==================== mem_access_arbiter
mem_access_arbiter/placed.png
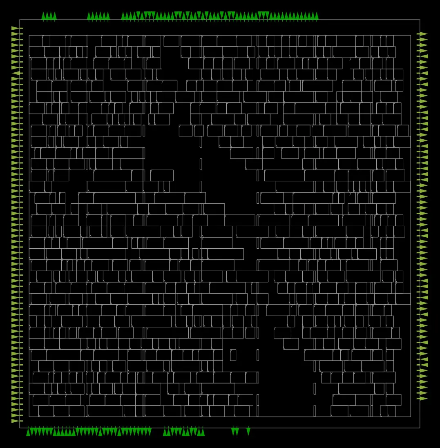
**config.mk**
```make
export PLATFORM = sky130hd
export DESIGN_NAME = mem_access_arbiter
export DESIGN_NICKNAME = d
export VERILOG_FILES = /design/src/rtl/mem_access_arbiter.sv
export SDC_FILE = /design/constraint.sdc
export NUM_CORES = 1
export LEC_CHECK = 0
export CORE_AREA = 2 2 95 97
export DETAILED_ROUTE_END_ITERATION = 10
export DIE_AREA = 0 0 97 99
export PLACE_DENSITY = 0.75
export SYNTH_ARGS = -nofsm -noshare
export SYNTH_HDL_FRONTEND = slang
export SYNTH_SLANG_ARGS = --single-unit
```
**constraint.sdc**
```tcl
create_clock -name clock_in -period 2.5 [get_ports clock_in]
set_clock_uncertainty 0.05 [all_clocks]
set_input_delay 0.5 -clock clock_in [delete_from_list [all_inputs] [get_ports clock_in]]
set_output_delay 0.5 -clock clock_in [all_outputs]
set_load 0.005 [all_outputs]
```
**src/rtl/mem_access_arbiter.sv**
```systemverilog
// Round-robin arbiter between the CPU data path (m0) and the loader/debug master (m1)
// onto the shared memory write port and read port 1, with load slicing and extension.
module mem_access_arbiter #(
  parameter int ADDRESS_WIDTH = 8
) (
  input  logic                     clock_in,
  input  logic                     reset_in,

  input  logic                     m0_req_in,
  input  logic                     m0_write_in,
  input  logic [1:0]               m0_mode_in,
  input  logic                     m0_unsigned_in,
  input  logic [ADDRESS_WIDTH-1:0] m0_address_in,
  input  logic [31:0]              m0_write_data_in,
  output logic                     m0_grant_out,
  output logic                     m0_rvalid_out,
  output logic                     m0_error_out,
  output logic [31:0]              m0_read_data_out,

  input  logic                     m1_req_in,
  input  logic                     m1_write_in,
  input  logic [1:0]               m1_mode_in,
  input  logic                     m1_unsigned_in,
  input  logic [ADDRESS_WIDTH-1:0] m1_address_in,
  input  logic [31:0]              m1_write_data_in,
  output logic                     m1_grant_out,
  output logic                     m1_rvalid_out,
  output logic                     m1_error_out,
  output logic [31:0]              m1_read_data_out,

  output logic                     mem_write_out,
  output logic [1:0]               mem_mode_out,
  output logic [ADDRESS_WIDTH-1:0] mem_write_address_out,
  output logic [31:0]              mem_write_data_out,
  output logic [ADDRESS_WIDTH-1:0] mem_read_address_out,
  output logic                     mem_read_en_out,
  input  logic [31:0]              mem_read_data_in
);

  // last_m1 = 1 means m1 won most recently, so m0 wins the next tie
  logic       last_m1_q, last_m1_d;
  logic       rsp_valid_q, rsp_valid_d;
  logic       rsp_m1_q, rsp_m1_d;
  logic       rsp_err_q, rsp_err_d;
  logic [1:0] rsp_mode_q, rsp_mode_d;
  logic [1:0] rsp_off_q, rsp_off_d;
  logic       rsp_uns_q, rsp_uns_d;

  logic                     granted;
  logic                     sel_m1;
  logic                     sel_write;
  logic [1:0]               sel_mode;
  logic                     sel_uns;
  logic [ADDRESS_WIDTH-1:0] sel_addr;
  logic [31:0]              sel_wdata;
  logic                     misaligned;
  logic                     do_write;
  logic                     do_read;

  always_comb begin
    m0_grant_out = 1'b0;
    m1_grant_out = 1'b0;
    if (!reset_in) begin
      m0_grant_out = m0_req_in & (~m1_req_in | last_m1_q);
      m1_grant_out = m1_req_in & (~m0_req_in | ~last_m1_q);
    end
    granted   = m0_grant_out | m1_grant_out;
    sel_m1    = m1_grant_out;
    sel_write = sel_m1 ? m1_write_in      : m0_write_in;
    sel_mode  = sel_m1 ? m1_mode_in       : m0_mode_in;
    sel_uns   = sel_m1 ? m1_unsigned_in   : m0_unsigned_in;
    sel_addr  = sel_m1 ? m1_address_in    : m0_address_in;
    sel_wdata = sel_m1 ? m1_write_data_in : m0_write_data_in;

    case (sel_mode)
      2'b10:   misaligned = sel_addr[0];
      2'b11:   misaligned = 1'b0;
      default: misaligned = |sel_addr[1:0];
    endcase

    do_write = granted & sel_write & ~misaligned;
    do_read  = granted & ~sel_write & ~misaligned;

    mem_write_out         = do_write;
    mem_mode_out          = do_write ? sel_mode  : 2'b00;
    mem_write_address_out = do_write ? sel_addr  : '0;
    mem_write_data_out    = do_write ? sel_wdata : 32'h0;
    mem_read_address_out  = do_read  ? sel_addr  : '0;
  end

  always_comb begin
    last_m1_d   = granted ? sel_m1 : last_m1_q;
    rsp_valid_d = granted & (~sel_write | misaligned);
    rsp_m1_d    = sel_m1;
    rsp_err_d   = misaligned;
    rsp_mode_d  = sel_mode;
    rsp_off_d   = sel_addr[1:0];
    rsp_uns_d   = sel_uns;
  end

  always_ff @(posedge clock_in) begin
    if (reset_in) begin
      last_m1_q   <= 1'b1;
      rsp_valid_q <= 1'b0;
      rsp_m1_q    <= 1'b0;
      rsp_err_q   <= 1'b0;
      rsp_mode_q  <= 2'b00;
      rsp_off_q   <= 2'b00;
      rsp_uns_q   <= 1'b0;
    end else begin
      last_m1_q   <= last_m1_d;
      rsp_valid_q <= rsp_valid_d;
      rsp_m1_q    <= rsp_m1_d;
      rsp_err_q   <= rsp_err_d;
      rsp_mode_q  <= rsp_mode_d;
      rsp_off_q   <= rsp_off_d;
      rsp_uns_q   <= rsp_uns_d;
    end
  end

  // Response stage: the memory returns the word addressed in the grant cycle
  logic        rsp_live;
  logic [15:0] half_sel;
  logic [7:0]  byte_sel;
  logic [31:0] load_fmt;

  always_comb begin
    rsp_live        = rsp_valid_q & ~reset_in;
    mem_read_en_out = rsp_live & ~rsp_err_q;

    half_sel = rsp_off_q[1] ? mem_read_data_in[31:16] : mem_read_data_in[15:0];
    case (rsp_off_q)
      2'b00:   byte_sel = mem_read_data_in[7:0];
      2'b01:   byte_sel = mem_read_data_in[15:8];
      2'b10:   byte_sel = mem_read_data_in[23:16];
      default: byte_sel = mem_read_data_in[31:24];
    endcase

    case (rsp_mode_q)
      2'b10:   load_fmt = {{16{~rsp_uns_q & half_sel[15]}}, half_sel};
      2'b11:   load_fmt = {{24{~rsp_uns_q & byte_sel[7]}}, byte_sel};
      default: load_fmt = mem_read_data_in;
    endcase
    if (rsp_err_q) load_fmt = 32'h0;

    m0_rvalid_out    = rsp_live & ~rsp_m1_q;
    m1_rvalid_out    = rsp_live & rsp_m1_q;
    m0_error_out     = m0_rvalid_out & rsp_err_q;
    m1_error_out     = m1_rvalid_out & rsp_err_q;
    m0_read_data_out = m0_rvalid_out ? load_fmt : 32'h0;
    m1_read_data_out = m1_rvalid_out ? load_fmt : 32'h0;
  end

endmodule

```
==> metrics.csv <==
stage,metric,value,unit
setup_path,Worst Path Required,1.95,ns
pwr,Pwr top,combinational cells,
setup_path,"most used cell, CP",buf_6,
setup_path,CP Capture Type,output pin,
finish,most frequent logic cell in the layout,clkdlybuf4s50_1,
global_routing,first-pass GRT wire length,21490,µm
sta,final hold vios,0,
finish,Flops,9,
cts,CTS sink cnt,9,
finish,Largest cell class,non-clock buffers,
place,Final Wtd Congestion,1.187,
setup_path,crit path launch,rsp_off_q[0],
die,Die H,99,µm
logic_synthesis,cell count after synthesis,349,
global_routing,GRT overflow,0,
sta,RSZ-0062 raised after global routing,yes,
sta,WHS,0.4847,ns
finish,clk_buf instances,4,
finish,NonClk Buf Share,54.13,%
finish,Final Instance Area,6066,µm²
drt,WL/cell,18.68,µm
drt,drt first pass iters,4,
finish,non-clock buffer count,368,
logic_synthesis,Synth Seq Share,8.612,%
logic_synthesis,"FF+latch count, synth",9,
global_routing,GRT Total Usage,27.74,%
cts,clk latency late pin,0.24,ns
run_status,outcome,"finished, violations left",
drt,initial DRC count,95,
logic_synthesis,Mux cell area share,9.629,%
pwr,sequential power share,13.4,%
finish,biggest regs,"rsp_mode_q: 2 flops, rsp_off_q: 2 flops",
run_status,failing checks,setup timing,
global_routing,largest net degree at the start of global routing,30,
cts,Num CTS Buffers,3,
setup_path,WP data arrival,2.04,ns
global_routing,initial antenna violation count,0,
pwr,Internal Power,811.8,µW
cts,cts hold-fix bufs,0,
run,max cap viols,0,
setup_path,R2R cell count,8,
setup_path,crit path max fanout,4,
logic_synthesis,main area contributors,"nand2_1 13%, nor2_1 11%, a21oi_1 8.9%",
setup_path,Crit. path cell count,8,
logic_synthesis,synth warn,0,
drt,WL met2,7876,µm
logic_synthesis,Main logic family,simple AND/OR/NAND/NOR gates,
sta,# setup viols final,46,
logic_synthesis,ys async rst share,0,%
sta,Least-Margin Pin Slew,0.6508,ns
finish,Layout area overhead,190.0,%
logic_synthesis,Mean Syn Cell Area,5.994,µm²
place,# port buffers,245,
sta,"crit path setup slack, layout",-0.09078,ns
finish,Non-Filler Instances,802,
pwr,seq pwr,175,µW
setup_path,reg-to-reg endpoint,rsp_mode_q[1],
logic_synthesis,"Simple Share, Synth",41.75,%
global_routing,vias in the first global route,4140,
pwr,switching share of power,38.09,%
setup_path,FF-to-FF Start,last_m1_q,
## Picture notes: mem_access_arbiter/placed.png
Fill cells: 650
final cell utilization of the core: 70.94%
Placeable Area: 8551 µm²


==================== beta_fetch_unit
beta_fetch_unit/blocks.png
Other sequential cells in the stronger grey, the rest of the logic in the fainter grey.
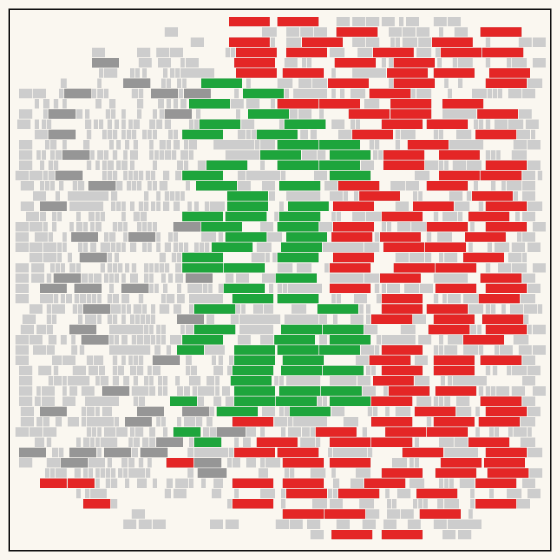
### src/rtl/beta_pkg.sv
// Shared types and constants for the beta core front end.
// Imported by the fetch unit and its prefetch queue.
package beta_pkg;

  localparam int unsigned XLEN             = 32;
  localparam logic [1:0]  INSTR_ALIGN_MASK = 2'b11;
  localparam int unsigned PC_INCR          = 4;

  typedef struct packed {
    logic [XLEN-1:0] instr;
    logic [XLEN-1:0] pc;
  } fetch_entry_t;

  typedef enum logic {
    RUN  = 1'b0,
    HALT = 1'b1
  } fetch_state_t;

endpackage

### src/rtl/beta_fetch_fifo.sv
// In-order synchronous queue of fetch entries with flush and occupancy count.
// Used for both the prefetched instruction words and the PC-of-request queue.
module beta_fetch_fifo
  import beta_pkg::*;
#(
  parameter int unsigned DEPTH = 2
) (
  input  logic                   clk,
  input  logic                   rst,
  input  logic                   push,
  input  fetch_entry_t           push_data,
  input  logic                   pop,
  input  logic                   flush,
  output fetch_entry_t           head,
  output logic [$clog2(DEPTH):0] count,
  output logic                   full,
  output logic                   empty
);

  localparam int unsigned AW = $clog2(DEPTH);
  localparam int unsigned CW = $clog2(DEPTH) + 1;

  fetch_entry_t  mem [DEPTH];
  logic [AW-1:0] wr_ptr;
  logic [AW-1:0] rd_ptr;
  logic          do_push;
  logic          do_pop;

  assign full    = (count == CW'(DEPTH));
  assign empty   = (count == '0);
  assign do_push = push & ~full;
  assign do_pop  = pop & ~empty;
  assign head    = mem[rd_ptr];

  // Flush drops everything, including a same-cycle push or pop.
  always_ff @(posedge clk) begin
    if (rst) begin
      wr_ptr <= '0;
      rd_ptr <= '0;
      count  <= '0;
      for (int i = 0; i < int'(DEPTH); i++) begin
        mem[i] <= '0;
      end
    end else if (flush) begin
      wr_ptr <= '0;
      rd_ptr <= '0;
      count  <= '0;
    end else begin
      if (do_push) begin
        mem[wr_ptr] <= push_data;
        wr_ptr      <= wr_ptr + AW'(1);
      end
      if (do_pop) begin
        rd_ptr <= rd_ptr + AW'(1);
      end
      case ({do_push, do_pop})
        2'b10:   count <= count + CW'(1);
        2'b01:   count <= count - CW'(1);
        default: count <= count;
      endcase
    end
  end

endmodule

### src/rtl/beta_fetch_unit.sv
// Instruction fetch stage: PC, credit-limited memory requests, prefetch queue,
// redirect handling with stale-response discard, and misaligned-target halt.
module beta_fetch_unit
  import beta_pkg::*;
#(
  parameter logic [XLEN-1:0] BOOT_ADDR  = 32'h0000_0000,
  parameter int unsigned     FIFO_DEPTH = 2
) (
  input  logic            clk_i,
  input  logic            rst_i,
  output logic            imem_req_o,
  output logic [XLEN-1:0] imem_addr_o,
  input  logic            imem_gnt_i,
  input  logic            imem_rvalid_i,
  input  logic [XLEN-1:0] imem_rdata_i,
  output logic [XLEN-1:0] instr_o,
  output logic [XLEN-1:0] pc_o,
  output logic            instr_valid_o,
  input  logic            instr_ready_i,
  input  logic            jump_i,
  input  logic [XLEN-1:0] jump_addr_i,
  output logic            fetch_misaligned_o
);

  localparam int unsigned CW = $clog2(FIFO_DEPTH) + 1;

  fetch_state_t    state;
  fetch_state_t    next_state;
  logic [XLEN-1:0] pc;
  logic [CW-1:0]   outstanding;
  logic [CW-1:0]   outstanding_next;
  logic [CW-1:0]   discard;
  logic [CW-1:0]   fifo_count;
  logic [CW-1:0]   pcq_count;
  logic [CW:0]     credit_used;
  logic            misaligned;
  logic            req;
  logic            grant;
  logic            jump_ok;
  logic            jump_bad;
  logic            drop;
  logic            push;
  logic            pop;
  logic            flush;
  logic            fifo_full;
  logic            fifo_empty;
  logic            pcq_full;
  logic            pcq_empty;
  fetch_entry_t    push_data;
  fetch_entry_t    head;
  fetch_entry_t    pcq_data;
  fetch_entry_t    pcq_head;
  logic            unused_pcq;

  assign credit_used = (CW+1)'(outstanding) + (CW+1)'(fifo_count);

  always_ff @(posedge clk_i) begin
    if (rst_i) begin
      state <= RUN;
    end else begin
      state <= next_state;
    end
  end

  // Requests only while running, never in a redirect cycle, and only with a free credit.
  always_comb begin
    next_state = state;
    req        = 1'b0;
    jump_ok    = 1'b0;
    jump_bad   = 1'b0;
    if (state == RUN) begin
      if (jump_i) begin
        if ((jump_addr_i[1:0] & INSTR_ALIGN_MASK) != 2'b00) begin
          next_state = HALT;
          jump_bad   = 1'b1;
        end else begin
          jump_ok = 1'b1;
        end
      end else if (credit_used < (CW+1)'(FIFO_DEPTH)) begin
        req = 1'b1;
      end
    end
    if (rst_i) begin
      req = 1'b0;
    end
  end

  assign grant            = req & imem_gnt_i;
  assign outstanding_next = outstanding + CW'(grant) - CW'(imem_rvalid_i);
  assign drop             = imem_rvalid_i & (discard != '0);
  assign push             = imem_rvalid_i & (discard == '0) & (state == RUN);
  assign pop              = instr_valid_o & instr_ready_i;
  assign flush            = jump_i | (state == HALT);

  // Redirect overrides the normal PC advance and resets the stale-word budget.
  always_ff @(posedge clk_i) begin
    if (rst_i) begin
      pc          <= BOOT_ADDR;
      outstanding <= '0;
      discard     <= '0;
      misaligned  <= 1'b0;
    end else begin
      outstanding <= outstanding_next;
      if (jump_ok) begin
        pc      <= jump_addr_i;
        discard <= outstanding_next;
      end else begin
        if (grant) begin
          pc <= pc + XLEN'(PC_INCR);
        end
        if (drop) begin
          discard <= discard - CW'(1);
        end
      end
      if (jump_bad) begin
        misaligned <= 1'b1;
      end
    end
  end

  // The PC queue tracks every granted request, stale or not, so it is never flushed.
  assign pcq_data = '{instr: '0, pc: pc};

  beta_fetch_fifo #(
    .DEPTH (FIFO_DEPTH)
  ) u_pc_queue (
    .clk       (clk_i),
    .rst       (rst_i),
    .push      (grant),
    .push_data (pcq_data),
    .pop       (imem_rvalid_i),
    .flush     (1'b0),
    .head      (pcq_head),
    .count     (pcq_count),
    .full      (pcq_full),
    .empty     (pcq_empty)
  );

  assign push_data = '{instr: imem_rdata_i, pc: pcq_head.pc};

  beta_fetch_fifo #(
    .DEPTH (FIFO_DEPTH)
  ) u_instr_queue (
    .clk       (clk_i),
    .rst       (rst_i),
    .push      (push),
    .push_data (push_data),
    .pop       (pop),
    .flush     (flush),
    .head      (head),
    .count     (fifo_count),
    .full      (fifo_full),
    .empty     (fifo_empty)
  );

  assign unused_pcq = ^{pcq_count, pcq_head.instr};

  assign imem_req_o         = req;
  assign imem_addr_o        = pc;
  assign instr_o            = head.instr;
  assign pc_o               = head.pc;
  assign instr_valid_o      = ~fifo_empty & (state == RUN);
  assign fetch_misaligned_o = misaligned;

  a_no_overflow: assert property (@(posedge clk_i) disable iff (rst_i) !(push && fifo_full));
  a_pcq_no_overflow: assert property (@(posedge clk_i) disable iff (rst_i) !(grant && pcq_full));
  a_pcq_has_entry: assert property (@(posedge clk_i) disable iff (rst_i) !(imem_rvalid_i && pcq_empty));

endmodule

### config.mk
export PLATFORM = sky130hd
export DESIGN_NAME = beta_fetch_unit
export DESIGN_NICKNAME = d
export VERILOG_FILES = /design/src/rtl/beta_pkg.sv /design/src/rtl/beta_fetch_fifo.sv /design/src/rtl/beta_fetch_unit.sv
export SDC_FILE = /design/constraint.sdc
export NUM_CORES = 1
export LEC_CHECK = 0
export ABC_AREA = 1
export CAP_MARGIN = 30
export CORE_UTILIZATION = 55
export DETAILED_ROUTE_END_ITERATION = 8
export GPL_ROUTABILITY_DRIVEN = 0
export PLACE_DENSITY_LB_ADDON = 0.25
export SLEW_MARGIN = 20
export SYNTH_ARGS = -nofsm -noshare
export SYNTH_HDL_FRONTEND = slang
export SYNTH_SLANG_ARGS = --single-unit
### constraint.sdc
create_clock -name clk_i -period 8.2 [get_ports clk_i]
set_input_delay 1.23 -clock clk_i [delete_from_list [all_inputs] [get_ports clk_i]]
set_output_delay 1.23 -clock clk_i [all_outputs]
set_load 0.01 [all_outputs]
==> metrics.csv <==
stage,metric,value,unit
finish,inverters,102,
worst_hold_path,WHS Path Cells,1,
finish,Comb area share,26.57,%
setup_path,crit path launch,rst_i,
finish,# diodes,0,
setup_path,Slowest Stage Delay on Critical Path,0.56,ns
logic_synthesis,cell count after synthesis,1056,
setup_path,Crit Path Class,in -> out,
drt,DRT Wirelength,23300,µm
logic_synthesis,flip-flops with a built-in enable,192,
finish,final cell utilization of the core,70.26,%
setup_path,Worst Path Required,6.97,ns
logic_synthesis,Post-Syn Area,10960,µm²
finish,Final Instance Area,13720,µm²
drt,WL met2,11010,µm
sta,Tcrit/Tclk final,49.95,%
die,Placeable Area,19530,µm²
sta,WHS,0.4494,ns
finish,Fill cells,1486,
logic_synthesis,Mux cell area share,9.498,%
run_status,outcome,"complete, no violations",
logic_synthesis,Area leader share,52.60,%
pwr,leakage,0.005044,µW
finish,non-clock buffer count,180,
cts,clk slew on worst S/H paths,0.06,ns
finish,sequential share of cell area,49.05,%
sta,final hold vios,0,
sta,"crit path setup slack, layout",4.104,ns
finish,Post-layout nets,1292,
pwr,PD cells,206.4,nW/µm²
logic_synthesis,# Cells Yosys,1056,
logic_synthesis,"Simple Share, Synth",19.08,%
finish,Non-Filler Instances,1498,
logic_synthesis,distinct lib cells,35,
global_routing,GRT Total Usage,23.03,%
setup_path,WP data arrival,2.87,ns
setup_path,R2R cell count,12,
setup_path,cell breakdown of the critical path,clkdlybuf4s50_1 > buf_4 > nor2_1 > nand2_2 > nor2_2 > clkdlybuf4s50_1,
pwr,Internal Power,2215,µW
logic_synthesis,Dominant Register Cell,edfxtp_1,
cts,Num CTS Buffers,24,
logic_synthesis,fa+ha+maj area frac,0.8676,%
finish,Layout area overhead,25.16,%
drt,average via count per standard cell,5.210,
logic_synthesis,ys async rst share,0,%
logic_synthesis,chip area in the Yosys report,10960,µm²
drt,WL met1,10020,µm
finish,Largest Register,u_instr_queue.mem,
pwr,Clock net power,1150,µW
setup_path,reg-to-reg endpoint,u_pc_queue.mem[1][24],
place,Placed Area,12860,µm²
finish,Flops,240,
pwr,switching share of power,21.78,%
setup_path,CP max stage cell,clkdlybuf4s50_1,
pwr,Pwr top,sequential cells,
finish,FF/Latch Area,6729,µm²
die,Tap Cells,265,
global_routing,met1 global-route usage,31.71,%
cts,root buf cell,clkbuf_16,
setup_path,reg-to-reg setup timing slack,4.76,ns
sta,clock period minus worst slack,4.096,ns
logic_synthesis,post-synth top area cell,edfxtp_1,
setup_path,Top Family by Delay on Critical Path,buffers and inverters,
worst_hold_path,hold wc startpoint,u_pc_queue.rd_ptr,
pwr,Worst VDD drop,0.1682,mV
drt,Antenna Nets Post-Route,0,
logic_synthesis,"FF+latch count, synth",240,
logic_synthesis,Main logic family,simple AND/OR/NAND/NOR gates,
## Picture notes: beta_fetch_unit/blocks.png
legend:
  u_pc_queue:
    colour: green
    flops: 68
  u_instr_queue:
    colour: red
    flops: 132
not coloured: 40


==================== seq_pattern_tx
seq_pattern_tx/floorplan.png
Bar = 20 µm. Pins as bars on the die edge. Tap cells in grey.
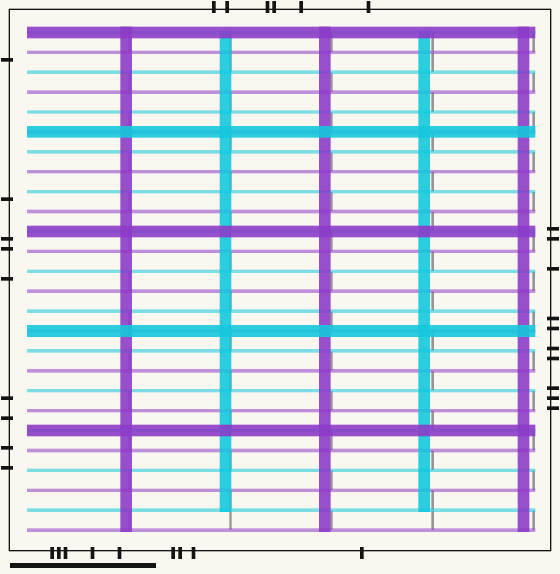
seq_pattern_tx/util_map.png
Bar = 20 µm. The die is cut into 7 by 7 equal tiles; white is low, dark blue is high, 0 to 100% covered.
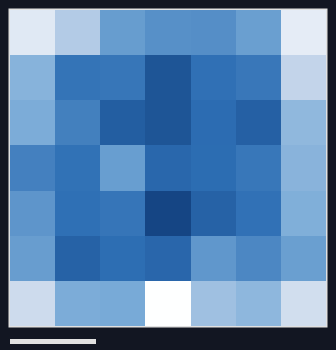
--- src/rtl/seq_pkg.sv ---
// Shared types and helpers for the single-bit sequence link blocks.
// Holds the transmitter state encoding, the default idle level and pattern length clamping.
package seq_pkg;

   typedef enum logic [1:0] {
      IDLE = 2'd0,
      SEND = 2'd1,
      GAP  = 2'd2
   } state_t;

   localparam logic IDLE_BIT_DEF = 1'b0;

   // A length of zero, or one longer than the pattern register, means "send the full register".
   function automatic int unsigned clamp_len(input int unsigned len, input int unsigned pat_w);
      return (len == 0 || len > pat_w) ? pat_w : len;
   endfunction

endpackage

--- src/rtl/seq_piso_shift.sv ---
// Parallel-in serial-out shifter, MSB-first, with a programmable number of bits.
// The load value is left-aligned, and its MSB leaves on the load edge, so rem_o counts only the bits still queued behind it.
import seq_pkg::*;

module seq_piso_shift #(
   parameter int PAT_W = 8,
   parameter int LEN_W = 4
) (
   input  logic             clk,
   input  logic             reset,
   input  logic             load_i,
   input  logic [PAT_W-1:0] pat_i,
   input  logic [LEN_W-1:0] len_i,
   input  logic             shift_i,
   output logic             head_o,
   output logic [LEN_W-1:0] rem_o
);

   logic [PAT_W-1:0] sr_q, sr_d;
   logic [LEN_W-1:0] rem_q, rem_d;

   always_comb begin
      sr_d  = sr_q;
      rem_d = rem_q;
      if (load_i) begin
         sr_d  = pat_i << 1;
         rem_d = len_i - LEN_W'(1);
      end else if (shift_i) begin
         sr_d  = sr_q << 1;
         rem_d = rem_q - LEN_W'(1);
      end
   end

   always_ff @(posedge clk) begin
      if (reset) begin
         sr_q  <= '0;
         rem_q <= '0;
      end else begin
         sr_q  <= sr_d;
         rem_q <= rem_d;
      end
   end

   assign head_o = sr_q[PAT_W-1];
   assign rem_o  = rem_q;

endmodule

--- src/rtl/seq_pattern_tx.sv ---
// Serial pattern transmitter: sends a captured pattern MSB-first, repeated with optional idle gaps.
// All outputs are registered; the first bit appears in the cycle after the load is accepted.
import seq_pkg::*;

module seq_pattern_tx #(
   parameter int   PAT_W    = 8,
   parameter int   LEN_W    = 4,
   parameter int   CNT_W    = 8,
   parameter int   GAP_W    = 4,
   parameter logic IDLE_BIT = IDLE_BIT_DEF
) (
   input  logic             clk,
   input  logic             reset,
   input  logic             load_valid,
   output logic             load_ready,
   input  logic [PAT_W-1:0] load_pattern,
   input  logic [LEN_W-1:0] load_len,
   input  logic [CNT_W-1:0] load_reps,
   input  logic [GAP_W-1:0] load_gap,
   input  logic             abort,
   output logic             out_bit,
   output logic             out_valid,
   output logic             frame_start,
   output logic             busy,
   output logic             done
);

   state_t           state_q;
   logic             out_bit_q, out_valid_q, frame_start_q, done_q;
   logic [PAT_W-1:0] pat_q;
   logic [LEN_W-1:0] len_q;
   logic [CNT_W-1:0] rep_q;
   logic [GAP_W-1:0] gap_cfg_q, gap_cnt_q;

   logic [LEN_W-1:0] load_len_c;
   logic [PAT_W-1:0] load_aligned_c;
   logic             accept_c, restart_c, shift_c, rep_end_c;
   logic             piso_load, piso_head;
   logic [PAT_W-1:0] piso_pat;
   logic [LEN_W-1:0] piso_len, piso_rem;
   logic             first_bit_c;

   assign load_len_c     = LEN_W'(clamp_len(32'(load_len), PAT_W));
   assign load_aligned_c = load_pattern << (PAT_W - int'(load_len_c));

   assign accept_c  = (state_q == IDLE) && load_valid;
   assign rep_end_c = (state_q == SEND) && (piso_rem == '0);
   assign shift_c   = (state_q == SEND) && !abort && (piso_rem != '0);
   // A new repetition starts either straight after the last bit (no gap) or on the final gap cycle.
   assign restart_c = !abort &&
                      ((rep_end_c && (rep_q != '0) && (gap_cfg_q == '0)) ||
                       ((state_q == GAP) && (gap_cnt_q == GAP_W'(1))));

   assign piso_load   = accept_c || restart_c;
   assign piso_pat    = accept_c ? load_aligned_c : pat_q;
   assign piso_len    = accept_c ? load_len_c : len_q;
   assign first_bit_c = piso_pat[PAT_W-1];

   seq_piso_shift #(
      .PAT_W(PAT_W),
      .LEN_W(LEN_W)
   ) u_shift (
      .clk    (clk),
      .reset  (reset),
      .load_i (piso_load),
      .pat_i  (piso_pat),
      .len_i  (piso_len),
      .shift_i(shift_c),
      .head_o (piso_head),
      .rem_o  (piso_rem)
   );

   always_ff @(posedge clk) begin
      if (reset) begin
         state_q       <= IDLE;
         out_bit_q     <= IDLE_BIT;
         out_valid_q   <= 1'b0;
         frame_start_q <= 1'b0;
         done_q        <= 1'b0;
         pat_q         <= '0;
         len_q         <= '0;
         rep_q         <= '0;
         gap_cfg_q     <= '0;
         gap_cnt_q     <= '0;
      end else begin
         frame_start_q <= 1'b0;
         done_q        <= 1'b0;
         case (state_q)
            IDLE: begin
               out_bit_q   <= IDLE_BIT;
               out_valid_q <= 1'b0;
               if (accept_c) begin
                  pat_q         <= load_aligned_c;
                  len_q         <= load_len_c;
                  rep_q         <= load_reps;
                  gap_cfg_q     <= load_gap;
                  state_q       <= SEND;
                  out_bit_q     <= first_bit_c;
                  out_valid_q   <= 1'b1;
                  frame_start_q <= 1'b1;
               end
            end
            SEND: begin
               if (abort) begin
                  state_q     <= IDLE;
                  out_bit_q   <= IDLE_BIT;
                  out_valid_q <= 1'b0;
               end else if (shift_c) begin
                  out_bit_q <= piso_head;
               end else if (rep_q != '0) begin
                  rep_q <= rep_q - CNT_W'(1);
                  if (restart_c) begin
                     out_bit_q     <= first_bit_c;
                     frame_start_q <= 1'b1;
                  end else begin
                     state_q     <= GAP;
                     gap_cnt_q   <= gap_cfg_q;
                     out_bit_q   <= IDLE_BIT;
                     out_valid_q <= 1'b0;
                  end
               end else begin
                  state_q     <= IDLE;
                  done_q      <= 1'b1;
                  out_bit_q   <= IDLE_BIT;
                  out_valid_q <= 1'b0;
               end
            end
            GAP: begin
               if (abort) begin
                  state_q     <= IDLE;
                  out_bit_q   <= IDLE_BIT;
                  out_valid_q <= 1'b0;
               end else if (restart_c) begin
                  state_q       <= SEND;
                  out_bit_q     <= first_bit_c;
                  out_valid_q   <= 1'b1;
                  frame_start_q <= 1'b1;
               end else begin
                  gap_cnt_q <= gap_cnt_q - GAP_W'(1);
               end
            end
            default: begin
               state_q     <= IDLE;
               out_bit_q   <= IDLE_BIT;
               out_valid_q <= 1'b0;
            end
         endcase
      end
   end

   assign out_bit     = out_bit_q;
   assign out_valid   = out_valid_q;
   assign frame_start = frame_start_q;
   assign done        = done_q;
   assign busy        = (state_q != IDLE);
   assign load_ready  = (state_q == IDLE);

endmodule

--- config.mk ---
export PLATFORM = sky130hd
export DESIGN_NAME = seq_pattern_tx
export DESIGN_NICKNAME = d
export VERILOG_FILES = /design/src/rtl/seq_pkg.sv /design/src/rtl/seq_piso_shift.sv /design/src/rtl/seq_pattern_tx.sv
export SDC_FILE = /design/constraint.sdc
export NUM_CORES = 1
export LEC_CHECK = 0
export CORE_MARGIN = 2
export CORE_UTILIZATION = 55
export CTS_BUF_LIST = sky130_fd_sc_hd__clkbuf_4 sky130_fd_sc_hd__clkbuf_8
export CTS_CLUSTER_SIZE = 30
export DETAILED_ROUTE_END_ITERATION = 6
export PLACE_DENSITY = 0.79
export SLEW_MARGIN = 20
export SYNTH_ARGS = -nofsm -noshare
export SYNTH_HDL_FRONTEND = slang
export SYNTH_SLANG_ARGS = --single-unit
export TNS_END_PERCENT = 10
--- constraint.sdc ---
create_clock -name clk -period 3.2 [get_ports clk]
set_clock_uncertainty 0.15 [all_clocks]
set_input_delay 0.64 -clock clk [delete_from_list [all_inputs] [get_ports clk]]
set_output_delay 0.64 -clock clk [all_outputs]
set_load 0.1 [all_outputs]
==> metrics.csv <==
stage,metric,value,unit
setup_path,crit path launch,load_len[0],
sta,Least-Margin Pin Slew,0.7057,ns
logic_synthesis,ys async rst share,0,%
finish,most frequent logic cell in the layout,dfxtp_1,
drt,met3 wire len,338,µm
cts,post-CTS resize count,0,
finish,Comb area share,50.40,%
drt,vias,2669,
pwr,sequential power share,43.2,%
finish,Clock-cell share,2.753,%
die,Placeable Area,4723,µm²
logic_synthesis,flip-flops with a built-in enable,0,
global_routing,busiest grt layer,met2,
finish,non-clock buffer count,58,
global_routing,largest net degree at the start of global routing,19,
sta,clock period minus worst slack,2.826,ns
setup_path,Crit. path cell count,9,
place,Placed Area,3182,µm²
place,DP Wirelength,4924,µm
drt,average via count per standard cell,6.011,
sta,final hold vios,0,
finish,mi-comb count,254,
drt,drt first pass iters,4,
pwr,seq pwr,652,µW
finish,most frequent cells in the layout,"45 x dfxtp_1, 37 x a21oi_1, 35 x nand2_1, 31 x buf_4",
die,die area,5443,µm²
sta,RSZ-0062 raised after global routing,no,
run_status,outcome,"complete, no violations",
finish,Flops,45,
setup_path,Top Family by Delay on Critical Path,buffers and inverters,
pwr,Pwr top,sequential cells,
sta,f_max,0.3539,GHz
sta,max-slew violations,0,
logic_synthesis,aoi share,28.13,%
die,# IOs,34,
setup_path,Worst Path Buf+Inv,4,
setup_path,crit path launch type,primary input,
setup_path,crit path capture,u_shift.sr_q[2],
run,tool warning count,28,
place,# port buffers,33,
pwr,switching share of power,35.61,%
cts,root buf cell,clkbuf_8,
sta,WHS,0.3229,ns
## Picture notes: seq_pattern_tx/floorplan.png
legend:
  VSS:
    colour: purple
  VDD:
    colour: cyan
signal pins: 34
met5 straps: 5
rows: 25
tap cells: 67

## Picture notes: seq_pattern_tx/util_map.png
fullest tile: 92%
tiles over 75% full: 25%
nearly empty tiles: 2.0%
densest ninth of the die: centre
mean over tiles: 59%


==================== alu_sequential_exec
`src/rtl/alu_sequential_exec.sv`:
```
// rtl/alu_sequential_exec.sv - multi-cycle ALU with iterative one-bit-per-cycle logical right shift
// start/busy/done handshake; result and zero flag commit only on the EXEC->DONE edge.
module alu_sequential_exec #(
    parameter int DATA_WIDTH = 32
) (
    input  logic                  clk,
    input  logic                  reset,
    input  logic                  start_i,
    input  logic [3:0]            ALU_Operation_i,
    input  logic [DATA_WIDTH-1:0] A_i,
    input  logic [DATA_WIDTH-1:0] B_i,
    output logic                  busy_o,
    output logic                  done_o,
    output logic [DATA_WIDTH-1:0] ALU_Result_o,
    output logic                  Zero_o
);

    localparam logic [3:0] OP_ADD = 4'b0000;
    localparam logic [3:0] OP_SUB = 4'b0001;
    localparam logic [3:0] OP_OR  = 4'b0011;
    localparam logic [3:0] OP_LUI = 4'b0101;
    localparam logic [3:0] OP_SRL = 4'b0110;

    typedef enum logic [1:0] {
        S_IDLE = 2'd0,
        S_EXEC = 2'd1,
        S_DONE = 2'd2
    } state_t;

    state_t                state_q, state_d;
    logic [3:0]            op_q, op_d;
    logic [DATA_WIDTH-1:0] work_q, work_d;
    logic [DATA_WIDTH-1:0] b_q, b_d;
    logic [4:0]            cnt_q, cnt_d;
    logic [DATA_WIDTH-1:0] result_q, result_d;
    logic                  zero_q, zero_d;
    logic [DATA_WIDTH-1:0] final_val;
    logic                  shifting;

    // work_q holds operand A for every op; only SRL ever modifies it
    assign shifting = (op_q == OP_SRL) && (cnt_q != 5'd0);

    always_comb begin
        final_val = '0;
        case (op_q)
            OP_ADD:  final_val = work_q + b_q;
            OP_SUB:  final_val = work_q - b_q;
            OP_OR:   final_val = work_q | b_q;
            OP_LUI:  final_val = b_q << 12;
            OP_SRL:  final_val = work_q;
            default: final_val = '0;
        endcase
    end

    always_ff @(posedge clk or negedge reset) begin
        if (!reset) begin
            state_q  <= S_IDLE;
            op_q     <= 4'd0;
            work_q   <= '0;
            b_q      <= '0;
            cnt_q    <= 5'd0;
            result_q <= '0;
            zero_q   <= 1'b1;
        end else begin
            state_q  <= state_d;
            op_q     <= op_d;
            work_q   <= work_d;
            b_q      <= b_d;
            cnt_q    <= cnt_d;
            result_q <= result_d;
            zero_q   <= zero_d;
        end
    end

    always_comb begin
        state_d = state_q;
        case (state_q)
            S_IDLE:  if (start_i) state_d = S_EXEC;
            S_EXEC:  if (!shifting) state_d = S_DONE;
            S_DONE:  state_d = S_IDLE;
            default: state_d = S_IDLE;
        endcase
    end

    always_comb begin
        op_d     = op_q;
        work_d   = work_q;
        b_d      = b_q;
        cnt_d    = cnt_q;
        result_d = result_q;
        zero_d   = zero_q;
        case (state_q)
            S_IDLE: begin
                if (start_i) begin
                    op_d   = ALU_Operation_i;
                    work_d = A_i;
                    b_d    = B_i;
                    cnt_d  = (ALU_Operation_i == OP_SRL) ? B_i[4:0] : 5'd0;
                end
            end
            S_EXEC: begin
                if (shifting) begin
                    work_d = work_q >> 1;
                    cnt_d  = cnt_q - 5'd1;
                end else begin
                    result_d = final_val;
                    zero_d   = (final_val == '0);
                end
            end
            default: ;
        endcase
    end

    always_comb begin
        busy_o       = (state_q != S_IDLE);
        done_o       = (state_q == S_DONE);
        ALU_Result_o = result_q;
        Zero_o       = zero_q;
    end

endmodule

```
`config.mk`:
```
export PLATFORM = sky130hd
export DESIGN_NAME = alu_sequential_exec
export DESIGN_NICKNAME = d
export VERILOG_FILES = /design/src/rtl/alu_sequential_exec.sv
export SDC_FILE = /design/constraint.sdc
export NUM_CORES = 1
export LEC_CHECK = 0
export ABC_AREA = 1
export ABC_CLOCK_PERIOD_IN_PS = 10490
export CAP_MARGIN = 15
export CORE_MARGIN = 2
export CORE_UTILIZATION = 55
export CTS_CLUSTER_SIZE = 16
export DETAILED_ROUTE_END_ITERATION = 10
export PLACE_DENSITY = 0.79
export SYNTH_ARGS = -nofsm -noshare
export SYNTH_HDL_FRONTEND = slang
export SYNTH_SLANG_ARGS = --single-unit
export TNS_END_PERCENT = 5
```
`constraint.sdc`:
```
create_clock -name clk -period 10.49 [get_ports clk]
set_input_delay 2.098 -clock clk [delete_from_list [all_inputs] [get_ports clk]]
set_output_delay 2.098 -clock clk [all_outputs]
set_load 0.02 [all_outputs]
```
==> metrics.csv <==
stage,metric,value,unit
drt,average via count per standard cell,5.567,
pwr,Design Power,3652,µW
die,die area,16650,µm²
finish,mi-comb count,940,
global_routing,met3 GRT Util,6.689,%
die,Floorplan Utilization,56.35,%
finish,Comb area share,49.28,%
die,Cell Rows,45,
cts,clk slew on worst S/H paths,0.08,ns
logic_synthesis,Main logic family,simple AND/OR/NAND/NOR gates,
pwr,leakage,0.005008,µW
pwr,sequential power share,21.0,%
pwr,Worst VDD drop,0.1764,mV
finish,layout cells sized above 1,6.236,%
drt,Antenna Nets Post-Route,0,
setup_path,CP max stage cell,nand2_1,
die,die width,129.0,µm
logic_synthesis,# Cells Yosys,1296,
drt,drt first pass iters,6,
global_routing,GRT overflow,0,
place,DP Wirelength,20840,µm
pwr,Clock net power,342,µW
worst_hold_path,hold wc startpoint,ALU_Result_o[1],
finish,Flops,108,
sta,"crit path setup slack, layout",6.317,ns
finish,Largest cell class,multi-input combinational cells,
run_status,outcome,"complete, no violations",
logic_synthesis,synth warn,0,
finish,most frequent cells in the layout,"316 x nand2_1, 192 x inv_1, 160 x nor2_1, 107 x dfrtp_1, 104 x clkdlybuf4s50_1",
global_routing,GRT Total Usage,33.15,%
finish,inverters,207,
setup_path,Worst Path Required,10.80,ns
drt,initial DRC count,940,
drt,DR DRC count,0,
cts,CTS sink cnt,108,
pwr,Comb power frac,69.6,%
sta,WHS,0.4839,ns
pwr,seq pwr,767,µW
die,Tap Cells,211,
alu_sequential_exec/util_map.png
Bar = 50 µm. The die is cut into 13 by 13 equal tiles; white is low, dark blue is high, 0 to 100% covered.
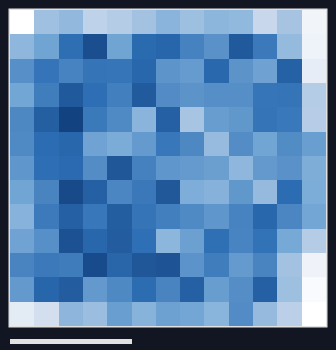
nearly empty tiles: 1.2%
tiles over 75% full: 21%
mean over tiles: 59%
fullest tile: 93%

alu_sequential_exec/placed.png
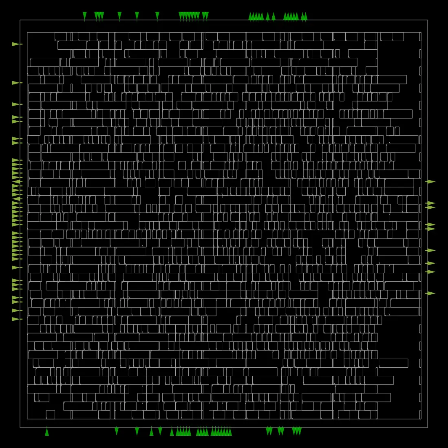
Non-Filler Instances: 1590
Placeable Area: 15260 µm²
sequential share of cell area: 26.90%
Fill cells: 1406


==================== phy_rx
phy_rx/util_map.png
Bar = 20 µm. The die is cut into 9 by 9 equal tiles; white is low, dark blue is high, 0 to 100% covered.
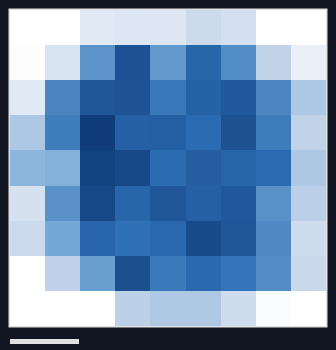
phy_rx/port_trees.png
Bar = 20 µm.
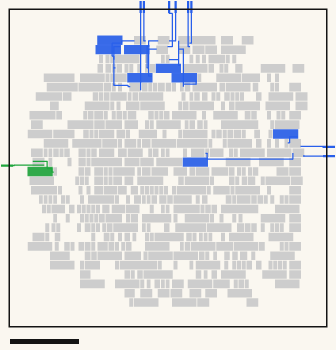
==> config.mk <==
export PLATFORM = sky130hd
export DESIGN_NAME = phy_rx
export DESIGN_NICKNAME = d
export VERILOG_FILES = /design/src/rtl/phy_rx_pkg.sv /design/src/rtl/phy_rx_sipo.sv /design/src/rtl/phy_rx.sv
export SDC_FILE = /design/constraint.sdc
export NUM_CORES = 1
export LEC_CHECK = 0
export ABC_AREA = 1
export CORE_MARGIN = 5
export CORE_UTILIZATION = 49
export DETAILED_ROUTE_END_ITERATION = 8
export GPL_TIMING_DRIVEN = 0
export PLACE_DENSITY = 0.75
export SYNTH_ARGS = -nofsm -noshare
export SYNTH_HDL_FRONTEND = slang
export SYNTH_SLANG_ARGS = --single-unit
==> constraint.sdc <==
create_clock -name clk -period 1.76 [get_ports clk]
set_clock_uncertainty 0.15 [all_clocks]
set_input_delay 0.264 -clock clk [delete_from_list [all_inputs] [get_ports clk]]
set_output_delay 0.264 -clock clk [all_outputs]
set_load 0.005 [all_outputs]
==> src/rtl/phy_rx_pkg.sv <==
// Shared symbols, FSM state encoding and lane count for the phy_rx serial receiver.
package phy_rx_pkg;
   localparam int         NUM_LANES = 4;
   localparam logic [7:0] COM       = 8'hBC;
   localparam logic [7:0] PAD       = 8'hF7;

   typedef enum logic [1:0] {UNLOCKED, ALIGN, LOCKED} state_e;

   function automatic logic slot_valid(input logic [7:0] b);
      return b != PAD;
   endfunction
endpackage

==> src/rtl/phy_rx_sipo.sv <==
// Bit-serial front end: shift register plus byte-phase counter producing the candidate byte.
module phy_rx_sipo (
   input  logic       clk,
   input  logic       reset,
   input  logic       data_i,
   input  logic       hold_i,
   output logic [7:0] cand_o,
   output logic       byte_done_o
);
   // Only the seven most recent bits are kept; the eighth is the live line bit.
   logic [6:0] shreg_q;
   logic [2:0] bit_cnt_q, bit_cnt_d;

   assign cand_o      = {shreg_q, data_i};
   assign byte_done_o = (bit_cnt_q == 3'd7);
   assign bit_cnt_d   = hold_i ? 3'd0 : bit_cnt_q + 3'd1;

   always_ff @(posedge clk) begin
      if (reset) begin
         shreg_q   <= '0;
         bit_cnt_q <= '0;
      end else begin
         shreg_q   <= cand_o[6:0];
         bit_cnt_q <= bit_cnt_d;
      end
   end
endmodule

==> src/rtl/phy_rx.sv <==
// Four-lane byte-striped PHY receiver: COM-based alignment, slot reassembly, word publish.
// Optional PHY_RX_LOCK_LOSS_EN: a framing error drops lock and forces a full relock.
module phy_rx
   import phy_rx_pkg::*;
#(
   parameter int LOCK_COMS = 4
) (
   input  logic       clk,
   input  logic       reset,
   input  logic       data_in,
   output logic [7:0] data_out0,
   output logic [7:0] data_out1,
   output logic [7:0] data_out2,
   output logic [7:0] data_out3,
   output logic       valid_out0,
   output logic       valid_out1,
   output logic       valid_out2,
   output logic       valid_out3,
   output logic       frame_stb,
   output logic       locked,
   output logic       frame_err
);
   localparam logic [3:0] LOCK_LAST = 4'(LOCK_COMS - 1);

   logic [7:0] cand;
   logic       byte_done;

   state_e                          state_q;
   logic [3:0]                      com_cnt_q;
   logic [1:0]                      lane_idx_q;
   logic [NUM_LANES-2:0][7:0]       stage_q;
   logic [NUM_LANES-1:0][7:0]       data_q;
   logic [NUM_LANES-1:0]            vld_q;
   logic                            stb_q, err_q, locked_q;

   phy_rx_sipo u_sipo (
      .clk        (clk),
      .reset      (reset),
      .data_i     (data_in),
      .hold_i     (state_q == UNLOCKED),
      .cand_o     (cand),
      .byte_done_o(byte_done)
   );

   always_ff @(posedge clk) begin
      if (reset) begin
         state_q    <= UNLOCKED;
         com_cnt_q  <= '0;
         lane_idx_q <= '0;
         stage_q    <= '0;
         data_q     <= '0;
         vld_q      <= '0;
         stb_q      <= 1'b0;
         err_q      <= 1'b0;
         locked_q   <= 1'b0;
      end else begin
         stb_q <= 1'b0;
         err_q <= 1'b0;
         case (state_q)
            UNLOCKED: begin
               if (cand == COM) begin
                  state_q   <= ALIGN;
                  com_cnt_q <= 4'd1;
               end
            end
            ALIGN: begin
               if (byte_done) begin
                  if (cand == COM) begin
                     com_cnt_q <= com_cnt_q + 4'd1;
                     if (com_cnt_q == LOCK_LAST) begin
                        state_q    <= LOCKED;
                        locked_q   <= 1'b1;
                        lane_idx_q <= '0;
                     end
                  end else begin
                     state_q   <= UNLOCKED;
                     com_cnt_q <= '0;
                  end
               end
            end
            LOCKED: begin
               if (byte_done) begin
                  if (lane_idx_q == 2'd0) begin
                     // COM in slot 0 is idle fill; anything else opens a frame.
                     if (cand != COM) begin
                        stage_q[0] <= cand;
                        lane_idx_q <= 2'd1;
                     end
                  end else if (cand == COM) begin
                     err_q      <= 1'b1;
                     lane_idx_q <= '0;
`ifdef PHY_RX_LOCK_LOSS_EN
                     state_q   <= UNLOCKED;
                     locked_q  <= 1'b0;
                     com_cnt_q <= '0;
`else
                     state_q   <= LOCKED;
`endif
                  end else if (lane_idx_q == 2'd3) begin
                     for (int l = 0; l < NUM_LANES - 1; l++) begin
                        data_q[l] <= stage_q[l];
                        vld_q[l]  <= slot_valid(stage_q[l]);
                     end
                     data_q[3]  <= cand;
                     vld_q[3]   <= slot_valid(cand);
                     stb_q      <= 1'b1;
                     lane_idx_q <= '0;
                  end else begin
                     stage_q[lane_idx_q] <= cand;
                     lane_idx_q          <= lane_idx_q + 2'd1;
                  end
               end
            end
            default: state_q <= UNLOCKED;
         endcase
      end
   end

   assign data_out0  = data_q[0];
   assign data_out1  = data_q[1];
   assign data_out2  = data_q[2];
   assign data_out3  = data_q[3];
   assign valid_out0 = vld_q[0];
   assign valid_out1 = vld_q[1];
   assign valid_out2 = vld_q[2];
   assign valid_out3 = vld_q[3];
   assign frame_stb  = stb_q;
   assign frame_err  = err_q;
   assign locked     = locked_q;
endmodule
==> metrics.csv <==
stage,metric,value,unit
drt,vias,2981,
finish,most frequent cells in the layout,"104 x nor2_1, 75 x nand2_1, 69 x dfxtp_1, 40 x clkdlybuf4s50_1, 33 x o21ai_0",
logic_synthesis,synth warn,0,
sta,f_max,0.5754,GHz
logic_synthesis,syn_nets,435,
logic_synthesis,fa+ha+maj area frac,2.674,%
sta,Tcrit/Tclk final,98.74,%
setup_path,Worst Path Buf+Inv,4,
finish,inverters,32,
logic_synthesis,aoi share,11.34,%
pwr,Worst VDD drop,0.4653,mV
place,DP Wirelength,5269,µm
setup_path,crit path max fanout,4,
finish,sequential share of cell area,38.30,%
setup_path,Worst Path Required,1.83,ns
drt,DR DRC count,0,
finish,Non-Filler Instances,574,
cts,cts hold-fix bufs,0,
drt,drt first pass iters,5,
finish,Comb area share,34.73,%
setup_path,Slowest Stage Delay on Critical Path,0.37,ns
global_routing,met2 usage,30.49,%
cts,CTS H-Tree Depth,3,
sta,Relative slew margins,63.33,%
sta,clock period minus worst slack,1.738,ns
finish,max FFs per register,24,
pwr,Pwr top,sequential cells,
cts,Num CTS Buffers,9,
finish,Largest Register,stage_q,
finish,Post-layout nets,502,
place,Place WS,-0.4231,ns
drt,Antenna Nets Post-Route,0,
pwr,switching share of power,22.74,%
finish,Largest cell class,sequential cells,
pwr,leakage,0.001604,µW
run_status,outcome,"complete, no violations",
pwr,Comb power frac,5.9,%
cts,clk latency late pin,0.36,ns
die,Floorplan Utilization,51.00,%
logic_synthesis,Area leader share,49.50,%
logic_synthesis,post-synth top area cell,dfxtp_1,
global_routing,met3 GRT Util,2.455,%
setup_path,CP Capture Type,flip-flop,
logic_synthesis,flip-flops with a built-in enable,0,
logic_synthesis,"Simple Share, Synth",29.07,%
About phy_rx/util_map.png:
fullest tile: 95%
densest ninth of the die: centre
mean over tiles: 50%
tiles over 75% full: 35%
nearly empty tiles: 12%

About phy_rx/port_trees.png:
legend:
  data_out2:
    colour: blue
    bits: 8
    direction: output
    edge: 6 top, 2 right
    end_cells: 8
    buffers: 8
    wire: 204 µm
  valid_out2:
    colour: green
    bits: 1
    direction: output
    edge: left
    end_cells: 1
    buffers: 1
    wire: 18.6 µm


==================== fetch_stage
==> config.mk <==
export PLATFORM = sky130hd
export DESIGN_NAME = fetch_stage
export DESIGN_NICKNAME = d
export VERILOG_FILES = /design/src/rtl/fetch_pkg.sv /design/src/rtl/fetch_perf_cnt.sv /design/src/rtl/fetch_stage.sv
export SDC_FILE = /design/constraint.sdc
export NUM_CORES = 1
export LEC_CHECK = 0
export CORE_UTILIZATION = 49
export DETAILED_ROUTE_END_ITERATION = 8
export PLACE_DENSITY = 0.77
export SLEW_MARGIN = 20
export SYNTH_ARGS = -nofsm -noshare
export SYNTH_HDL_FRONTEND = slang
export SYNTH_SLANG_ARGS = --single-unit
==> constraint.sdc <==
create_clock -name clk -period 6.4 [get_ports clk]
set_input_delay 0.96 -clock clk [delete_from_list [all_inputs] [get_ports clk]]
set_output_delay 0.96 -clock clk [all_outputs]
set_load 0.01 [all_outputs]
==> src/rtl/fetch_pkg.sv <==
// rtl/fetch_pkg.sv - shared state encoding, constants and PC helper for the fetch stage
package fetch_pkg;

    localparam int unsigned XLEN = 32;

    // FSM encoding kept as plain constants so older flows can consume it.
    typedef logic [1:0] fetch_state_t;
    localparam fetch_state_t ST_IDLE    = 2'd0;
    localparam fetch_state_t ST_WAIT    = 2'd1;
    localparam fetch_state_t ST_HOLD    = 2'd2;
    localparam fetch_state_t ST_DISCARD = 2'd3;

    localparam logic [XLEN-1:0] RESET_PC = 32'h0000_0000;
    localparam logic [XLEN-1:0] NOP      = 32'h0000_0000;

    // Word-address increment; wraps 32'hFFFF_FFFF -> 0.
    function automatic logic [XLEN-1:0] pc_next(input logic [XLEN-1:0] pc);
        return pc + 32'd1;
    endfunction

endpackage

==> src/rtl/fetch_perf_cnt.sv <==
// rtl/fetch_perf_cnt.sv - fetched / discarded instruction event counters
//
// Ports:
//   clk, reset          clock, asynchronous active-high reset
//   fetched_inc         one instruction accepted into output or hold register
//   discarded_inc[1:0]  number of responses / valid entries thrown away this cycle
//   perf_fetched        running fetched count (wraps modulo 2^32)
//   perf_discarded      running discarded count (wraps modulo 2^32)
module fetch_perf_cnt
    import fetch_pkg::*;
(
    input  logic            clk,
    input  logic            reset,
    input  logic            fetched_inc,
    input  logic [1:0]      discarded_inc,
    output logic [XLEN-1:0] perf_fetched,
    output logic [XLEN-1:0] perf_discarded
);

    logic [XLEN-1:0] fetched_q, fetched_d;
    logic [XLEN-1:0] discarded_q, discarded_d;

    always_comb begin
        fetched_d   = fetched_q + {{(XLEN-1){1'b0}}, fetched_inc};
        discarded_d = discarded_q + {{(XLEN-2){1'b0}}, discarded_inc};
    end

    always_ff @(posedge clk or posedge reset) begin
        if (reset) begin
            fetched_q   <= '0;
            discarded_q <= '0;
        end else begin
            fetched_q   <= fetched_d;
            discarded_q <= discarded_d;
        end
    end

    assign perf_fetched   = fetched_q;
    assign perf_discarded = discarded_q;

endmodule

==> src/rtl/fetch_stage.sv <==
// rtl/fetch_stage.sv - instruction fetch stage with hold buffer and redirect handling
//
// Optional feature macro: FETCH_PERF_CNT_EN (adds perf_fetched / perf_discarded outputs).
//
// Ports:
//   clk, reset                    clock, asynchronous active-high reset
//   stall_in                      F/D latch holding; registered outputs must not change
//   redirect_valid, redirect_pc   taken branch/jump from execute and its target
//   imem_req, imem_addr           registered single-cycle request pulse and word address
//   imem_rvalid, imem_rdata       one response per request, at least one cycle later
//   pc_out, ir_out, valid_out     {PC+1, instruction or NOP, real-instruction flag} to F/D
module fetch_stage
    import fetch_pkg::*;
(
    input  logic            clk,
    input  logic            reset,
`ifdef FETCH_PERF_CNT_EN
    output logic [XLEN-1:0] perf_fetched,
    output logic [XLEN-1:0] perf_discarded,
`endif
    input  logic            stall_in,
    input  logic            redirect_valid,
    input  logic [XLEN-1:0] redirect_pc,
    output logic            imem_req,
    output logic [XLEN-1:0] imem_addr,
    input  logic            imem_rvalid,
    input  logic [XLEN-1:0] imem_rdata,
    output logic [XLEN-1:0] pc_out,
    output logic [XLEN-1:0] ir_out,
    output logic            valid_out
);

    fetch_state_t    state_q, state_d;
    logic [XLEN-1:0] pc_q, pc_d;
    logic            imem_req_q, imem_req_d;
    logic [XLEN-1:0] imem_addr_q, imem_addr_d;
    logic [XLEN-1:0] pc_out_q, pc_out_d;
    logic [XLEN-1:0] ir_out_q, ir_out_d;
    logic            valid_out_q, valid_out_d;
    logic [XLEN-1:0] hold_pc_q, hold_pc_d;
    logic [XLEN-1:0] hold_ir_q, hold_ir_d;
    logic [XLEN-1:0] pc_inc;

    assign pc_inc = pc_next(pc_q);

    always_comb begin
        state_d     = state_q;
        pc_d        = pc_q;
        imem_req_d  = 1'b0;
        imem_addr_d = imem_addr_q;
        pc_out_d    = pc_out_q;
        ir_out_d    = ir_out_q;
        valid_out_d = valid_out_q;
        hold_pc_d   = hold_pc_q;
        hold_ir_d   = hold_ir_q;

        if (redirect_valid) begin
            // Redirect beats stall: the F/D latch must see a bubble next cycle.
            pc_d        = redirect_pc;
            ir_out_d    = NOP;
            valid_out_d = 1'b0;
            hold_pc_d   = '0;
            hold_ir_d   = NOP;
            // A request still in flight must be drained before refetching;
            // a response arriving right now is simply dropped.
            if ((state_q == ST_WAIT || state_q == ST_DISCARD) && !imem_rvalid)
                state_d = ST_DISCARD;
            else
                state_d = ST_IDLE;
        end else begin
            // Bubble whenever the latch is advancing and nothing new is loaded.
            if (!stall_in) begin
                ir_out_d    = NOP;
                valid_out_d = 1'b0;
            end
            case (state_q)
                ST_IDLE: begin
                    imem_req_d  = 1'b1;
                    imem_addr_d = pc_q;
                    state_d     = ST_WAIT;
                end
                ST_WAIT: begin
                    if (imem_rvalid) begin
                        pc_d = pc_inc;
                        // An empty output register may be filled even under stall.
                        if (!stall_in || !valid_out_q) begin
                            pc_out_d    = pc_inc;
                            ir_out_d    = imem_rdata;
                            valid_out_d = 1'b1;
                            imem_req_d  = 1'b1;
                            imem_addr_d = pc_inc;
                        end else begin
                            hold_pc_d = pc_inc;
                            hold_ir_d = imem_rdata;
                            state_d   = ST_HOLD;
                        end
                    end
                end
                ST_HOLD: begin
                    if (!stall_in) begin
                        pc_out_d    = hold_pc_q;
                        ir_out_d    = hold_ir_q;
                        valid_out_d = 1'b1;
                        imem_req_d  = 1'b1;
                        imem_addr_d = pc_q;
                        state_d     = ST_WAIT;
                    end
                end
                default: begin
                    if (imem_rvalid)
                        state_d = ST_IDLE;
                end
            endcase
        end
    end

    always_ff @(posedge clk or posedge reset) begin
        if (reset) begin
            state_q     <= ST_IDLE;
            pc_q        <= RESET_PC;
            imem_req_q  <= 1'b0;
            imem_addr_q <= RESET_PC;
            pc_out_q    <= '0;
            ir_out_q    <= NOP;
            valid_out_q <= 1'b0;
            hold_pc_q   <= '0;
            hold_ir_q   <= NOP;
        end else begin
            state_q     <= state_d;
            pc_q        <= pc_d;
            imem_req_q  <= imem_req_d;
            imem_addr_q <= imem_addr_d;
            pc_out_q    <= pc_out_d;
            ir_out_q    <= ir_out_d;
            valid_out_q <= valid_out_d;
            hold_pc_q   <= hold_pc_d;
            hold_ir_q   <= hold_ir_d;
        end
    end

    assign imem_req  = imem_req_q;
    assign imem_addr = imem_addr_q;
    assign pc_out    = pc_out_q;
    assign ir_out    = ir_out_q;
    assign valid_out = valid_out_q;

`ifdef FETCH_PERF_CNT_EN
    logic       fetched_inc;
    logic       drop_resp;
    logic       flush_out;
    logic       flush_hold;
    logic [1:0] discarded_inc;

    // Count each instruction once, when it leaves memory; HOLD -> output is a move.
    assign fetched_inc   = (state_q == ST_WAIT) && imem_rvalid && !redirect_valid;
    assign drop_resp     = imem_rvalid &&
                           ((state_q == ST_DISCARD) || (redirect_valid && state_q == ST_WAIT));
    assign flush_out     = redirect_valid && valid_out_q;
    assign flush_hold    = redirect_valid && (state_q == ST_HOLD);
    assign discarded_inc = {1'b0, drop_resp} + {1'b0, flush_out} + {1'b0, flush_hold};

    fetch_perf_cnt u_perf_cnt (
        .clk            (clk),
        .reset          (reset),
        .fetched_inc    (fetched_inc),
        .discarded_inc  (discarded_inc),
        .perf_fetched   (perf_fetched),
        .perf_discarded (perf_discarded)
    );
`endif

endmodule

==> metrics.csv <==
stage,metric,value,unit
cts,clk buf depth,2,
cts,cts hold-fix bufs,0,
die,Cell Rows,51,
finish,Largest cell class,sequential cells,
setup_path,reg-to-reg setup timing slack,3.01,ns
finish,Gate Area,4547,µm²
run_status,outcome,"complete, no violations",
logic_synthesis,chip area in the Yosys report,9942,µm²
drt,average via count per standard cell,5.733,
pwr,Design Power,4229,µW
sta,# setup viols final,0,
setup_path,FF-to-FF Start,state_q[1],
logic_synthesis,fa+ha+maj area frac,0.7551,%
run,tool warning count,34,
setup_path,WP data arrival,4.17,ns
sta,clock period minus worst slack,3.842,ns
die,Placeable Area,19650,µm²
drt,drt first pass iters,5,
fetch_stage/util_map.png
Bar = 50 µm. The die is cut into 14 by 14 equal tiles; white is low, dark blue is high, 0 to 100% covered.
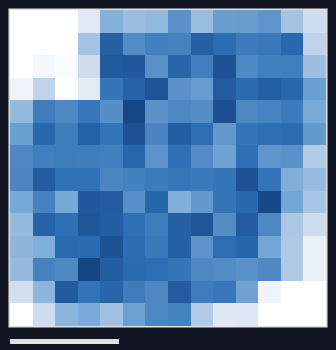
fullest tile: 91%
emptiest ninth of the die: upper left
tiles over 75% full: 26%
nearly empty tiles: 7.1%
mean over tiles: 57%

fetch_stage/port_trees.png
Bar = 50 µm.
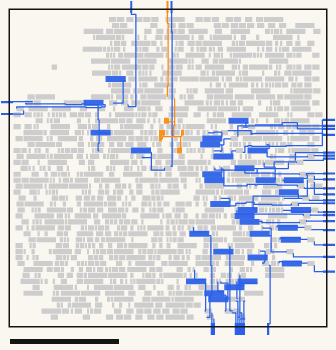
legend:
  stall_in:
    colour: orange
    bits: 1
    direction: input
    edge: top
    end_cells: 5
    buffers: 1
    wire: 84.5 µm
  pc_out:
    colour: blue
    bits: 32
    direction: output
    edge: 20 right, 8 bottom, 2 top, 2 left
    end_cells: 32
    buffers: 32
    wire: 1290 µm

fetch_stage/placed.png
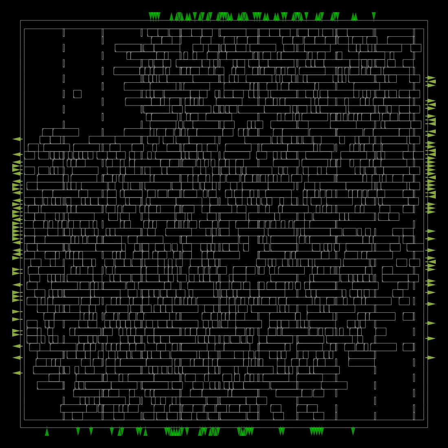
Flops: 196
sequential share of cell area: 40.28%
Tap Cells: 265
Fill cells: 1713


==================== gray_counter_param
gray_counter_param/floorplan.png
Bar = 20 µm. Pins as bars on the die edge. Tap cells in grey.
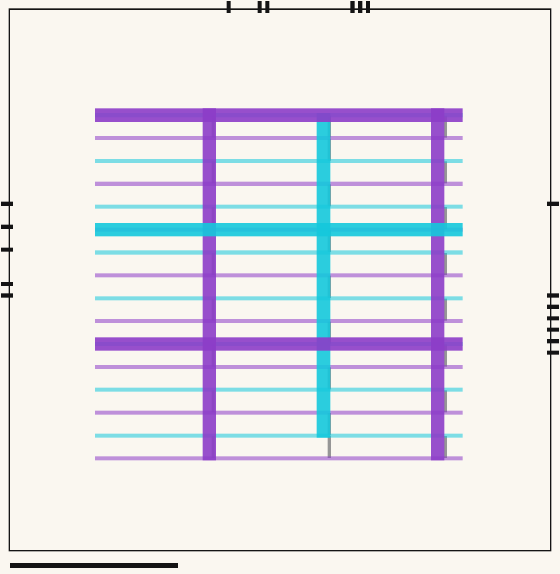
gray_counter_param/port_trees.png
Bar = 20 µm.
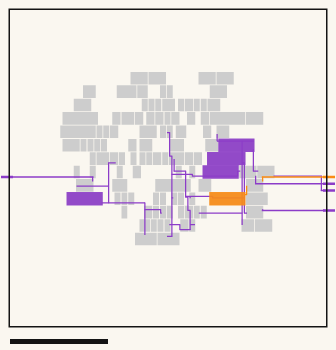
gray_counter_param/ff_map.png
Bar = 20 µm. Other sequential cells in the stronger grey, the rest of the logic in the fainter grey.
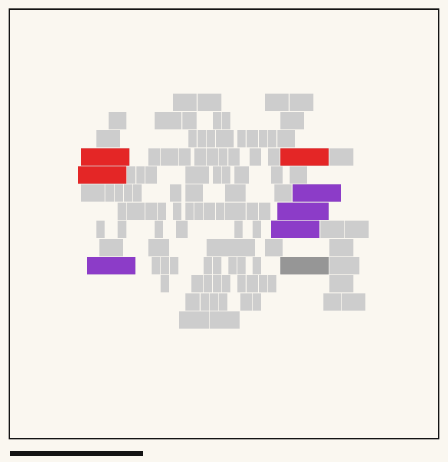
### src/rtl/gray_pkg.sv
// Shared Gray-code helpers and constants for the Gray counter family.
package gray_pkg;

  // Widest counter the helpers and the counter support.
  localparam int unsigned MaxWidth = 32;

  typedef logic [MaxWidth-1:0] word_t;

  // Per-edge operation selected by the counter's next-state mux (reset is handled in the flop).
  typedef enum logic [1:0] {
    OpHold,
    OpStep,
    OpLoad
  } op_e;

  // Binary to Gray; valid for any width up to MaxWidth when the upper bits are zero.
  function automatic word_t bin2gray(input word_t bin);
    return bin ^ (bin >> 1);
  endfunction

  // Gray to binary as an XOR prefix from the MSB down; zero upper bits leave the result intact.
  function automatic word_t gray2bin(input word_t gray);
    word_t bin;
    logic  acc;
    bin = '0;
    acc = 1'b0;
    for (int i = int'(MaxWidth) - 1; i >= 0; i--) begin
      acc    = acc ^ gray[i];
      bin[i] = acc;
    end
    return bin;
  endfunction

endpackage

### src/rtl/gray_to_bin.sv
// Purely combinational Gray-to-binary converter of configurable width.
module gray_to_bin #(
  parameter int unsigned WIDTH = 4
) (
  input  logic [WIDTH-1:0] gray,
  output logic [WIDTH-1:0] bin
);

  // XOR prefix from the MSB down: bin[i] is the parity of gray[WIDTH-1:i].
  always_comb begin
    logic acc;
    acc = 1'b0;
    bin = '0;
    for (int i = int'(WIDTH) - 1; i >= 0; i--) begin
      acc    = acc ^ gray[i];
      bin[i] = acc;
    end
  end

endmodule

### src/rtl/gray_counter_param.sv
// Registered Gray-code counter with enable, direction, synchronous load and wrap/saturate mode.
// A binary register and a Gray register are kept in lock step so both views come straight
// from flops, giving a glitch-free Gray value for sampling in another clock domain.
module gray_counter_param
  import gray_pkg::*;
#(
  parameter int unsigned WIDTH       = 4,
  parameter bit          SATURATE    = 1'b0,
  parameter int unsigned RESET_VALUE = 0
) (
  input  logic             clk,
  input  logic             rst,
  input  logic             en,
  input  logic             up,
  input  logic             load,
  input  logic [WIDTH-1:0] load_gray,
  output logic [WIDTH-1:0] gray_count,
  output logic [WIDTH-1:0] bin_count,
  output logic             tc
);

  localparam logic [WIDTH-1:0] One       = WIDTH'(1);
  localparam logic [WIDTH-1:0] ResetBin  = WIDTH'(RESET_VALUE);
  localparam logic [WIDTH-1:0] ResetGray = WIDTH'(bin2gray(word_t'(ResetBin)));

  logic [WIDTH-1:0] bin_q, bin_d;
  logic [WIDTH-1:0] gray_q, gray_d;
  logic             tc_q, tc_d;

  logic [WIDTH-1:0] load_bin;
  logic [WIDTH-1:0] step_bin;
  logic [WIDTH-1:0] step_gray;
  logic             at_max;
  logic             at_min;
  logic             at_limit;
  logic             hold_at_limit;
  op_e              op;

  // The only long path: a WIDTH-deep XOR chain from load_gray into the binary register.
  gray_to_bin #(
    .WIDTH(WIDTH)
  ) u_load_conv (
    .gray(load_gray),
    .bin (load_bin)
  );

  // Decode the operation for this edge; load outranks counting.
  always_comb begin
    op = OpHold;
    if (load) begin
      op = OpLoad;
    end else if (en) begin
      op = OpStep;
    end
  end

  // Boundary detection and the candidate step value in the selected direction.
  always_comb begin
    at_max        = &bin_q;
    at_min        = ~|bin_q;
    at_limit      = up ? at_max : at_min;
    hold_at_limit = SATURATE && at_limit;
    step_bin      = up ? (bin_q + One) : (bin_q - One);
    step_gray     = WIDTH'(bin2gray(word_t'(step_bin)));
  end

  // Next-state mux; tc only flags an enabled step taken from the direction boundary.
  always_comb begin
    bin_d  = bin_q;
    gray_d = gray_q;
    tc_d   = 1'b0;
    unique case (op)
      OpLoad: begin
        // Gray register takes the loaded code verbatim, not a re-encoding of load_bin.
        bin_d  = load_bin;
        gray_d = load_gray;
      end
      OpStep: begin
        tc_d = at_limit;
        if (!hold_at_limit) begin
          bin_d  = step_bin;
          gray_d = step_gray;
        end
      end
      OpHold: begin
      end
    endcase
  end

  // State registers with synchronous reset overriding load and enable.
  always_ff @(posedge clk) begin
    if (rst) begin
      bin_q  <= ResetBin;
      gray_q <= ResetGray;
      tc_q   <= 1'b0;
    end else begin
      bin_q  <= bin_d;
      gray_q <= gray_d;
      tc_q   <= tc_d;
    end
  end

  assign bin_count  = bin_q;
  assign gray_count = gray_q;
  assign tc         = tc_q;

endmodule

### config.mk
export PLATFORM = sky130hd
export DESIGN_NAME = gray_counter_param
export DESIGN_NICKNAME = d
export VERILOG_FILES = /design/src/rtl/gray_pkg.sv /design/src/rtl/gray_to_bin.sv /design/src/rtl/gray_counter_param.sv
export SDC_FILE = /design/constraint.sdc
export NUM_CORES = 1
export LEC_CHECK = 0
export ABC_AREA = 1
export CAP_MARGIN = 10
export CORE_MARGIN = 10
export CORE_UTILIZATION = 30
export DETAILED_ROUTE_END_ITERATION = 10
export GPL_TIMING_DRIVEN = 0
export PLACE_DENSITY = 0.65
export SETUP_SLACK_MARGIN = 0.2
export SLEW_MARGIN = 10
export SYNTH_ARGS = -nofsm -noshare
export SYNTH_HDL_FRONTEND = slang
export SYNTH_SLANG_ARGS = --single-unit
### constraint.sdc
create_clock -name clk -period 2 [get_ports clk]
set_input_delay 0.3 -clock clk [delete_from_list [all_inputs] [get_ports clk]]
set_output_delay 0.3 -clock clk [all_outputs]
set_load 0.01 [all_outputs]
==> metrics.csv <==
stage,metric,value,unit
cts,clk slew on worst S/H paths,0.07,ns
global_routing,first-pass GRT wire length,2566,µm
setup_path,crit path launch type,flip-flop,
sta,Post-Route Skew,0.01441,ns
finish,# diodes,0,
pwr,sequential power share,38.3,%
finish,sequential share of cell area,20.09,%
logic_synthesis,# Cells Yosys,91,
place,DP Wirelength,1179,µm
finish,mi-comb count,65,
cts,cts hold-fix bufs,0,
drt,drt first pass iters,5,
finish,Comb area share,44.08,%
logic_synthesis,Synth Seq Share,27.35,%
sta,Tcrit/Tclk final,80.48,%
finish,most frequent cells in the layout,"23 x nand2_1, 15 x inv_1, 15 x clkdlybuf4s50_1, 10 x nand3_1",
drt,DRT Wirelength,1490,µm
global_routing,met1 global-route usage,8.074,%
finish,NonClk Buf Share,21.65,%
cts,Num CTS Buffers,3,
pwr,Worst VDD drop,0.2899,mV
logic_synthesis,flip-flops with a built-in enable,0,
logic_synthesis,synth warn,0,
setup_path,reg-to-reg setup timing slack,0.47,ns
sta,"crit path setup slack, layout",0.3904,ns
global_routing,busiest grt layer,met2,
logic_synthesis,"FF+latch count, synth",8,
logic_synthesis,ys async rst share,0,%
setup_path,crit path launch,bin_count[3],
drt,met3 wire len,160,µm
setup_path,Worst Path Required,1.70,ns
sta,# setup viols final,0,
die,die area,4119,µm²
cts,clk latency late pin,0.26,ns
place,# port buffers,16,
cts,CTS H-Tree Depth,1,
worst_hold_path,WHS Endpoint,bin_count[0],
logic_synthesis,syn_nets,103,
logic_synthesis,"count leader, synth",nand2_1,
die,die width,64.18,µm
setup_path,CP Capture Type,output pin,
pwr,switching share of power,33.42,%
logic_synthesis,post-synth top area cell,dfxtp_1,
drt,Antenna Nets Post-Route,0,
setup_path,Crit. path cell count,2,
global_routing,GRT overflow,0,
place,Place WS,-0.03645,ns
logic_synthesis,main area contributors,"dfxtp_1 27%, nand2_1 15%, inv_1 9.6%",
finish,Clock-cell share,2.804,%
cts,root buf cell,clkbuf_4,
finish,final cell utilization of the core,45.05,%
logic_synthesis,Dominant Register Cell,dfxtp_1,
drt,WL met1,674,µm
logic_synthesis,aoi share,15.81,%
die,Placeable Area,1783,µm²
pwr,Design Power,489.1,µW
run_status,outcome,"complete, no violations",
setup_path,CP max stage cell,clkdlybuf4s50_1,
setup_path,FF-to-FF Start,bin_count[0],
sta,WHS,0.3987,ns
pwr,Pwr top,sequential cells,
setup_path,Slowest Stage Delay on Critical Path,0.53,ns
cts,post-CTS resize count,0,
pwr,leakage,0.0003943,µW
sta,RSZ-0062 raised after global routing,no,
logic_synthesis,fa+ha+maj area frac,7.692,%
pwr,Internal Power,325.7,µW
finish,Largest cell class,multi-input combinational cells,
setup_path,Worst Path Buf+Inv,2,
## Picture notes: gray_counter_param/floorplan.png
legend:
  VDD:
    colour: cyan
  VSS:
    colour: purple
rows: 15
signal pins: 18
tap cells: 25
met5 straps: 3
met4 straps: 3

## Picture notes: gray_counter_param/port_trees.png
legend:
  tc:
    colour: orange
    bits: 1
    direction: output
    edge: right
    end_cells: 1
    buffers: 1
    wire: 15.7 µm
  bin_count:
    colour: purple
    bits: 4
    direction: output
    edge: 3 right, 1 left
    end_cells: 4
    buffers: 4
    wire: 220 µm

## Picture notes: gray_counter_param/ff_map.png
legend:
  bin_count:
    colour: purple
    flops: 4
  gray_count:
    colour: red
    flops: 3


==================== prog_loader_flat
File: src/rtl/prog_loader_pkg.sv
// prog_loader shared definitions: widths, sync byte,
// frame byte order and the loader state encoding.
package prog_loader_pkg;

  localparam int unsigned PL_WORD_W = 16;
  localparam int unsigned PL_ADDR_W = 10;
  localparam logic [7:0]  PL_SYNC   = 8'hA5;

  // Length and data words arrive most significant byte first.
  localparam bit PL_BIG_ENDIAN = 1'b1;

  typedef enum logic [2:0] {
    S_IDLE,
    S_LEN_HI,
    S_LEN_LO,
    S_DATA_HI,
    S_DATA_LO,
    S_CHECK,
    S_DONE,
    S_ERR
  } state_t;

  function automatic logic [15:0] join_bytes(
    input logic [7:0] first,
    input logic [7:0] second
  );
    return PL_BIG_ENDIAN ? {first, second}
                         : {second, first};
  endfunction

endpackage

File: src/rtl/prog_loader_if.sv
// prog_loader bus: byte receive stream, imem write port, status.
// master = loader side, slave = byte source / memory / CPU side.
interface prog_loader_if
  import prog_loader_pkg::*;
#(
  parameter int unsigned WORD_W = PL_WORD_W,
  parameter int unsigned ADDR_W = PL_ADDR_W
);

  logic [7:0]        rx_data;
  logic              rx_valid;
  logic              rx_ready;
  logic              mem_we;
  logic [ADDR_W-1:0] mem_addr;
  logic [WORD_W-1:0] mem_wdata;
  logic              cpu_hold;
  logic              done;
  logic              error;

  modport master (
    input  rx_data, rx_valid,
    output rx_ready,
    output mem_we, mem_addr, mem_wdata,
    output cpu_hold, done, error
  );

  modport slave (
    output rx_data, rx_valid,
    input  rx_ready,
    input  mem_we, mem_addr, mem_wdata,
    input  cpu_hold, done, error
  );

endinterface

File: src/rtl/prog_loader.sv
// Framed byte-stream loader: SYNC, 16-bit count, words, XOR sum.
// Ports: clk, reset (async, active-high), bus (prog_loader_if.master).
module prog_loader
  import prog_loader_pkg::*;
#(
  parameter int unsigned WORD_W = PL_WORD_W,
  parameter int unsigned ADDR_W = PL_ADDR_W,
  parameter logic [7:0]  SYNC   = PL_SYNC
) (
  input logic           clk,
  input logic           reset,
  prog_loader_if.master bus
);

  localparam logic [16:0] DEPTH = 17'(1) << ADDR_W;

  state_t            state_q, state_d;
  logic              rdy_q;
  logic [7:0]        hi_q, hi_d;
  logic [7:0]        csum_q, csum_d;
  logic [15:0]       len_q, len_d;
  logic [15:0]       cnt_q, cnt_d;
  logic [ADDR_W-1:0] addr_q, addr_d;
  logic              we_q, we_d;
  logic [WORD_W-1:0] wdata_q, wdata_d;

  logic              take;
  logic [7:0]        rx;
  logic [15:0]       pair;

  assign rx   = bus.rx_data;
  assign take = bus.rx_valid && rdy_q;
  assign pair = join_bytes(hi_q, rx);

  always_comb begin
    state_d = state_q;
    hi_d    = hi_q;
    csum_d  = csum_q;
    len_d   = len_q;
    cnt_d   = cnt_q;
    addr_d  = addr_q;
    wdata_d = wdata_q;
    we_d    = 1'b0;

    // Address moves on only after the write pulse has been seen.
    if (we_q) addr_d = addr_q + ADDR_W'(1);

    if (take) begin
      unique case (state_q)
        S_IDLE, S_DONE, S_ERR: begin
          if (rx == SYNC) begin
            state_d = S_LEN_HI;
            csum_d  = '0;
            cnt_d   = '0;
            addr_d  = '0;
          end
        end
        S_LEN_HI: begin
          hi_d    = rx;
          csum_d  = csum_q ^ rx;
          state_d = S_LEN_LO;
        end
        S_LEN_LO: begin
          csum_d = csum_q ^ rx;
          len_d  = pair;
          if (pair == 16'd0)
            state_d = S_CHECK;
          else if ({1'b0, pair} > DEPTH)
            state_d = S_ERR;
          else
            state_d = S_DATA_HI;
        end
        S_DATA_HI: begin
          hi_d    = rx;
          csum_d  = csum_q ^ rx;
          state_d = S_DATA_LO;
        end
        S_DATA_LO: begin
          csum_d  = csum_q ^ rx;
          we_d    = 1'b1;
          wdata_d = WORD_W'(pair);
          cnt_d   = cnt_q + 16'd1;
          state_d = (cnt_d == len_q) ? S_CHECK
                                     : S_DATA_HI;
        end
        S_CHECK: begin
          state_d = (rx == csum_q) ? S_DONE : S_ERR;
        end
        default: state_d = S_IDLE;
      endcase
    end
  end

  always_ff @(posedge clk or posedge reset) begin
    if (reset) begin
      state_q <= S_IDLE;
      rdy_q   <= 1'b0;
      hi_q    <= '0;
      csum_q  <= '0;
      len_q   <= '0;
      cnt_q   <= '0;
      addr_q  <= '0;
      we_q    <= 1'b0;
      wdata_q <= '0;
    end else begin
      state_q <= state_d;
      rdy_q   <= 1'b1;
      hi_q    <= hi_d;
      csum_q  <= csum_d;
      len_q   <= len_d;
      cnt_q   <= cnt_d;
      addr_q  <= addr_d;
      we_q    <= we_d;
      wdata_q <= wdata_d;
    end
  end

  assign bus.rx_ready  = rdy_q;
  assign bus.mem_we    = we_q;
  assign bus.mem_addr  = addr_q;
  assign bus.mem_wdata = wdata_q;
  assign bus.done      = (state_q == S_DONE);
  assign bus.error     = (state_q == S_ERR);
  assign bus.cpu_hold  = (state_q != S_DONE);

endmodule

File: src/flat_wrapper.sv
// flat-port wrapper written by rule: the top's interface ports become plain ports
module prog_loader_flat import prog_loader_pkg::*;
#(
  parameter int unsigned WORD_W = PL_WORD_W,
  parameter int unsigned ADDR_W = PL_ADDR_W,
  parameter logic [7:0]  SYNC   = PL_SYNC
)
  (clk, reset, bus_rx_data, bus_rx_valid, bus_rx_ready, bus_mem_we, bus_mem_addr, bus_mem_wdata, bus_cpu_hold, bus_done, bus_error);
  prog_loader_if #(.WORD_W(WORD_W), .ADDR_W(ADDR_W)) bus_i ();
  input logic clk;
  input logic reset;
  input wire logic [$bits(bus_i.rx_data)-1:0] bus_rx_data;
  input wire logic [$bits(bus_i.rx_valid)-1:0] bus_rx_valid;
  output wire logic [$bits(bus_i.rx_ready)-1:0] bus_rx_ready;
  output wire logic [$bits(bus_i.mem_we)-1:0] bus_mem_we;
  output wire logic [$bits(bus_i.mem_addr)-1:0] bus_mem_addr;
  output wire logic [$bits(bus_i.mem_wdata)-1:0] bus_mem_wdata;
  output wire logic [$bits(bus_i.cpu_hold)-1:0] bus_cpu_hold;
  output wire logic [$bits(bus_i.done)-1:0] bus_done;
  output wire logic [$bits(bus_i.error)-1:0] bus_error;
  assign bus_i.rx_data = bus_rx_data;
  assign bus_i.rx_valid = bus_rx_valid;
  assign bus_rx_ready = bus_i.rx_ready;
  assign bus_mem_we = bus_i.mem_we;
  assign bus_mem_addr = bus_i.mem_addr;
  assign bus_mem_wdata = bus_i.mem_wdata;
  assign bus_cpu_hold = bus_i.cpu_hold;
  assign bus_done = bus_i.done;
  assign bus_error = bus_i.error;
  prog_loader #(.WORD_W(WORD_W), .ADDR_W(ADDR_W), .SYNC(SYNC)) u_core (.clk(clk), .reset(reset), .bus(bus_i));
endmodule
File: config.mk
export PLATFORM = sky130hd
export DESIGN_NAME = prog_loader_flat
export DESIGN_NICKNAME = d
export VERILOG_FILES = /design/src/rtl/prog_loader_pkg.sv /design/src/rtl/prog_loader_if.sv /design/src/rtl/prog_loader.sv /design/src/flat_wrapper.sv
export SDC_FILE = /design/constraint.sdc
export NUM_CORES = 1
export LEC_CHECK = 0
export CORE_ASPECT_RATIO = 0.5
export CORE_MARGIN = 3
export CORE_UTILIZATION = 33
export DETAILED_ROUTE_END_ITERATION = 8
export PLACE_DENSITY = 0.53
export SLEW_MARGIN = 20
export SYNTH_ARGS = -nofsm -noshare
export SYNTH_HDL_FRONTEND = slang
export SYNTH_SLANG_ARGS = --single-unit
File: constraint.sdc
create_clock -name clk -period 5.2 [get_ports clk]
set_input_delay 1.56 -clock clk [delete_from_list [all_inputs] [get_ports clk]]
set_output_delay 1.56 -clock clk [all_outputs]
set_load 0.05 [all_outputs]
prog_loader_flat/ff_map.png
Bar = 50 µm. Other sequential cells in the stronger grey, the rest of the logic in the fainter grey.
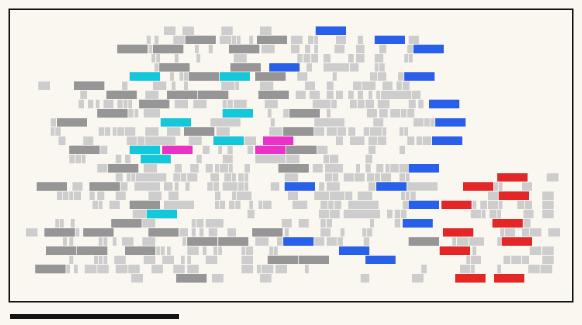
legend:
  u_core.hi_q:
    colour: cyan
    flops: 8
  u_core.cnt_q:
    colour: blue
    flops: 16
  u_core.bus.mem_addr:
    colour: red
    flops: 10
  u_core.state_q:
    colour: magenta
    flops: 3
not coloured: 42

==> metrics.csv <==
stage,metric,value,unit
place,DP Wirelength,7114,µm
pwr,Pwr top,combinational cells,
sta,Relative slew margins,46.39,%
logic_synthesis,aoi share,13.53,%
finish,inverters,8,
sta,"crit path setup slack, layout",1.401,ns
finish,Clock-cell share,5.868,%
pwr,sequential power share,37.4,%
die,Die H,86.38,µm
finish,NonClk Buf Share,9.122,%
finish,Layout area overhead,19.01,%
worst_hold_path,worst hold path class,reg -> reg,
pwr,Clock net power,641,µW
logic_synthesis,Post-Syn Area,4264,µm²
die,Tap Cells,165,
logic_synthesis,"FF+latch count, synth",79,
run_status,outcome,"complete, no violations",
logic_synthesis,Main logic family,simple AND/OR/NAND/NOR gates,
global_routing,GRT overflow,0,
finish,FF/Latch Area,1977,µm²
pwr,leakage,0.002166,µW
die,Cell Rows,28,
cts,cts hold-fix bufs,0,
setup_path,WP data arrival,2.24,ns
cts,CTS sink cnt,79,
finish,layout cells sized above 1,13.33,%
logic_synthesis,most frequent cells after synthesis,"79 x dfrtp_1, 70 x nand2_1, 33 x nor2_1, 32 x o21ai_0, 25 x mux2_2",
logic_synthesis,synth warn,0,
finish,# diodes,0,
pwr,net switching power,1205,µW
logic_synthesis,cell count after synthesis,440,
cts,clk slew on worst S/H paths,0.06,ns
logic_synthesis,syn_nets,453,
drt,DR DRC count,0,
setup_path,Crit. path cell count,4,
setup_path,CP max stage cell,clkdlybuf4s50_1,
cts,post-CTS setup buffers,0,
cts,clk latency late pin,0.34,ns
sta,RSZ-0062 raised after global routing,no,
setup_path,FF-to-FF Start,u_core.cnt_q[0],
prog_loader_flat/util_map.png
Bar = 50 µm. The die is cut into 17 by 9 equal tiles; white is low, dark blue is high, 0 to 100% covered.
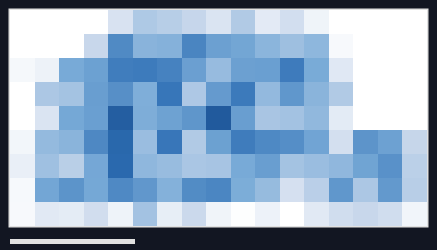
nearly empty tiles: 18%
densest ninth of the die: centre
emptiest ninth of the die: upper right
fullest tile: 83%
mean over tiles: 34%


==================== cipher_round_core
cipher_round_core/placed.png
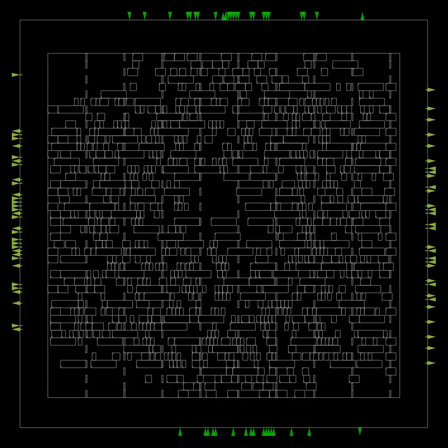
cipher_round_core/util_map.png
Bar = 50 µm. The die is cut into 15 by 15 equal tiles; white is low, dark blue is high, 0 to 100% covered.
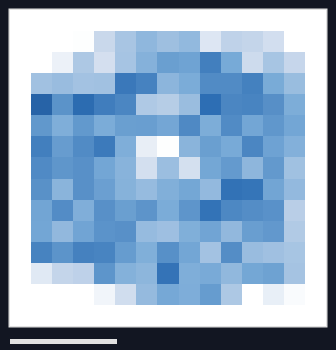
===== src/rtl/cipher_pkg.sv =====
// Shared types and helpers for the toy cipher round engine: state encoding,
// default geometry and a width-generic rotate-left.
package cipher_pkg;

    localparam int DEF_BLOCK_W    = 32;
    localparam int DEF_NUM_ROUNDS = 4;
    localparam int DEF_ROT        = 3;

    // Widest block the generic rotate supports.
    localparam int MAX_W   = 256;
    localparam int STATE_W = 2;

    typedef enum logic [STATE_W-1:0] {
        IDLE  = 2'd0,
        ROUND = 2'd1,
        DONE  = 2'd2
    } state_t;

    // Rotate the low w bits of x left by amt (0 < amt < w <= MAX_W); upper bits return zero.
    function automatic logic [MAX_W-1:0] rotl(input logic [MAX_W-1:0] x, input int w, input int amt);
        logic [MAX_W-1:0] mask;
        mask = {MAX_W{1'b1}} >> (MAX_W - w);
        return ((x << amt) | ((x & mask) >> (w - amt))) & mask;
    endfunction

endpackage


===== src/rtl/cipher_round_fn.sv =====
// One key-mixing round, purely combinational, so an unrolled or decrypt stage
// can reuse it without dragging in the sequencing FSM.
module cipher_round_fn
    import cipher_pkg::*;
#(
    parameter int BLOCK_W = DEF_BLOCK_W,
    parameter int ROT     = DEF_ROT
) (
    input  logic [BLOCK_W-1:0] s,
    input  logic [BLOCK_W-1:0] k,
    input  logic [7:0]         r,
    output logic [BLOCK_W-1:0] s_next,
    output logic [BLOCK_W-1:0] k_next
);

    assign s_next = BLOCK_W'(rotl(MAX_W'(s ^ k), BLOCK_W, ROT));
    // The round index is folded into the key so identical rounds never repeat.
    assign k_next = BLOCK_W'(rotl(MAX_W'(k), BLOCK_W, 1)) ^ BLOCK_W'(r);

endmodule


===== src/rtl/cipher_round_core.sv =====
// Iterative cipher engine: accept block/key, run NUM_ROUNDS rounds one per clock,
// whiten and hand off. Define CIPHER_ABORT_EN to add a synchronous job abort input.
module cipher_round_core
    import cipher_pkg::*;
#(
    parameter int BLOCK_W    = DEF_BLOCK_W,
    parameter int NUM_ROUNDS = DEF_NUM_ROUNDS,
    parameter int ROT        = DEF_ROT
) (
    input  logic               clock,
    input  logic               reset,
`ifdef CIPHER_ABORT_EN
    input  logic               abort,
`endif
    input  logic               in_valid,
    output logic               in_ready,
    input  logic [BLOCK_W-1:0] in_block,
    input  logic [BLOCK_W-1:0] in_key,
    output logic               out_valid,
    input  logic               out_ready,
    output logic [BLOCK_W-1:0] out_block,
    output logic               busy
);

    state_t             state;
    logic [BLOCK_W-1:0] s;
    logic [BLOCK_W-1:0] k;
    logic [7:0]         r;
    logic [BLOCK_W-1:0] s_next;
    logic [BLOCK_W-1:0] k_next;
    logic               abort_hit;

`ifdef CIPHER_ABORT_EN
    assign abort_hit = abort;
`else
    assign abort_hit = 1'b0;
`endif

    cipher_round_fn #(
        .BLOCK_W (BLOCK_W),
        .ROT     (ROT)
    ) u_round (
        .s      (s),
        .k      (k),
        .r      (r),
        .s_next (s_next),
        .k_next (k_next)
    );

    // NOTE: every register, outputs included, uses <= so all reads in this block see pre-edge values.
    always_ff @(posedge clock or posedge reset) begin
        if (reset) begin
            state     <= IDLE;
            s         <= '0;
            k         <= '0;
            r         <= '0;
            in_ready  <= 1'b1;
            out_valid <= 1'b0;
            out_block <= '0;
            busy      <= 1'b0;
        end else if (abort_hit && state != IDLE) begin
            state     <= IDLE;
            r         <= '0;
            in_ready  <= 1'b1;
            out_valid <= 1'b0;
            busy      <= 1'b0;
        end else begin
            case (state)
                IDLE: begin
                    if (in_valid && in_ready) begin
                        s        <= in_block;
                        k        <= in_key;
                        r        <= 8'd1;
                        state    <= ROUND;
                        in_ready <= 1'b0;
                        busy     <= 1'b1;
                    end
                end
                ROUND: begin
                    s <= s_next;
                    k <= k_next;
                    r <= r + 8'd1;
                    // Whitening is taken from the final round's results so out_block is ready on DONE entry.
                    if (r == 8'(NUM_ROUNDS)) begin
                        state     <= DONE;
                        out_block <= s_next ^ k_next;
                        out_valid <= 1'b1;
                    end
                end
                DONE: begin
                    if (out_valid && out_ready) begin
                        state     <= IDLE;
                        out_valid <= 1'b0;
                        in_ready  <= 1'b1;
                        busy      <= 1'b0;
                    end
                end
                default: begin
                    state     <= IDLE;
                    r         <= '0;
                    in_ready  <= 1'b1;
                    out_valid <= 1'b0;
                    out_block <= '0;
                    busy      <= 1'b0;
                end
            endcase
        end
    end

endmodule


===== config.mk =====
export PLATFORM = sky130hd
export DESIGN_NAME = cipher_round_core
export DESIGN_NICKNAME = d
export VERILOG_FILES = /design/src/rtl/cipher_pkg.sv /design/src/rtl/cipher_round_fn.sv /design/src/rtl/cipher_round_core.sv
export SDC_FILE = /design/constraint.sdc
export NUM_CORES = 1
export LEC_CHECK = 0
export ABC_AREA = 1
export CAP_MARGIN = 20
export CORE_MARGIN = 10
export CORE_UTILIZATION = 40
export CTS_CLUSTER_SIZE = 24
export DETAILED_ROUTE_END_ITERATION = 6
export GPL_TIMING_DRIVEN = 1
export PLACE_DENSITY = 0.59
export SLEW_MARGIN = 20
export SYNTH_ARGS = -nofsm -noshare
export SYNTH_HDL_FRONTEND = slang
export SYNTH_HIERARCHICAL = 1
export SYNTH_SLANG_ARGS = --single-unit

===== constraint.sdc =====
create_clock -name clock -period 10.4 [get_ports clock]
set_clock_uncertainty 0.2 [all_clocks]
set_input_delay 2.08 -clock clock [delete_from_list [all_inputs] [get_ports clock]]
set_output_delay 2.08 -clock clock [all_outputs]
set_load 0.02 [all_outputs]

==> metrics.csv <==
stage,metric,value,unit
logic_synthesis,"count leader, synth",nand2_1,
finish,FF/Latch Area,2729,µm²
pwr,PD cells,342.5,nW/µm²
logic_synthesis,fa+ha+maj area frac,0.3812,%
drt,uppermost layer routed,met4,
die,Die H,148.1,µm
drt,met3 wire len,1021,µm
sta,clock period minus worst slack,4.012,ns
global_routing,first-pass GRT wire length,26810,µm
pwr,sequential power share,30.2,%
drt,DR DRC count,0,
logic_synthesis,"FF+latch count, synth",109,
setup_path,CP Capture Type,flip-flop,
sta,Relative slew margins,45.29,%
finish,# diodes,0,
place,Final Wtd Congestion,0.7955,
die,# IOs,103,
finish,Gate Area,3067,µm²
logic_synthesis,aoi share,9.186,%
setup_path,R2R cell count,9,
setup_path,Slowest Stage Delay on Critical Path,0.62,ns
setup_path,Top Family by Delay on Critical Path,buffers and inverters,
sta,RSZ-0062 raised after global routing,no,
logic_synthesis,Dominant Register Cell,dfrtp_1,
finish,Clock-cell share,3.793,%
cts,post-CTS resize count,0,
global_routing,met1 global-route usage,20.82,%
pwr,Pwr top,combinational cells,
cts,CTS sink cnt,109,
drt,Antenna Nets Post-Route,0,
place,Placed Area,7458,µm²
setup_path,crit path max fanout,67,
logic_synthesis,Area leader share,41.17,%
setup_path,Crit Path Class,in -> reg,
die,Floorplan Utilization,41.03,%
cts,CTS H-Tree Depth,3,
die,die width,148.1,µm
finish,Comb area share,39.56,%
global_routing,GRT Total Usage,14.84,%
place,Place WS,6.020,ns
pwr,Worst VDD drop,0.3480,mV
setup_path,cell breakdown of the critical path,clkdlybuf4s50_1 > nand3_2 > buf_4 > nand2_2 > buf_4 > o211ai_1 > nand2_1,
run_status,outcome,"complete, no violations",
cts,CTS tree,built,
logic_synthesis,"Simple Share, Synth",32.76,%
## Picture notes: cipher_round_core/placed.png
Placeable Area: 16000 µm²
Non-Filler Instances: 1135
Cell Rows: 46
Fill cells: 1661
final cell utilization of the core: 48.45%

## Picture notes: cipher_round_core/util_map.png
nearly empty tiles: 29%
fullest tile: 79%
tiles over 75% full: 0.90%
mean over tiles: 34%
emptiest ninth of the die: upper left


==================== sprite_ram_arbiter
`config.mk`:
```
export PLATFORM = sky130hd
export DESIGN_NAME = sprite_ram_arbiter
export DESIGN_NICKNAME = d
export VERILOG_FILES = /design/src/rtl/sprite_ram.sv /design/src/rtl/sprite_ram_pkg.sv /design/src/rtl/rr_arb2.sv /design/src/rtl/sprite_ram_arbiter.sv
export SDC_FILE = /design/constraint.sdc
export NUM_CORES = 1
export LEC_CHECK = 0
export CAP_MARGIN = 40
export CORE_MARGIN = 2
export CORE_UTILIZATION = 30
export DETAILED_ROUTE_END_ITERATION = 8
export PLACE_DENSITY = 0.81
export SYNTH_ARGS = -nofsm -noshare
export SYNTH_HDL_FRONTEND = slang
export SYNTH_SLANG_ARGS = --single-unit
```
`constraint.sdc`:
```
create_clock -name Clk -period 1.8 [get_ports Clk]
set_input_delay 0.36 -clock Clk [delete_from_list [all_inputs] [get_ports Clk]]
set_output_delay 0.36 -clock Clk [all_outputs]
set_load 0.01 [all_outputs]
```
`src/rtl/sprite_ram.sv`:
```

```
`src/rtl/sprite_ram_pkg.sv`:
```
// ============================================================================
// sprite_ram_pkg
// Shared widths, address-space limit, background palette and the enums used
// by the sprite frame-RAM arbiter and its round-robin sub-arbiter.
// Revision: 1.0 - initial release
// ============================================================================
`default_nettype none

package sprite_ram_pkg;

  localparam int ADDR_W = 16;
  localparam int DATA_W = 4;

  // First address outside the populated sprite sheet.
  localparam logic [ADDR_W-1:0] SS_DEPTH = 16'd40000;

  // Palette ID returned for reads that do not touch the RAM.
  localparam logic [DATA_W-1:0] BG_PALETTE = 4'h0;

  typedef enum logic {
    BOOT = 1'b0,
    RUN  = 1'b1
  } state_t;

  // Which requester owns the read data returning next cycle.
  typedef enum logic [1:0] {
    NONE  = 2'd0,
    DISP  = 2'd1,
    PROBE = 2'd2
  } owner_t;

  function automatic logic addr_in_range(input logic [ADDR_W-1:0] addr);
    return addr < SS_DEPTH;
  endfunction

endpackage

`default_nettype wire

```
`src/rtl/rr_arb2.sv`:
```
// ============================================================================
// rr_arb2
// Two-requester round-robin arbiter. Grants are combinational; a registered
// last-winner bit makes the previous winner lose the next tie. A lone
// requester always wins immediately.
//
// Ports:
//   clk          clock
//   rst_n        synchronous active-low reset (pointer -> requester A first)
//   req_a/req_b  requests
//   gnt_a/gnt_b  one-hot-or-zero grants
// Revision: 1.0 - initial release
// ============================================================================
`default_nettype none

module rr_arb2 (
  input  logic clk,
  input  logic rst_n,
  input  logic req_a,
  input  logic req_b,
  output logic gnt_a,
  output logic gnt_b
);

  // 1 when B won the most recent grant, so A wins the next tie.
  logic last_b;

  assign gnt_a = req_a & (~req_b | last_b);
  assign gnt_b = req_b & (~req_a | ~last_b);

  always_ff @(posedge clk) begin
    if (!rst_n) begin
      last_b <= 1'b1;
    end else if (gnt_a | gnt_b) begin
      last_b <= gnt_b;
    end
  end

endmodule

`default_nettype wire

```
`src/rtl/sprite_ram_arbiter.sv`:
```
// ============================================================================
// sprite_ram_arbiter
// Arbitrates a single frame-RAM port between the display pipeline (absolute
// priority), game-logic collision probes and a sprite-sheet loader. Reads
// return one cycle after the grant; out-of-range reads return BG_PALETTE and
// out-of-range writes are granted but suppressed.
//
// Build option: define SPRITE_RAM_LOADER_EN to include the BOOT state, the
// loader write path and the loader leg of the round robin. Without it the
// block comes out of reset in RUN and the probe is the only secondary
// requester.
//
// Ports:
//   Clk, Reset_n                   clock, synchronous active-low reset
//   disp_req/disp_addr             display read request
//   disp_data/disp_valid           display read result
//   pr_req/pr_addr                 probe read request
//   pr_gnt/pr_data/pr_valid        probe grant and read result
//   ld_req/ld_addr/ld_wdata        loader write request
//   ld_done                        loader finished pulse
//   ld_gnt                         loader grant
//   ram_addr/ram_we/ram_wdata      frame RAM request (combinational)
//   ram_rdata                      frame RAM read data (1-cycle latency)
//   ready                          arbiter in RUN
//   starve                         probe starved for STARVE_LIMIT cycles
// Revision: 1.0 - initial release
// ============================================================================
`default_nettype none

module sprite_ram_arbiter
  import sprite_ram_pkg::*;
#(
  parameter int STARVE_LIMIT = 1024
) (
  input  logic              Clk,
  input  logic              Reset_n,
  input  logic              disp_req,
  input  logic [ADDR_W-1:0] disp_addr,
  output logic [DATA_W-1:0] disp_data,
  output logic              disp_valid,
  input  logic              pr_req,
  input  logic [ADDR_W-1:0] pr_addr,
  output logic              pr_gnt,
  output logic [DATA_W-1:0] pr_data,
  output logic              pr_valid,
  input  logic              ld_req,
  input  logic [ADDR_W-1:0] ld_addr,
  input  logic [DATA_W-1:0] ld_wdata,
  input  logic              ld_done,
  output logic              ld_gnt,
  output logic [ADDR_W-1:0] ram_addr,
  output logic              ram_we,
  output logic [DATA_W-1:0] ram_wdata,
  input  logic [DATA_W-1:0] ram_rdata,
  output logic              ready,
  output logic              starve
);

  localparam int              CNT_W   = $clog2(STARVE_LIMIT + 1);
  localparam logic [CNT_W-1:0] CNT_MAX = CNT_W'(STARVE_LIMIT);

`ifdef SPRITE_RAM_LOADER_EN
  localparam state_t RESET_STATE = BOOT;
`else
  localparam state_t RESET_STATE = RUN;
`endif

  // --------------------------------------------------------------------------
  // Boot/run state machine
  // --------------------------------------------------------------------------
  state_t state;
  state_t state_next;

  always_ff @(posedge Clk) begin
    if (!Reset_n) begin
      state <= RESET_STATE;
    end else begin
      state <= state_next;
    end
  end

  always_comb begin
    state_next = state;
`ifdef SPRITE_RAM_LOADER_EN
    if (state == BOOT && ld_done) begin
      state_next = RUN;
    end
`endif
  end

  // Low during the reset cycle and for the first edge after it, so ready
  // rises one cycle after reset release even when the FSM resets into RUN.
  logic alive;

  always_ff @(posedge Clk) begin
    if (!Reset_n) begin
      alive <= 1'b0;
    end else begin
      alive <= 1'b1;
    end
  end

  // Reset_n gates everything combinational so no grant or strobe can leak
  // out while reset is held.
  logic in_run;
  logic in_boot;

  assign in_run  = Reset_n && (state == RUN);
  assign in_boot = Reset_n && (state == BOOT);

  // --------------------------------------------------------------------------
  // Arbitration
  // --------------------------------------------------------------------------
  logic disp_own;
  logic pr_arb_req;
  logic ld_arb_req;
  logic pr_win;
  logic ld_win;

  assign disp_own   = in_run && disp_req;
  assign pr_arb_req = in_run && !disp_req && pr_req;
`ifdef SPRITE_RAM_LOADER_EN
  assign ld_arb_req = in_run && !disp_req && ld_req;
`else
  assign ld_arb_req = 1'b0;
`endif

  rr_arb2 u_rr_arb2 (
    .clk   (Clk),
    .rst_n (Reset_n),
    .req_a (pr_arb_req),
    .req_b (ld_arb_req),
    .gnt_a (pr_win),
    .gnt_b (ld_win)
  );

  assign pr_gnt = pr_win;

`ifdef SPRITE_RAM_LOADER_EN
  // In BOOT the loader is the only RAM user, so it bypasses the round robin
  // and does not disturb the pointer.
  assign ld_gnt = ld_win | (in_boot && ld_req);
`else
  assign ld_gnt = 1'b0;

  logic unused_loader;
  assign unused_loader = ^{ld_req, ld_addr, ld_wdata, ld_done, ld_win};
`endif

  // --------------------------------------------------------------------------
  // RAM port mux
  // --------------------------------------------------------------------------
  always_comb begin
    ram_addr  = '0;
    ram_we    = 1'b0;
    ram_wdata = '0;
    if (disp_own) begin
      ram_addr = disp_addr;
    end else if (pr_win) begin
      ram_addr = pr_addr;
    end
`ifdef SPRITE_RAM_LOADER_EN
    else if (ld_gnt) begin
      ram_addr  = ld_addr;
      ram_wdata = ld_wdata;
      ram_we    = addr_in_range(ld_addr);
    end
`endif
  end

  // --------------------------------------------------------------------------
  // Read tag: who owns next cycle's ram_rdata, and whether to substitute
  // the background palette instead.
  // --------------------------------------------------------------------------
  owner_t rd_owner;
  owner_t rd_owner_next;
  logic   rd_bg;
  logic   rd_bg_next;

  always_comb begin
    rd_owner_next = NONE;
    rd_bg_next    = 1'b0;
    if (disp_own) begin
      rd_owner_next = DISP;
      rd_bg_next    = !addr_in_range(disp_addr);
    end else if (in_boot && disp_req) begin
      // Sheet is not loaded yet: answer without touching the RAM.
      rd_owner_next = DISP;
      rd_bg_next    = 1'b1;
    end else if (pr_win) begin
      rd_owner_next = PROBE;
      rd_bg_next    = !addr_in_range(pr_addr);
    end
  end

  always_ff @(posedge Clk) begin
    if (!Reset_n) begin
      rd_owner <= NONE;
      rd_bg    <= 1'b0;
    end else begin
      rd_owner <= rd_owner_next;
      rd_bg    <= rd_bg_next;
    end
  end

  assign disp_valid = Reset_n && (rd_owner == DISP);
  assign pr_valid   = Reset_n && (rd_owner == PROBE);
  assign disp_data  = (disp_valid && !rd_bg) ? ram_rdata : BG_PALETTE;
  assign pr_data    = (pr_valid && !rd_bg) ? ram_rdata : BG_PALETTE;

  // --------------------------------------------------------------------------
  // Probe starvation counter
  // --------------------------------------------------------------------------
  logic [CNT_W-1:0] starve_cnt;

  always_ff @(posedge Clk) begin
    if (!Reset_n) begin
      starve_cnt <= '0;
    end else if (state != RUN) begin
      starve_cnt <= '0;
    end else if (pr_req && !pr_win) begin
      if (starve_cnt != CNT_MAX) begin
        starve_cnt <= starve_cnt + CNT_W'(1);
      end
    end else begin
      starve_cnt <= '0;
    end
  end

  assign starve = Reset_n && (starve_cnt == CNT_MAX);
  assign ready  = Reset_n && alive && (state == RUN);

endmodule

`default_nettype wire
```
sprite_ram_arbiter/port_trees.png
Bar = 20 µm.
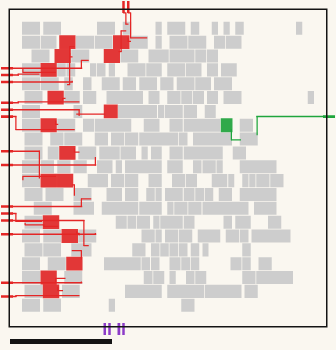
legend:
  ram_addr:
    colour: red
    bits: 16
    direction: output
    edge: 14 left, 2 top
    end_cells: 16
    buffers: 16
    wire: 263 µm
  ready:
    colour: green
    bits: 1
    direction: output
    edge: right
    end_cells: 1
    buffers: 1
    wire: 20.6 µm
  ld_wdata:
    colour: purple
    bits: 4
    direction: input
    edge: bottom
    end_cells: 0
    buffers: 0

==> metrics.csv <==
stage,metric,value,unit
sta,Tcrit/Tclk final,97.93,%
logic_synthesis,Synth Seq Share,29.67,%
logic_synthesis,"Simple Share, Synth",32.14,%
drt,initial DRC count,18,
run_status,outcome,"complete, no violations",
pwr,PD cells,393.8,nW/µm²
cts,CTS tree,built,
pwr,net switching power,206.3,µW
worst_hold_path,WHS Path Cells,2,
finish,clk_buf instances,3,
cts,cts hold-fix bufs,0,
pwr,Clock net power,194,µW
setup_path,cell breakdown of the critical path,inv_2 > ha_4 > and4bb_2 > and4_1 > buf_2,
sta,"crit path setup slack, layout",0.03732,ns
finish,max FFs per register,11,
drt,WL met2,1680,µm
setup_path,Worst Path Required,1.44,ns
setup_path,R2R cell count,4,
die,Floorplan Utilization,30.82,%
logic_synthesis,flip-flops with a built-in enable,0,
pwr,Clock Power Share,24.7,%
finish,biggest regs,"starve_cnt: 11 flops, rd_owner: 2 flops",
worst_hold_path,hold wc startpoint,Reset_n,
setup_path,crit path capture,starve,
finish,most frequent logic cell in the layout,clkdlybuf4s50_1,
global_routing,GRT overflow,0,
sta,max-slew violations,0,
die,die area,3855,µm²
drt,drt first pass iters,4,
finish,Fill cells,289,
drt,Antenna Nets Post-Route,0,
sta,final hold vios,0,
finish,Largest cell class,non-clock buffers,
setup_path,Slowest Stage Delay on Critical Path,0.35,ns
cts,CTS H-Tree Depth,1,
pwr,Comb power frac,31.9,%
global_routing,first-pass GRT wire length,4781,µm
cts,clk buf depth,2,
setup_path,crit path launch,starve_cnt[0],
place,Place WS,-0.6671,ns
setup_path,WP data arrival,1.40,ns
logic_synthesis,Mean Syn Cell Area,8.163,µm²
pwr,Worst VDD drop,0.2063,mV
global_routing,busiest grt layer,met2,
sta,WHS,0.4872,ns
place,DP Wirelength,2635,µm

==================== vx_csr_warp_fence
==> config.mk <==
export PLATFORM = sky130hd
export DESIGN_NAME = vx_csr_warp_fence
export DESIGN_NICKNAME = d
export VERILOG_FILES = /design/src/rtl/vx_csr_warp_fence.sv
export SDC_FILE = /design/constraint.sdc
export NUM_CORES = 1
export LEC_CHECK = 0
export ABC_AREA = 1
export CORE_MARGIN = 4
export CORE_UTILIZATION = 40
export DETAILED_ROUTE_END_ITERATION = 8
export GPL_ROUTABILITY_DRIVEN = 0
export GPL_TIMING_DRIVEN = 0
export PLACE_DENSITY = 0.65
export REMOVE_ABC_BUFFERS = 1
export SYNTH_ARGS = -nofsm -noshare
export SYNTH_HDL_FRONTEND = slang
export SYNTH_SLANG_ARGS = --single-unit
==> constraint.sdc <==
create_clock -name clk -period 3.45 [get_ports clk]
set_input_delay 0.345 -clock clk [delete_from_list [all_inputs] [get_ports clk]]
set_output_delay 0.345 -clock clk [all_outputs]
set_load 0.01 [all_outputs]
==> src/rtl/vx_csr_warp_fence.sv <==
// Per-warp pending-instruction counters and FPU-CSR lock FSMs feeding the warp scheduler.
// Optional lock_cycles perf counter enabled by defining VX_CSR_LOCK_PERF_EN.

module vx_csr_warp_fence_slot #(
  parameter int CNT_WIDTH = 4
) (
  input  logic                 clk,
  input  logic                 reset,
  input  logic                 issue,
  input  logic                 commit,
  input  logic                 lock,
  input  logic                 unlock,
  output logic [CNT_WIDTH-1:0] pending,
  output logic                 locked,
  output logic                 err
);
  typedef enum logic {UNLOCKED = 1'b0, LOCKED = 1'b1} lock_state_e;

  lock_state_e state_q, state_d;
  logic        lock_err;

  wire inc = issue & ~commit;
  wire dec = commit & ~issue;

  always_ff @(posedge clk or posedge reset) begin
    if (reset)                  pending <= '0;
    else if (inc && !(&pending)) pending <= pending + 1'b1;
    else if (dec && (|pending))  pending <= pending - 1'b1;
  end

  always_ff @(posedge clk or posedge reset) begin
    if (reset) state_q <= UNLOCKED;
    else       state_q <= state_d;
  end

  // Same-cycle unlock+lock is treated as unlock followed by lock.
  always_comb begin
    state_d  = state_q;
    lock_err = 1'b0;
    case (state_q)
      UNLOCKED: begin
        if (unlock) lock_err = 1'b1;
        if (lock)   state_d  = LOCKED;
      end
      LOCKED: begin
        if (lock && !unlock)      lock_err = 1'b1;
        else if (unlock && !lock) state_d  = UNLOCKED;
      end
      default: state_d = UNLOCKED;
    endcase
  end

  assign locked = (state_q == LOCKED);
  assign err    = (inc & (&pending)) | (dec & ~(|pending)) | lock_err;
endmodule

module vx_csr_warp_fence #(
  parameter int NUM_WARPS   = 4,
  parameter int CNT_WIDTH   = 4,
  parameter int CYCLE_WIDTH = 64,
  localparam int NW_WIDTH   = (NUM_WARPS > 1) ? $clog2(NUM_WARPS) : 1
) (
  input  logic                   clk,
  input  logic                   reset,
  input  logic                   issue_valid,
  input  logic [NW_WIDTH-1:0]    issue_wid,
  input  logic                   commit_valid,
  input  logic [NW_WIDTH-1:0]    commit_wid,
  input  logic                   lock_valid,
  input  logic [NW_WIDTH-1:0]    lock_wid,
  input  logic                   unlock_warp,
  input  logic [NW_WIDTH-1:0]    unlock_wid,
  input  logic [NW_WIDTH-1:0]    alm_empty_wid,
  output logic                   alm_empty,
  output logic [NUM_WARPS-1:0]   locked_mask,
  output logic [CYCLE_WIDTH-1:0] cycles,
  output logic [31:0]            lock_cycles,
  output logic                   err
);
  function automatic logic in_range(input logic [NW_WIDTH-1:0] wid);
    return 32'(wid) < NUM_WARPS;
  endfunction

  logic [NUM_WARPS-1:0][CNT_WIDTH-1:0] pending;
  logic [NUM_WARPS-1:0]                slot_err;
  logic                                oor_err;
  logic [CNT_WIDTH-1:0]                ae_cnt;

  for (genvar w = 0; w < NUM_WARPS; w++) begin : g_warp
    vx_csr_warp_fence_slot #(.CNT_WIDTH(CNT_WIDTH)) u_slot (
      .clk     (clk),
      .reset   (reset),
      .issue   (issue_valid  && (issue_wid  == NW_WIDTH'(w))),
      .commit  (commit_valid && (commit_wid == NW_WIDTH'(w))),
      .lock    (lock_valid   && (lock_wid   == NW_WIDTH'(w))),
      .unlock  (unlock_warp  && (unlock_wid == NW_WIDTH'(w))),
      .pending (pending[w]),
      .locked  (locked_mask[w]),
      .err     (slot_err[w])
    );
  end

  // Out-of-range events never match a slot, so they are dropped; only flag them.
  assign oor_err = (issue_valid  & ~in_range(issue_wid))
                 | (commit_valid & ~in_range(commit_wid))
                 | (lock_valid   & ~in_range(lock_wid))
                 | (unlock_warp  & ~in_range(unlock_wid));

  // An unqualified out-of-range query reads as empty rather than raising err.
  assign ae_cnt    = in_range(alm_empty_wid) ? pending[alm_empty_wid] : '0;
  assign alm_empty = (ae_cnt <= CNT_WIDTH'(1));

  always_ff @(posedge clk or posedge reset) begin
    if (reset)                      err <= 1'b0;
    else if ((|slot_err) | oor_err) err <= 1'b1;
  end

  always_ff @(posedge clk or posedge reset) begin
    if (reset) cycles <= '0;
    else       cycles <= cycles + 1'b1;
  end

`ifdef VX_CSR_LOCK_PERF_EN
  logic [31:0] lock_cycles_q;
  always_ff @(posedge clk or posedge reset) begin
    if (reset)                                   lock_cycles_q <= '0;
    else if ((|locked_mask) && !(&lock_cycles_q)) lock_cycles_q <= lock_cycles_q + 1'b1;
  end
  assign lock_cycles = lock_cycles_q;
`else
  assign lock_cycles = '0;
`endif
endmodule

vx_csr_warp_fence/placed.png
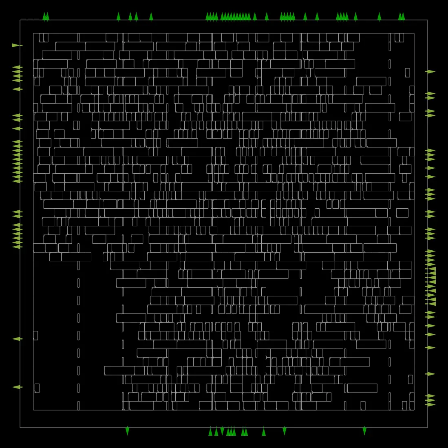
Flops: 85
Tap Cells: 180

vx_csr_warp_fence/floorplan.png
Bar = 50 µm. Pins as bars on the die edge. Tap cells in grey.
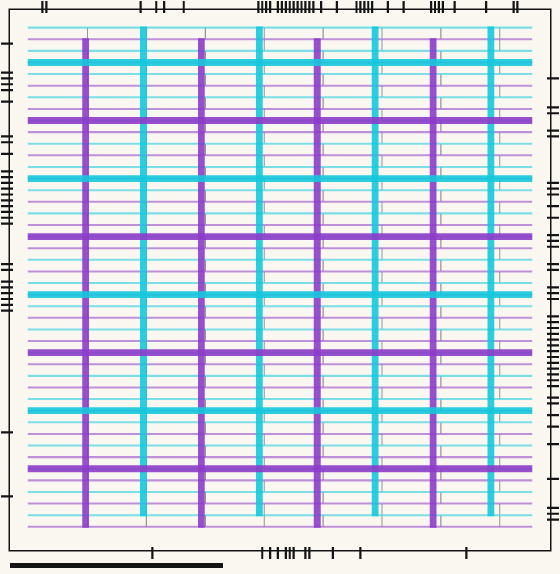
legend:
  VSS:
    colour: purple
  VDD:
    colour: cyan
met5 straps: 8
rows: 43
met4 straps: 8
signal pins: 118

vx_csr_warp_fence/util_map.png
Bar = 50 µm. The die is cut into 13 by 13 equal tiles; white is low, dark blue is high, 0 to 100% covered.
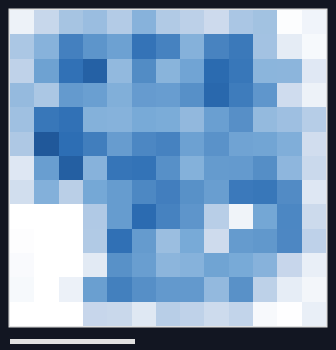
mean over tiles: 42%
nearly empty tiles: 8.3%
densest ninth of the die: centre
fullest tile: 84%

==> metrics.csv <==
stage,metric,value,unit
run_status,outcome,"complete, no violations",
drt,DR DRC count,0,
pwr,Internal Power,1991,µW
finish,final cell utilization of the core,49.87,%
die,Floorplan Utilization,40.65,%
die,die area,16010,µm²
place,Place WS,0.9848,ns
cts,post-CTS resize count,0,
sta,# setup viols final,0,
logic_synthesis,"count leader, synth",nand2_1,
logic_synthesis,cell count after synthesis,803,
drt,vias,5217,
setup_path,crit path capture,alm_empty,
setup_path,WP data arrival,1.90,ns
die,die width,126.5,µm
pwr,PD cells,418.3,nW/µm²
logic_synthesis,ys async rst share,100.0,%
sta,clock period minus worst slack,2.244,ns
global_routing,met3 GRT Util,4.589,%
drt,drt first pass iters,5,
setup_path,crit path launch,g_warp[0].u_slot.pending[1],
finish,Largest cell class,multi-input combinational cells,
finish,Layout area overhead,22.68,%
finish,most frequent cells in the layout,"272 x nand2_1, 148 x nor2_1, 85 x dfrtp_1, 85 x clkdlybuf4s50_1, 69 x inv_1",
sta,setup TNS,0,ns
finish,sequential share of cell area,30.85,%
finish,Clock-cell share,4.682,%
cts,CTS H-Tree Depth,3,
logic_synthesis,"FF+latch count, synth",85,
finish,# diodes,0,

==================== can_rx_accept_logic
can_rx_accept_logic/placed.png
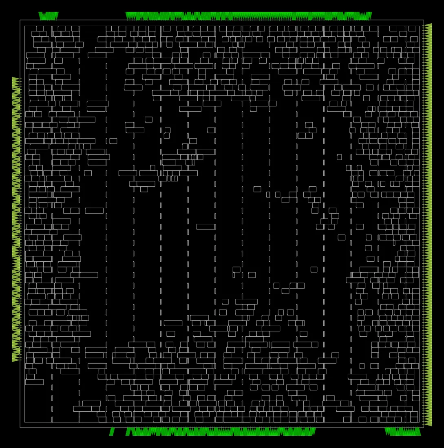
<file path="config.mk">
export PLATFORM = sky130hd
export DESIGN_NAME = can_rx_accept_logic
export DESIGN_NICKNAME = d
export VERILOG_FILES = /design/src/rtl/can_rx_pkg.sv /design/src/rtl/can_acceptance_filter.sv /design/src/rtl/can_rx_accept_logic.sv
export SDC_FILE = /design/constraint.sdc
export NUM_CORES = 1
export LEC_CHECK = 0
export CORE_AREA = 2 2 203 205
export CTS_CLUSTER_DIAMETER = 80
export DETAILED_ROUTE_END_ITERATION = 10
export DIE_AREA = 0 0 205 207
export PLACE_DENSITY_LB_ADDON = 0.3
export SYNTH_ARGS = -nofsm -noshare
export SYNTH_HDL_FRONTEND = slang
export SYNTH_HIERARCHICAL = 1
export SYNTH_SLANG_ARGS = --single-unit
</file>
<file path="constraint.sdc">
create_clock -name i_sys_clk -period 12.3 [get_ports i_sys_clk]
set_input_delay 3.075 -clock i_sys_clk [delete_from_list [all_inputs] [get_ports i_sys_clk]]
set_output_delay 3.075 -clock i_sys_clk [all_outputs]
set_load 0.05 [all_outputs]
</file>
<file path="src/rtl/can_rx_pkg.sv">
// Shared types and field positions for the CAN receive acceptance path.
package can_rx_pkg;

  localparam int DEF_NUM_FILTERS = 4;
  localparam int DEF_FRAME_W     = 128;

  // Frame word boundaries inside the 128-bit frame
  localparam int ID_HI  = 127;
  localparam int ID_LO  = 96;
  localparam int DLC_HI = 95;
  localparam int DW1_HI = 63;
  localparam int DW2_HI = 31;

  // Bit positions inside the ID word
  localparam int IDH_HI  = 31;
  localparam int IDH_LO  = 21;
  localparam int SRR_BIT = 20;
  localparam int IDE_BIT = 19;
  localparam int IDL_HI  = 18;
  localparam int IDL_LO  = 1;
  localparam int RTR_BIT = 0;

  typedef enum logic [1:0] {
    ST_IDLE   = 2'd0,
    ST_FILTER = 2'd1,
    ST_STORE  = 2'd2,
    ST_ACK    = 2'd3
  } rx_state_e;

endpackage

</file>
<file path="src/rtl/can_acceptance_filter.sv">
// Combinational acceptance check of one ID word against all mask/ID pairs.
module can_acceptance_filter
  import can_rx_pkg::*;
#(
  parameter int NUM_FILTERS = DEF_NUM_FILTERS
) (
  input  logic [31:0]               id,
  input  logic [NUM_FILTERS-1:0]    i_afr,
  input  logic [32*NUM_FILTERS-1:0] i_afmr,
  input  logic [32*NUM_FILTERS-1:0] i_afir,
  output logic                      accept
);

  logic [NUM_FILTERS-1:0][31:0] afmr_a;
  logic [NUM_FILTERS-1:0][31:0] afir_a;
  logic [NUM_FILTERS-1:0]       match;

  assign afmr_a = i_afmr;
  assign afir_a = i_afir;

  // Full 32-bit compare; software clears mask bits it wants ignored
  for (genvar k = 0; k < NUM_FILTERS; k++) begin : g_flt
    assign match[k] = i_afr[k] && (((id ^ afir_a[k]) & afmr_a[k]) == 32'd0);
  end

  // No enabled filter means filtering is off and everything is accepted
  assign accept = (i_afr == '0) || (|match);

endmodule

</file>
<file path="src/rtl/can_rx_accept_logic.sv">
// Receive-side frame handoff: req/ack from the CAN domain, acceptance
// filtering, RX FIFO write and RXOK/RXOFLW status pulses.
module can_rx_accept_logic
  import can_rx_pkg::*;
#(
  parameter int NUM_FILTERS = DEF_NUM_FILTERS,
  parameter int FRAME_W     = DEF_FRAME_W
) (
  input  logic                      i_sys_clk,
  input  logic                      i_reset,
  input  logic                      i_cen,
  input  logic                      i_rx_req,
  input  logic [FRAME_W-1:0]        i_rx_frame,
  input  logic [NUM_FILTERS-1:0]    i_afr,
  input  logic [32*NUM_FILTERS-1:0] i_afmr,
  input  logic [32*NUM_FILTERS-1:0] i_afir,
  input  logic                      i_rx_full,
  output logic                      o_rx_ack,
  output logic                      o_fifo_w_en,
  output logic [FRAME_W-1:0]        o_fifo_w_data,
  output logic                      o_rxok,
  output logic                      o_rxofl
);

  rx_state_e          state, state_nxt;
  logic               t_req, s_req;
  logic [FRAME_W-1:0] frame_q;
  logic               accept;
  logic               load, w_en_d, rxofl_d, ack_d;

  can_acceptance_filter #(.NUM_FILTERS(NUM_FILTERS)) u_filter (
    .id     (frame_q[ID_HI:ID_LO]),
    .i_afr  (i_afr),
    .i_afmr (i_afmr),
    .i_afir (i_afir),
    .accept (accept)
  );

  // Two-flop synchronizer for the request level; the frame bus is not
  // synchronized because the handshake keeps it stable while req is high
  always_ff @(posedge i_sys_clk or posedge i_reset) begin
    if (i_reset) begin
      t_req <= 1'b0;
      s_req <= 1'b0;
    end else begin
      t_req <= i_rx_req;
      s_req <= t_req;
    end
  end

  // State register
  always_ff @(posedge i_sys_clk or posedge i_reset) begin
    if (i_reset) state <= ST_IDLE;
    else         state <= state_nxt;
  end

  // Next-state: one pass per request; ACK waits for req to drop
  always_comb begin
    state_nxt = state;
    unique case (state)
      ST_IDLE:   if (s_req) state_nxt = ST_FILTER;
      ST_FILTER: state_nxt = ST_STORE;
      ST_STORE:  state_nxt = ST_ACK;
      ST_ACK:    if (!s_req) state_nxt = ST_IDLE;
      default:   state_nxt = ST_IDLE;
    endcase
  end

  // Output decode; config and FIFO-full only matter on the FILTER exit edge
  always_comb begin
    load    = (state == ST_IDLE) && s_req;
    w_en_d  = (state == ST_FILTER) && i_cen && accept && !i_rx_full;
    rxofl_d = (state == ST_FILTER) && i_cen && accept && i_rx_full;
    ack_d   = (state_nxt == ST_ACK);
  end

  // Registered outputs and frame holding register
  always_ff @(posedge i_sys_clk or posedge i_reset) begin
    if (i_reset) begin
      frame_q     <= '0;
      o_fifo_w_en <= 1'b0;
      o_rxok      <= 1'b0;
      o_rxofl     <= 1'b0;
      o_rx_ack    <= 1'b0;
    end else begin
      if (load) frame_q <= i_rx_frame;
      o_fifo_w_en <= w_en_d;
      o_rxok      <= w_en_d;
      o_rxofl     <= rxofl_d;
      o_rx_ack    <= ack_d;
    end
  end

  assign o_fifo_w_data = frame_q;

endmodule

</file>
==> metrics.csv <==
stage,metric,value,unit
drt,uppermost layer routed,met5,
logic_synthesis,synth warn,6,
setup_path,Top Family by Delay on Critical Path,buffers and inverters,
setup_path,reg-to-reg endpoint,o_rxok,
pwr,seq pwr,937,µW
worst_hold_path,worst hold path class,reg -> reg,
logic_synthesis,distinct lib cells,23,
pwr,sequential power share,26.8,%
setup_path,Worst Path Buf+Inv,1,
drt,DR DRC count,0,
global_routing,met2 usage,31.15,%
logic_synthesis,ys async rst share,100.0,%
die,Tap Cells,532,
drt,Antenna Nets Post-Route,0,
sta,RSZ-0062 raised after global routing,no,
pwr,leakage,0.005289,µW
cts,CTS H-Tree Depth,4,
logic_synthesis,syn_nets,898,
pwr,Clock Power Share,16.9,%
sta,f_max,0.1925,GHz
global_routing,GRT Total Usage,16.44,%
finish,# diodes,6,
finish,Final Instance Area,13270,µm²
pwr,Design Power,3493,µW
pwr,Comb power frac,56.3,%
logic_synthesis,"Simple Share, Synth",2.921,%
logic_synthesis,"FF+latch count, synth",135,
setup_path,Slowest Stage Delay on Critical Path,0.94,ns
sta,Least-Margin Pin Slew,0.8097,ns
sta,Tcrit/Tclk final,42.23,%
drt,WL met1,13090,µm
setup_path,WP data arrival,2.12,ns
drt,WL met2,19250,µm
drt,met3 wire len,3037,µm
drt,WL/cell,22.54,µm
finish,inverters,3,
place,Placed Area,12600,µm²
sta,"crit path setup slack, layout",7.105,ns
logic_synthesis,# Cells Yosys,505,
cts,post-CTS resize count,0,
place,Final Wtd Congestion,0.8638,
finish,clk_buf instances,18,
setup_path,reg-to-reg setup timing slack,9.72,ns
logic_synthesis,Mean Syn Cell Area,13.49,µm²
run,max cap viols,0,
worst_hold_path,WHS Path Cells,0,
run_status,outcome,"complete, no violations",
finish,NonClk Buf Share,39.80,%
global_routing,first-pass GRT wire length,49240,µm
place,Placed Cells,1551,
die,Floorplan Utilization,16.87,%
pwr,Comb. pwr,1970,µW
setup_path,crit path capture,o_fifo_w_data[108],
logic_synthesis,flip-flops with a built-in enable,0,
drt,vias,6354,
finish,max FFs per register,128,
logic_synthesis,main area contributors,"dfrtp_1 50%, mux2_2 21%, xor2_1 16%",
sta,WHS,0.3523,ns
## Picture notes: can_rx_accept_logic/placed.png
final cell utilization of the core: 32.88%
Flops: 135
Fill cells: 4125
Cell Rows: 74
sequential share of cell area: 25.45%



==> layout pictures side by side <==
Power grid.
picture 1
Bar = 50 µm. Pins as bars on the die edge. Tap cells in grey.
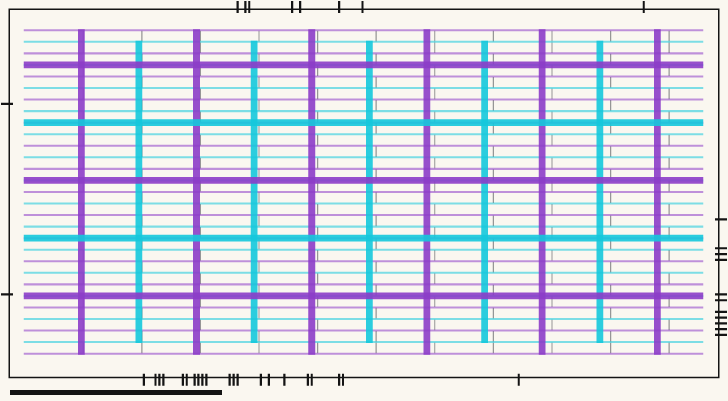
picture 2
Bar = 20 µm. Pins as bars on the die edge. Tap cells in grey.
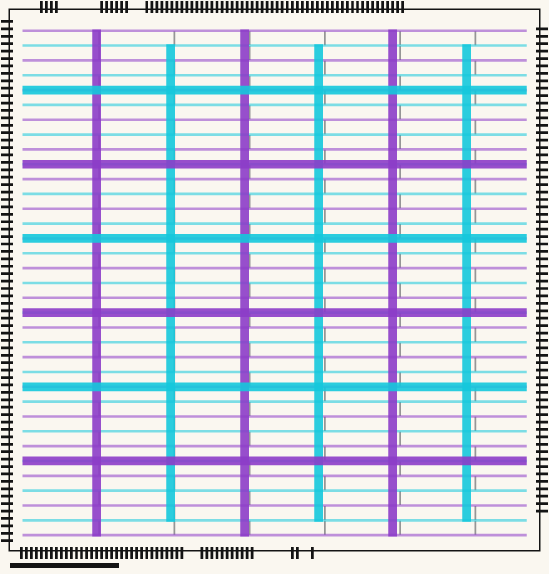
picture 3
Bar = 50 µm. Pins as bars on the die edge. Tap cells in grey.
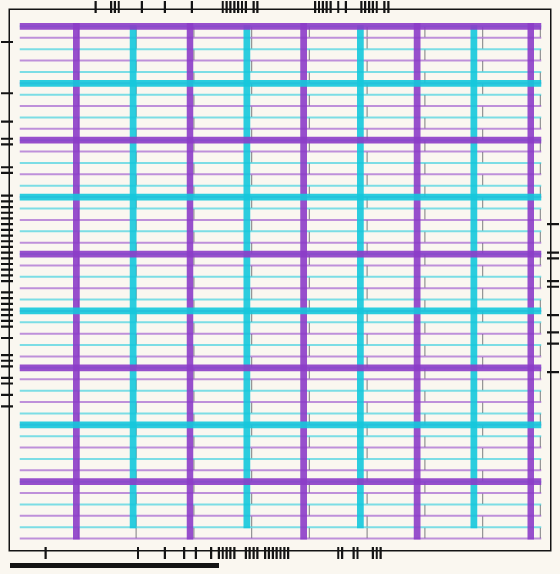
picture 4
Bar = 50 µm. Pins as bars on the die edge. Tap cells in grey.
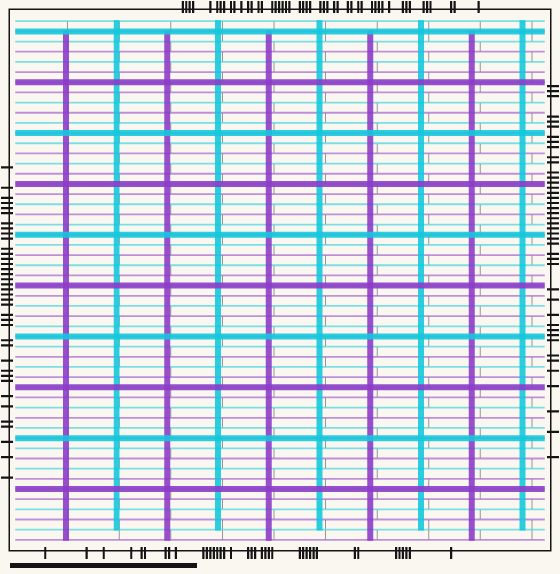
picture 5
Bar = 20 µm. Pins as bars on the die edge. Tap cells in grey.
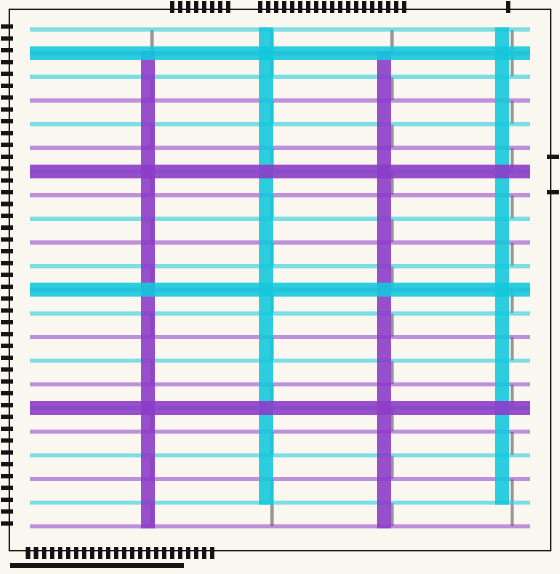
picture 6
Bar = 50 µm. Pins as bars on the die edge. Tap cells in grey.
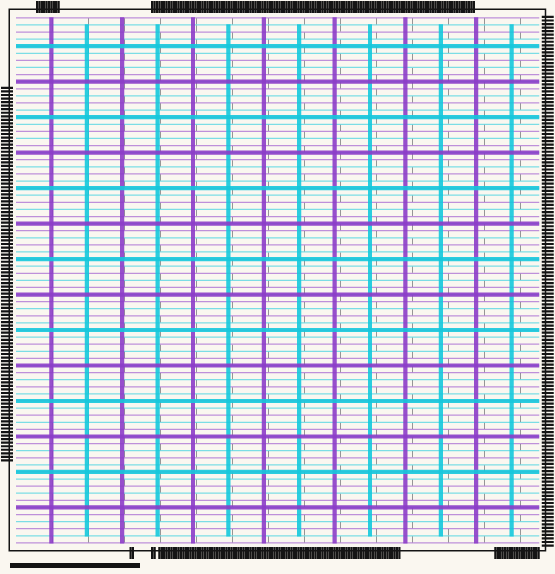
- prog_loader_flat = picture 1
- fetch_stage = picture 4
- alu_sequential_exec = picture 3
- mem_access_arbiter = picture 2
- can_rx_accept_logic = picture 6
- sprite_ram_arbiter = picture 5
Of these, largest die: picture 6
Of these, fewest pins: picture 1

Key to picture 4:
legend:
  VSS:
    colour: purple
  VDD:
    colour: cyan
met5 straps: 10
met1 rails: 52
met4 straps: 10


==> gallery <==
Local utilization.
(a)
Bar = 50 µm. The die is cut into 20 by 21 equal tiles; white is low, dark blue is high, 0 to 100% covered.
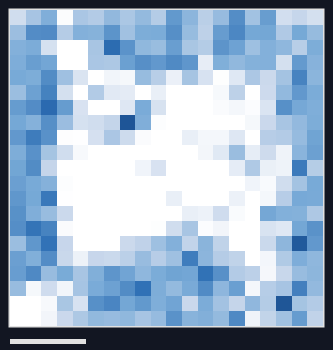
(b)
Bar = 20 µm. The die is cut into 10 by 10 equal tiles; white is low, dark blue is high, 0 to 100% covered.
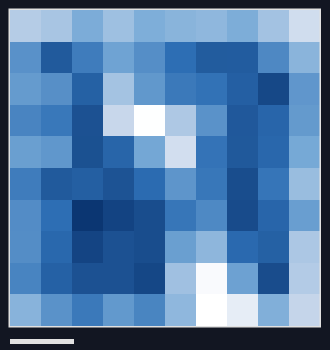
(c)
Bar = 20 µm. The die is cut into 6 by 6 equal tiles; white is low, dark blue is high, 0 to 100% covered.
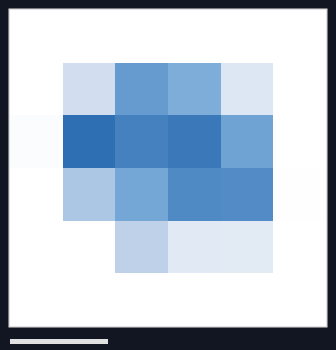
(d)
Bar = 20 µm. The die is cut into 6 by 6 equal tiles; white is low, dark blue is high, 0 to 100% covered.
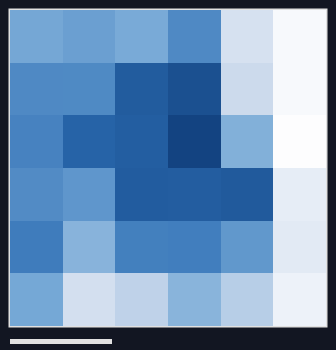
For gray_counter_param, see (c).
For mem_access_arbiter, see (b).
For sprite_ram_arbiter, see (d).
For can_rx_accept_logic, see (a).
Of these, largest die: (a)
Of these, lowest utilization: (a)

Key to (a):
tiles over 75% full: 1.2%
mean over tiles: 30%
fullest tile: 85%
nearly empty tiles: 23%
emptiest ninth of the die: centre

No activity file was given, so power comes from the tool's default toggle rates.
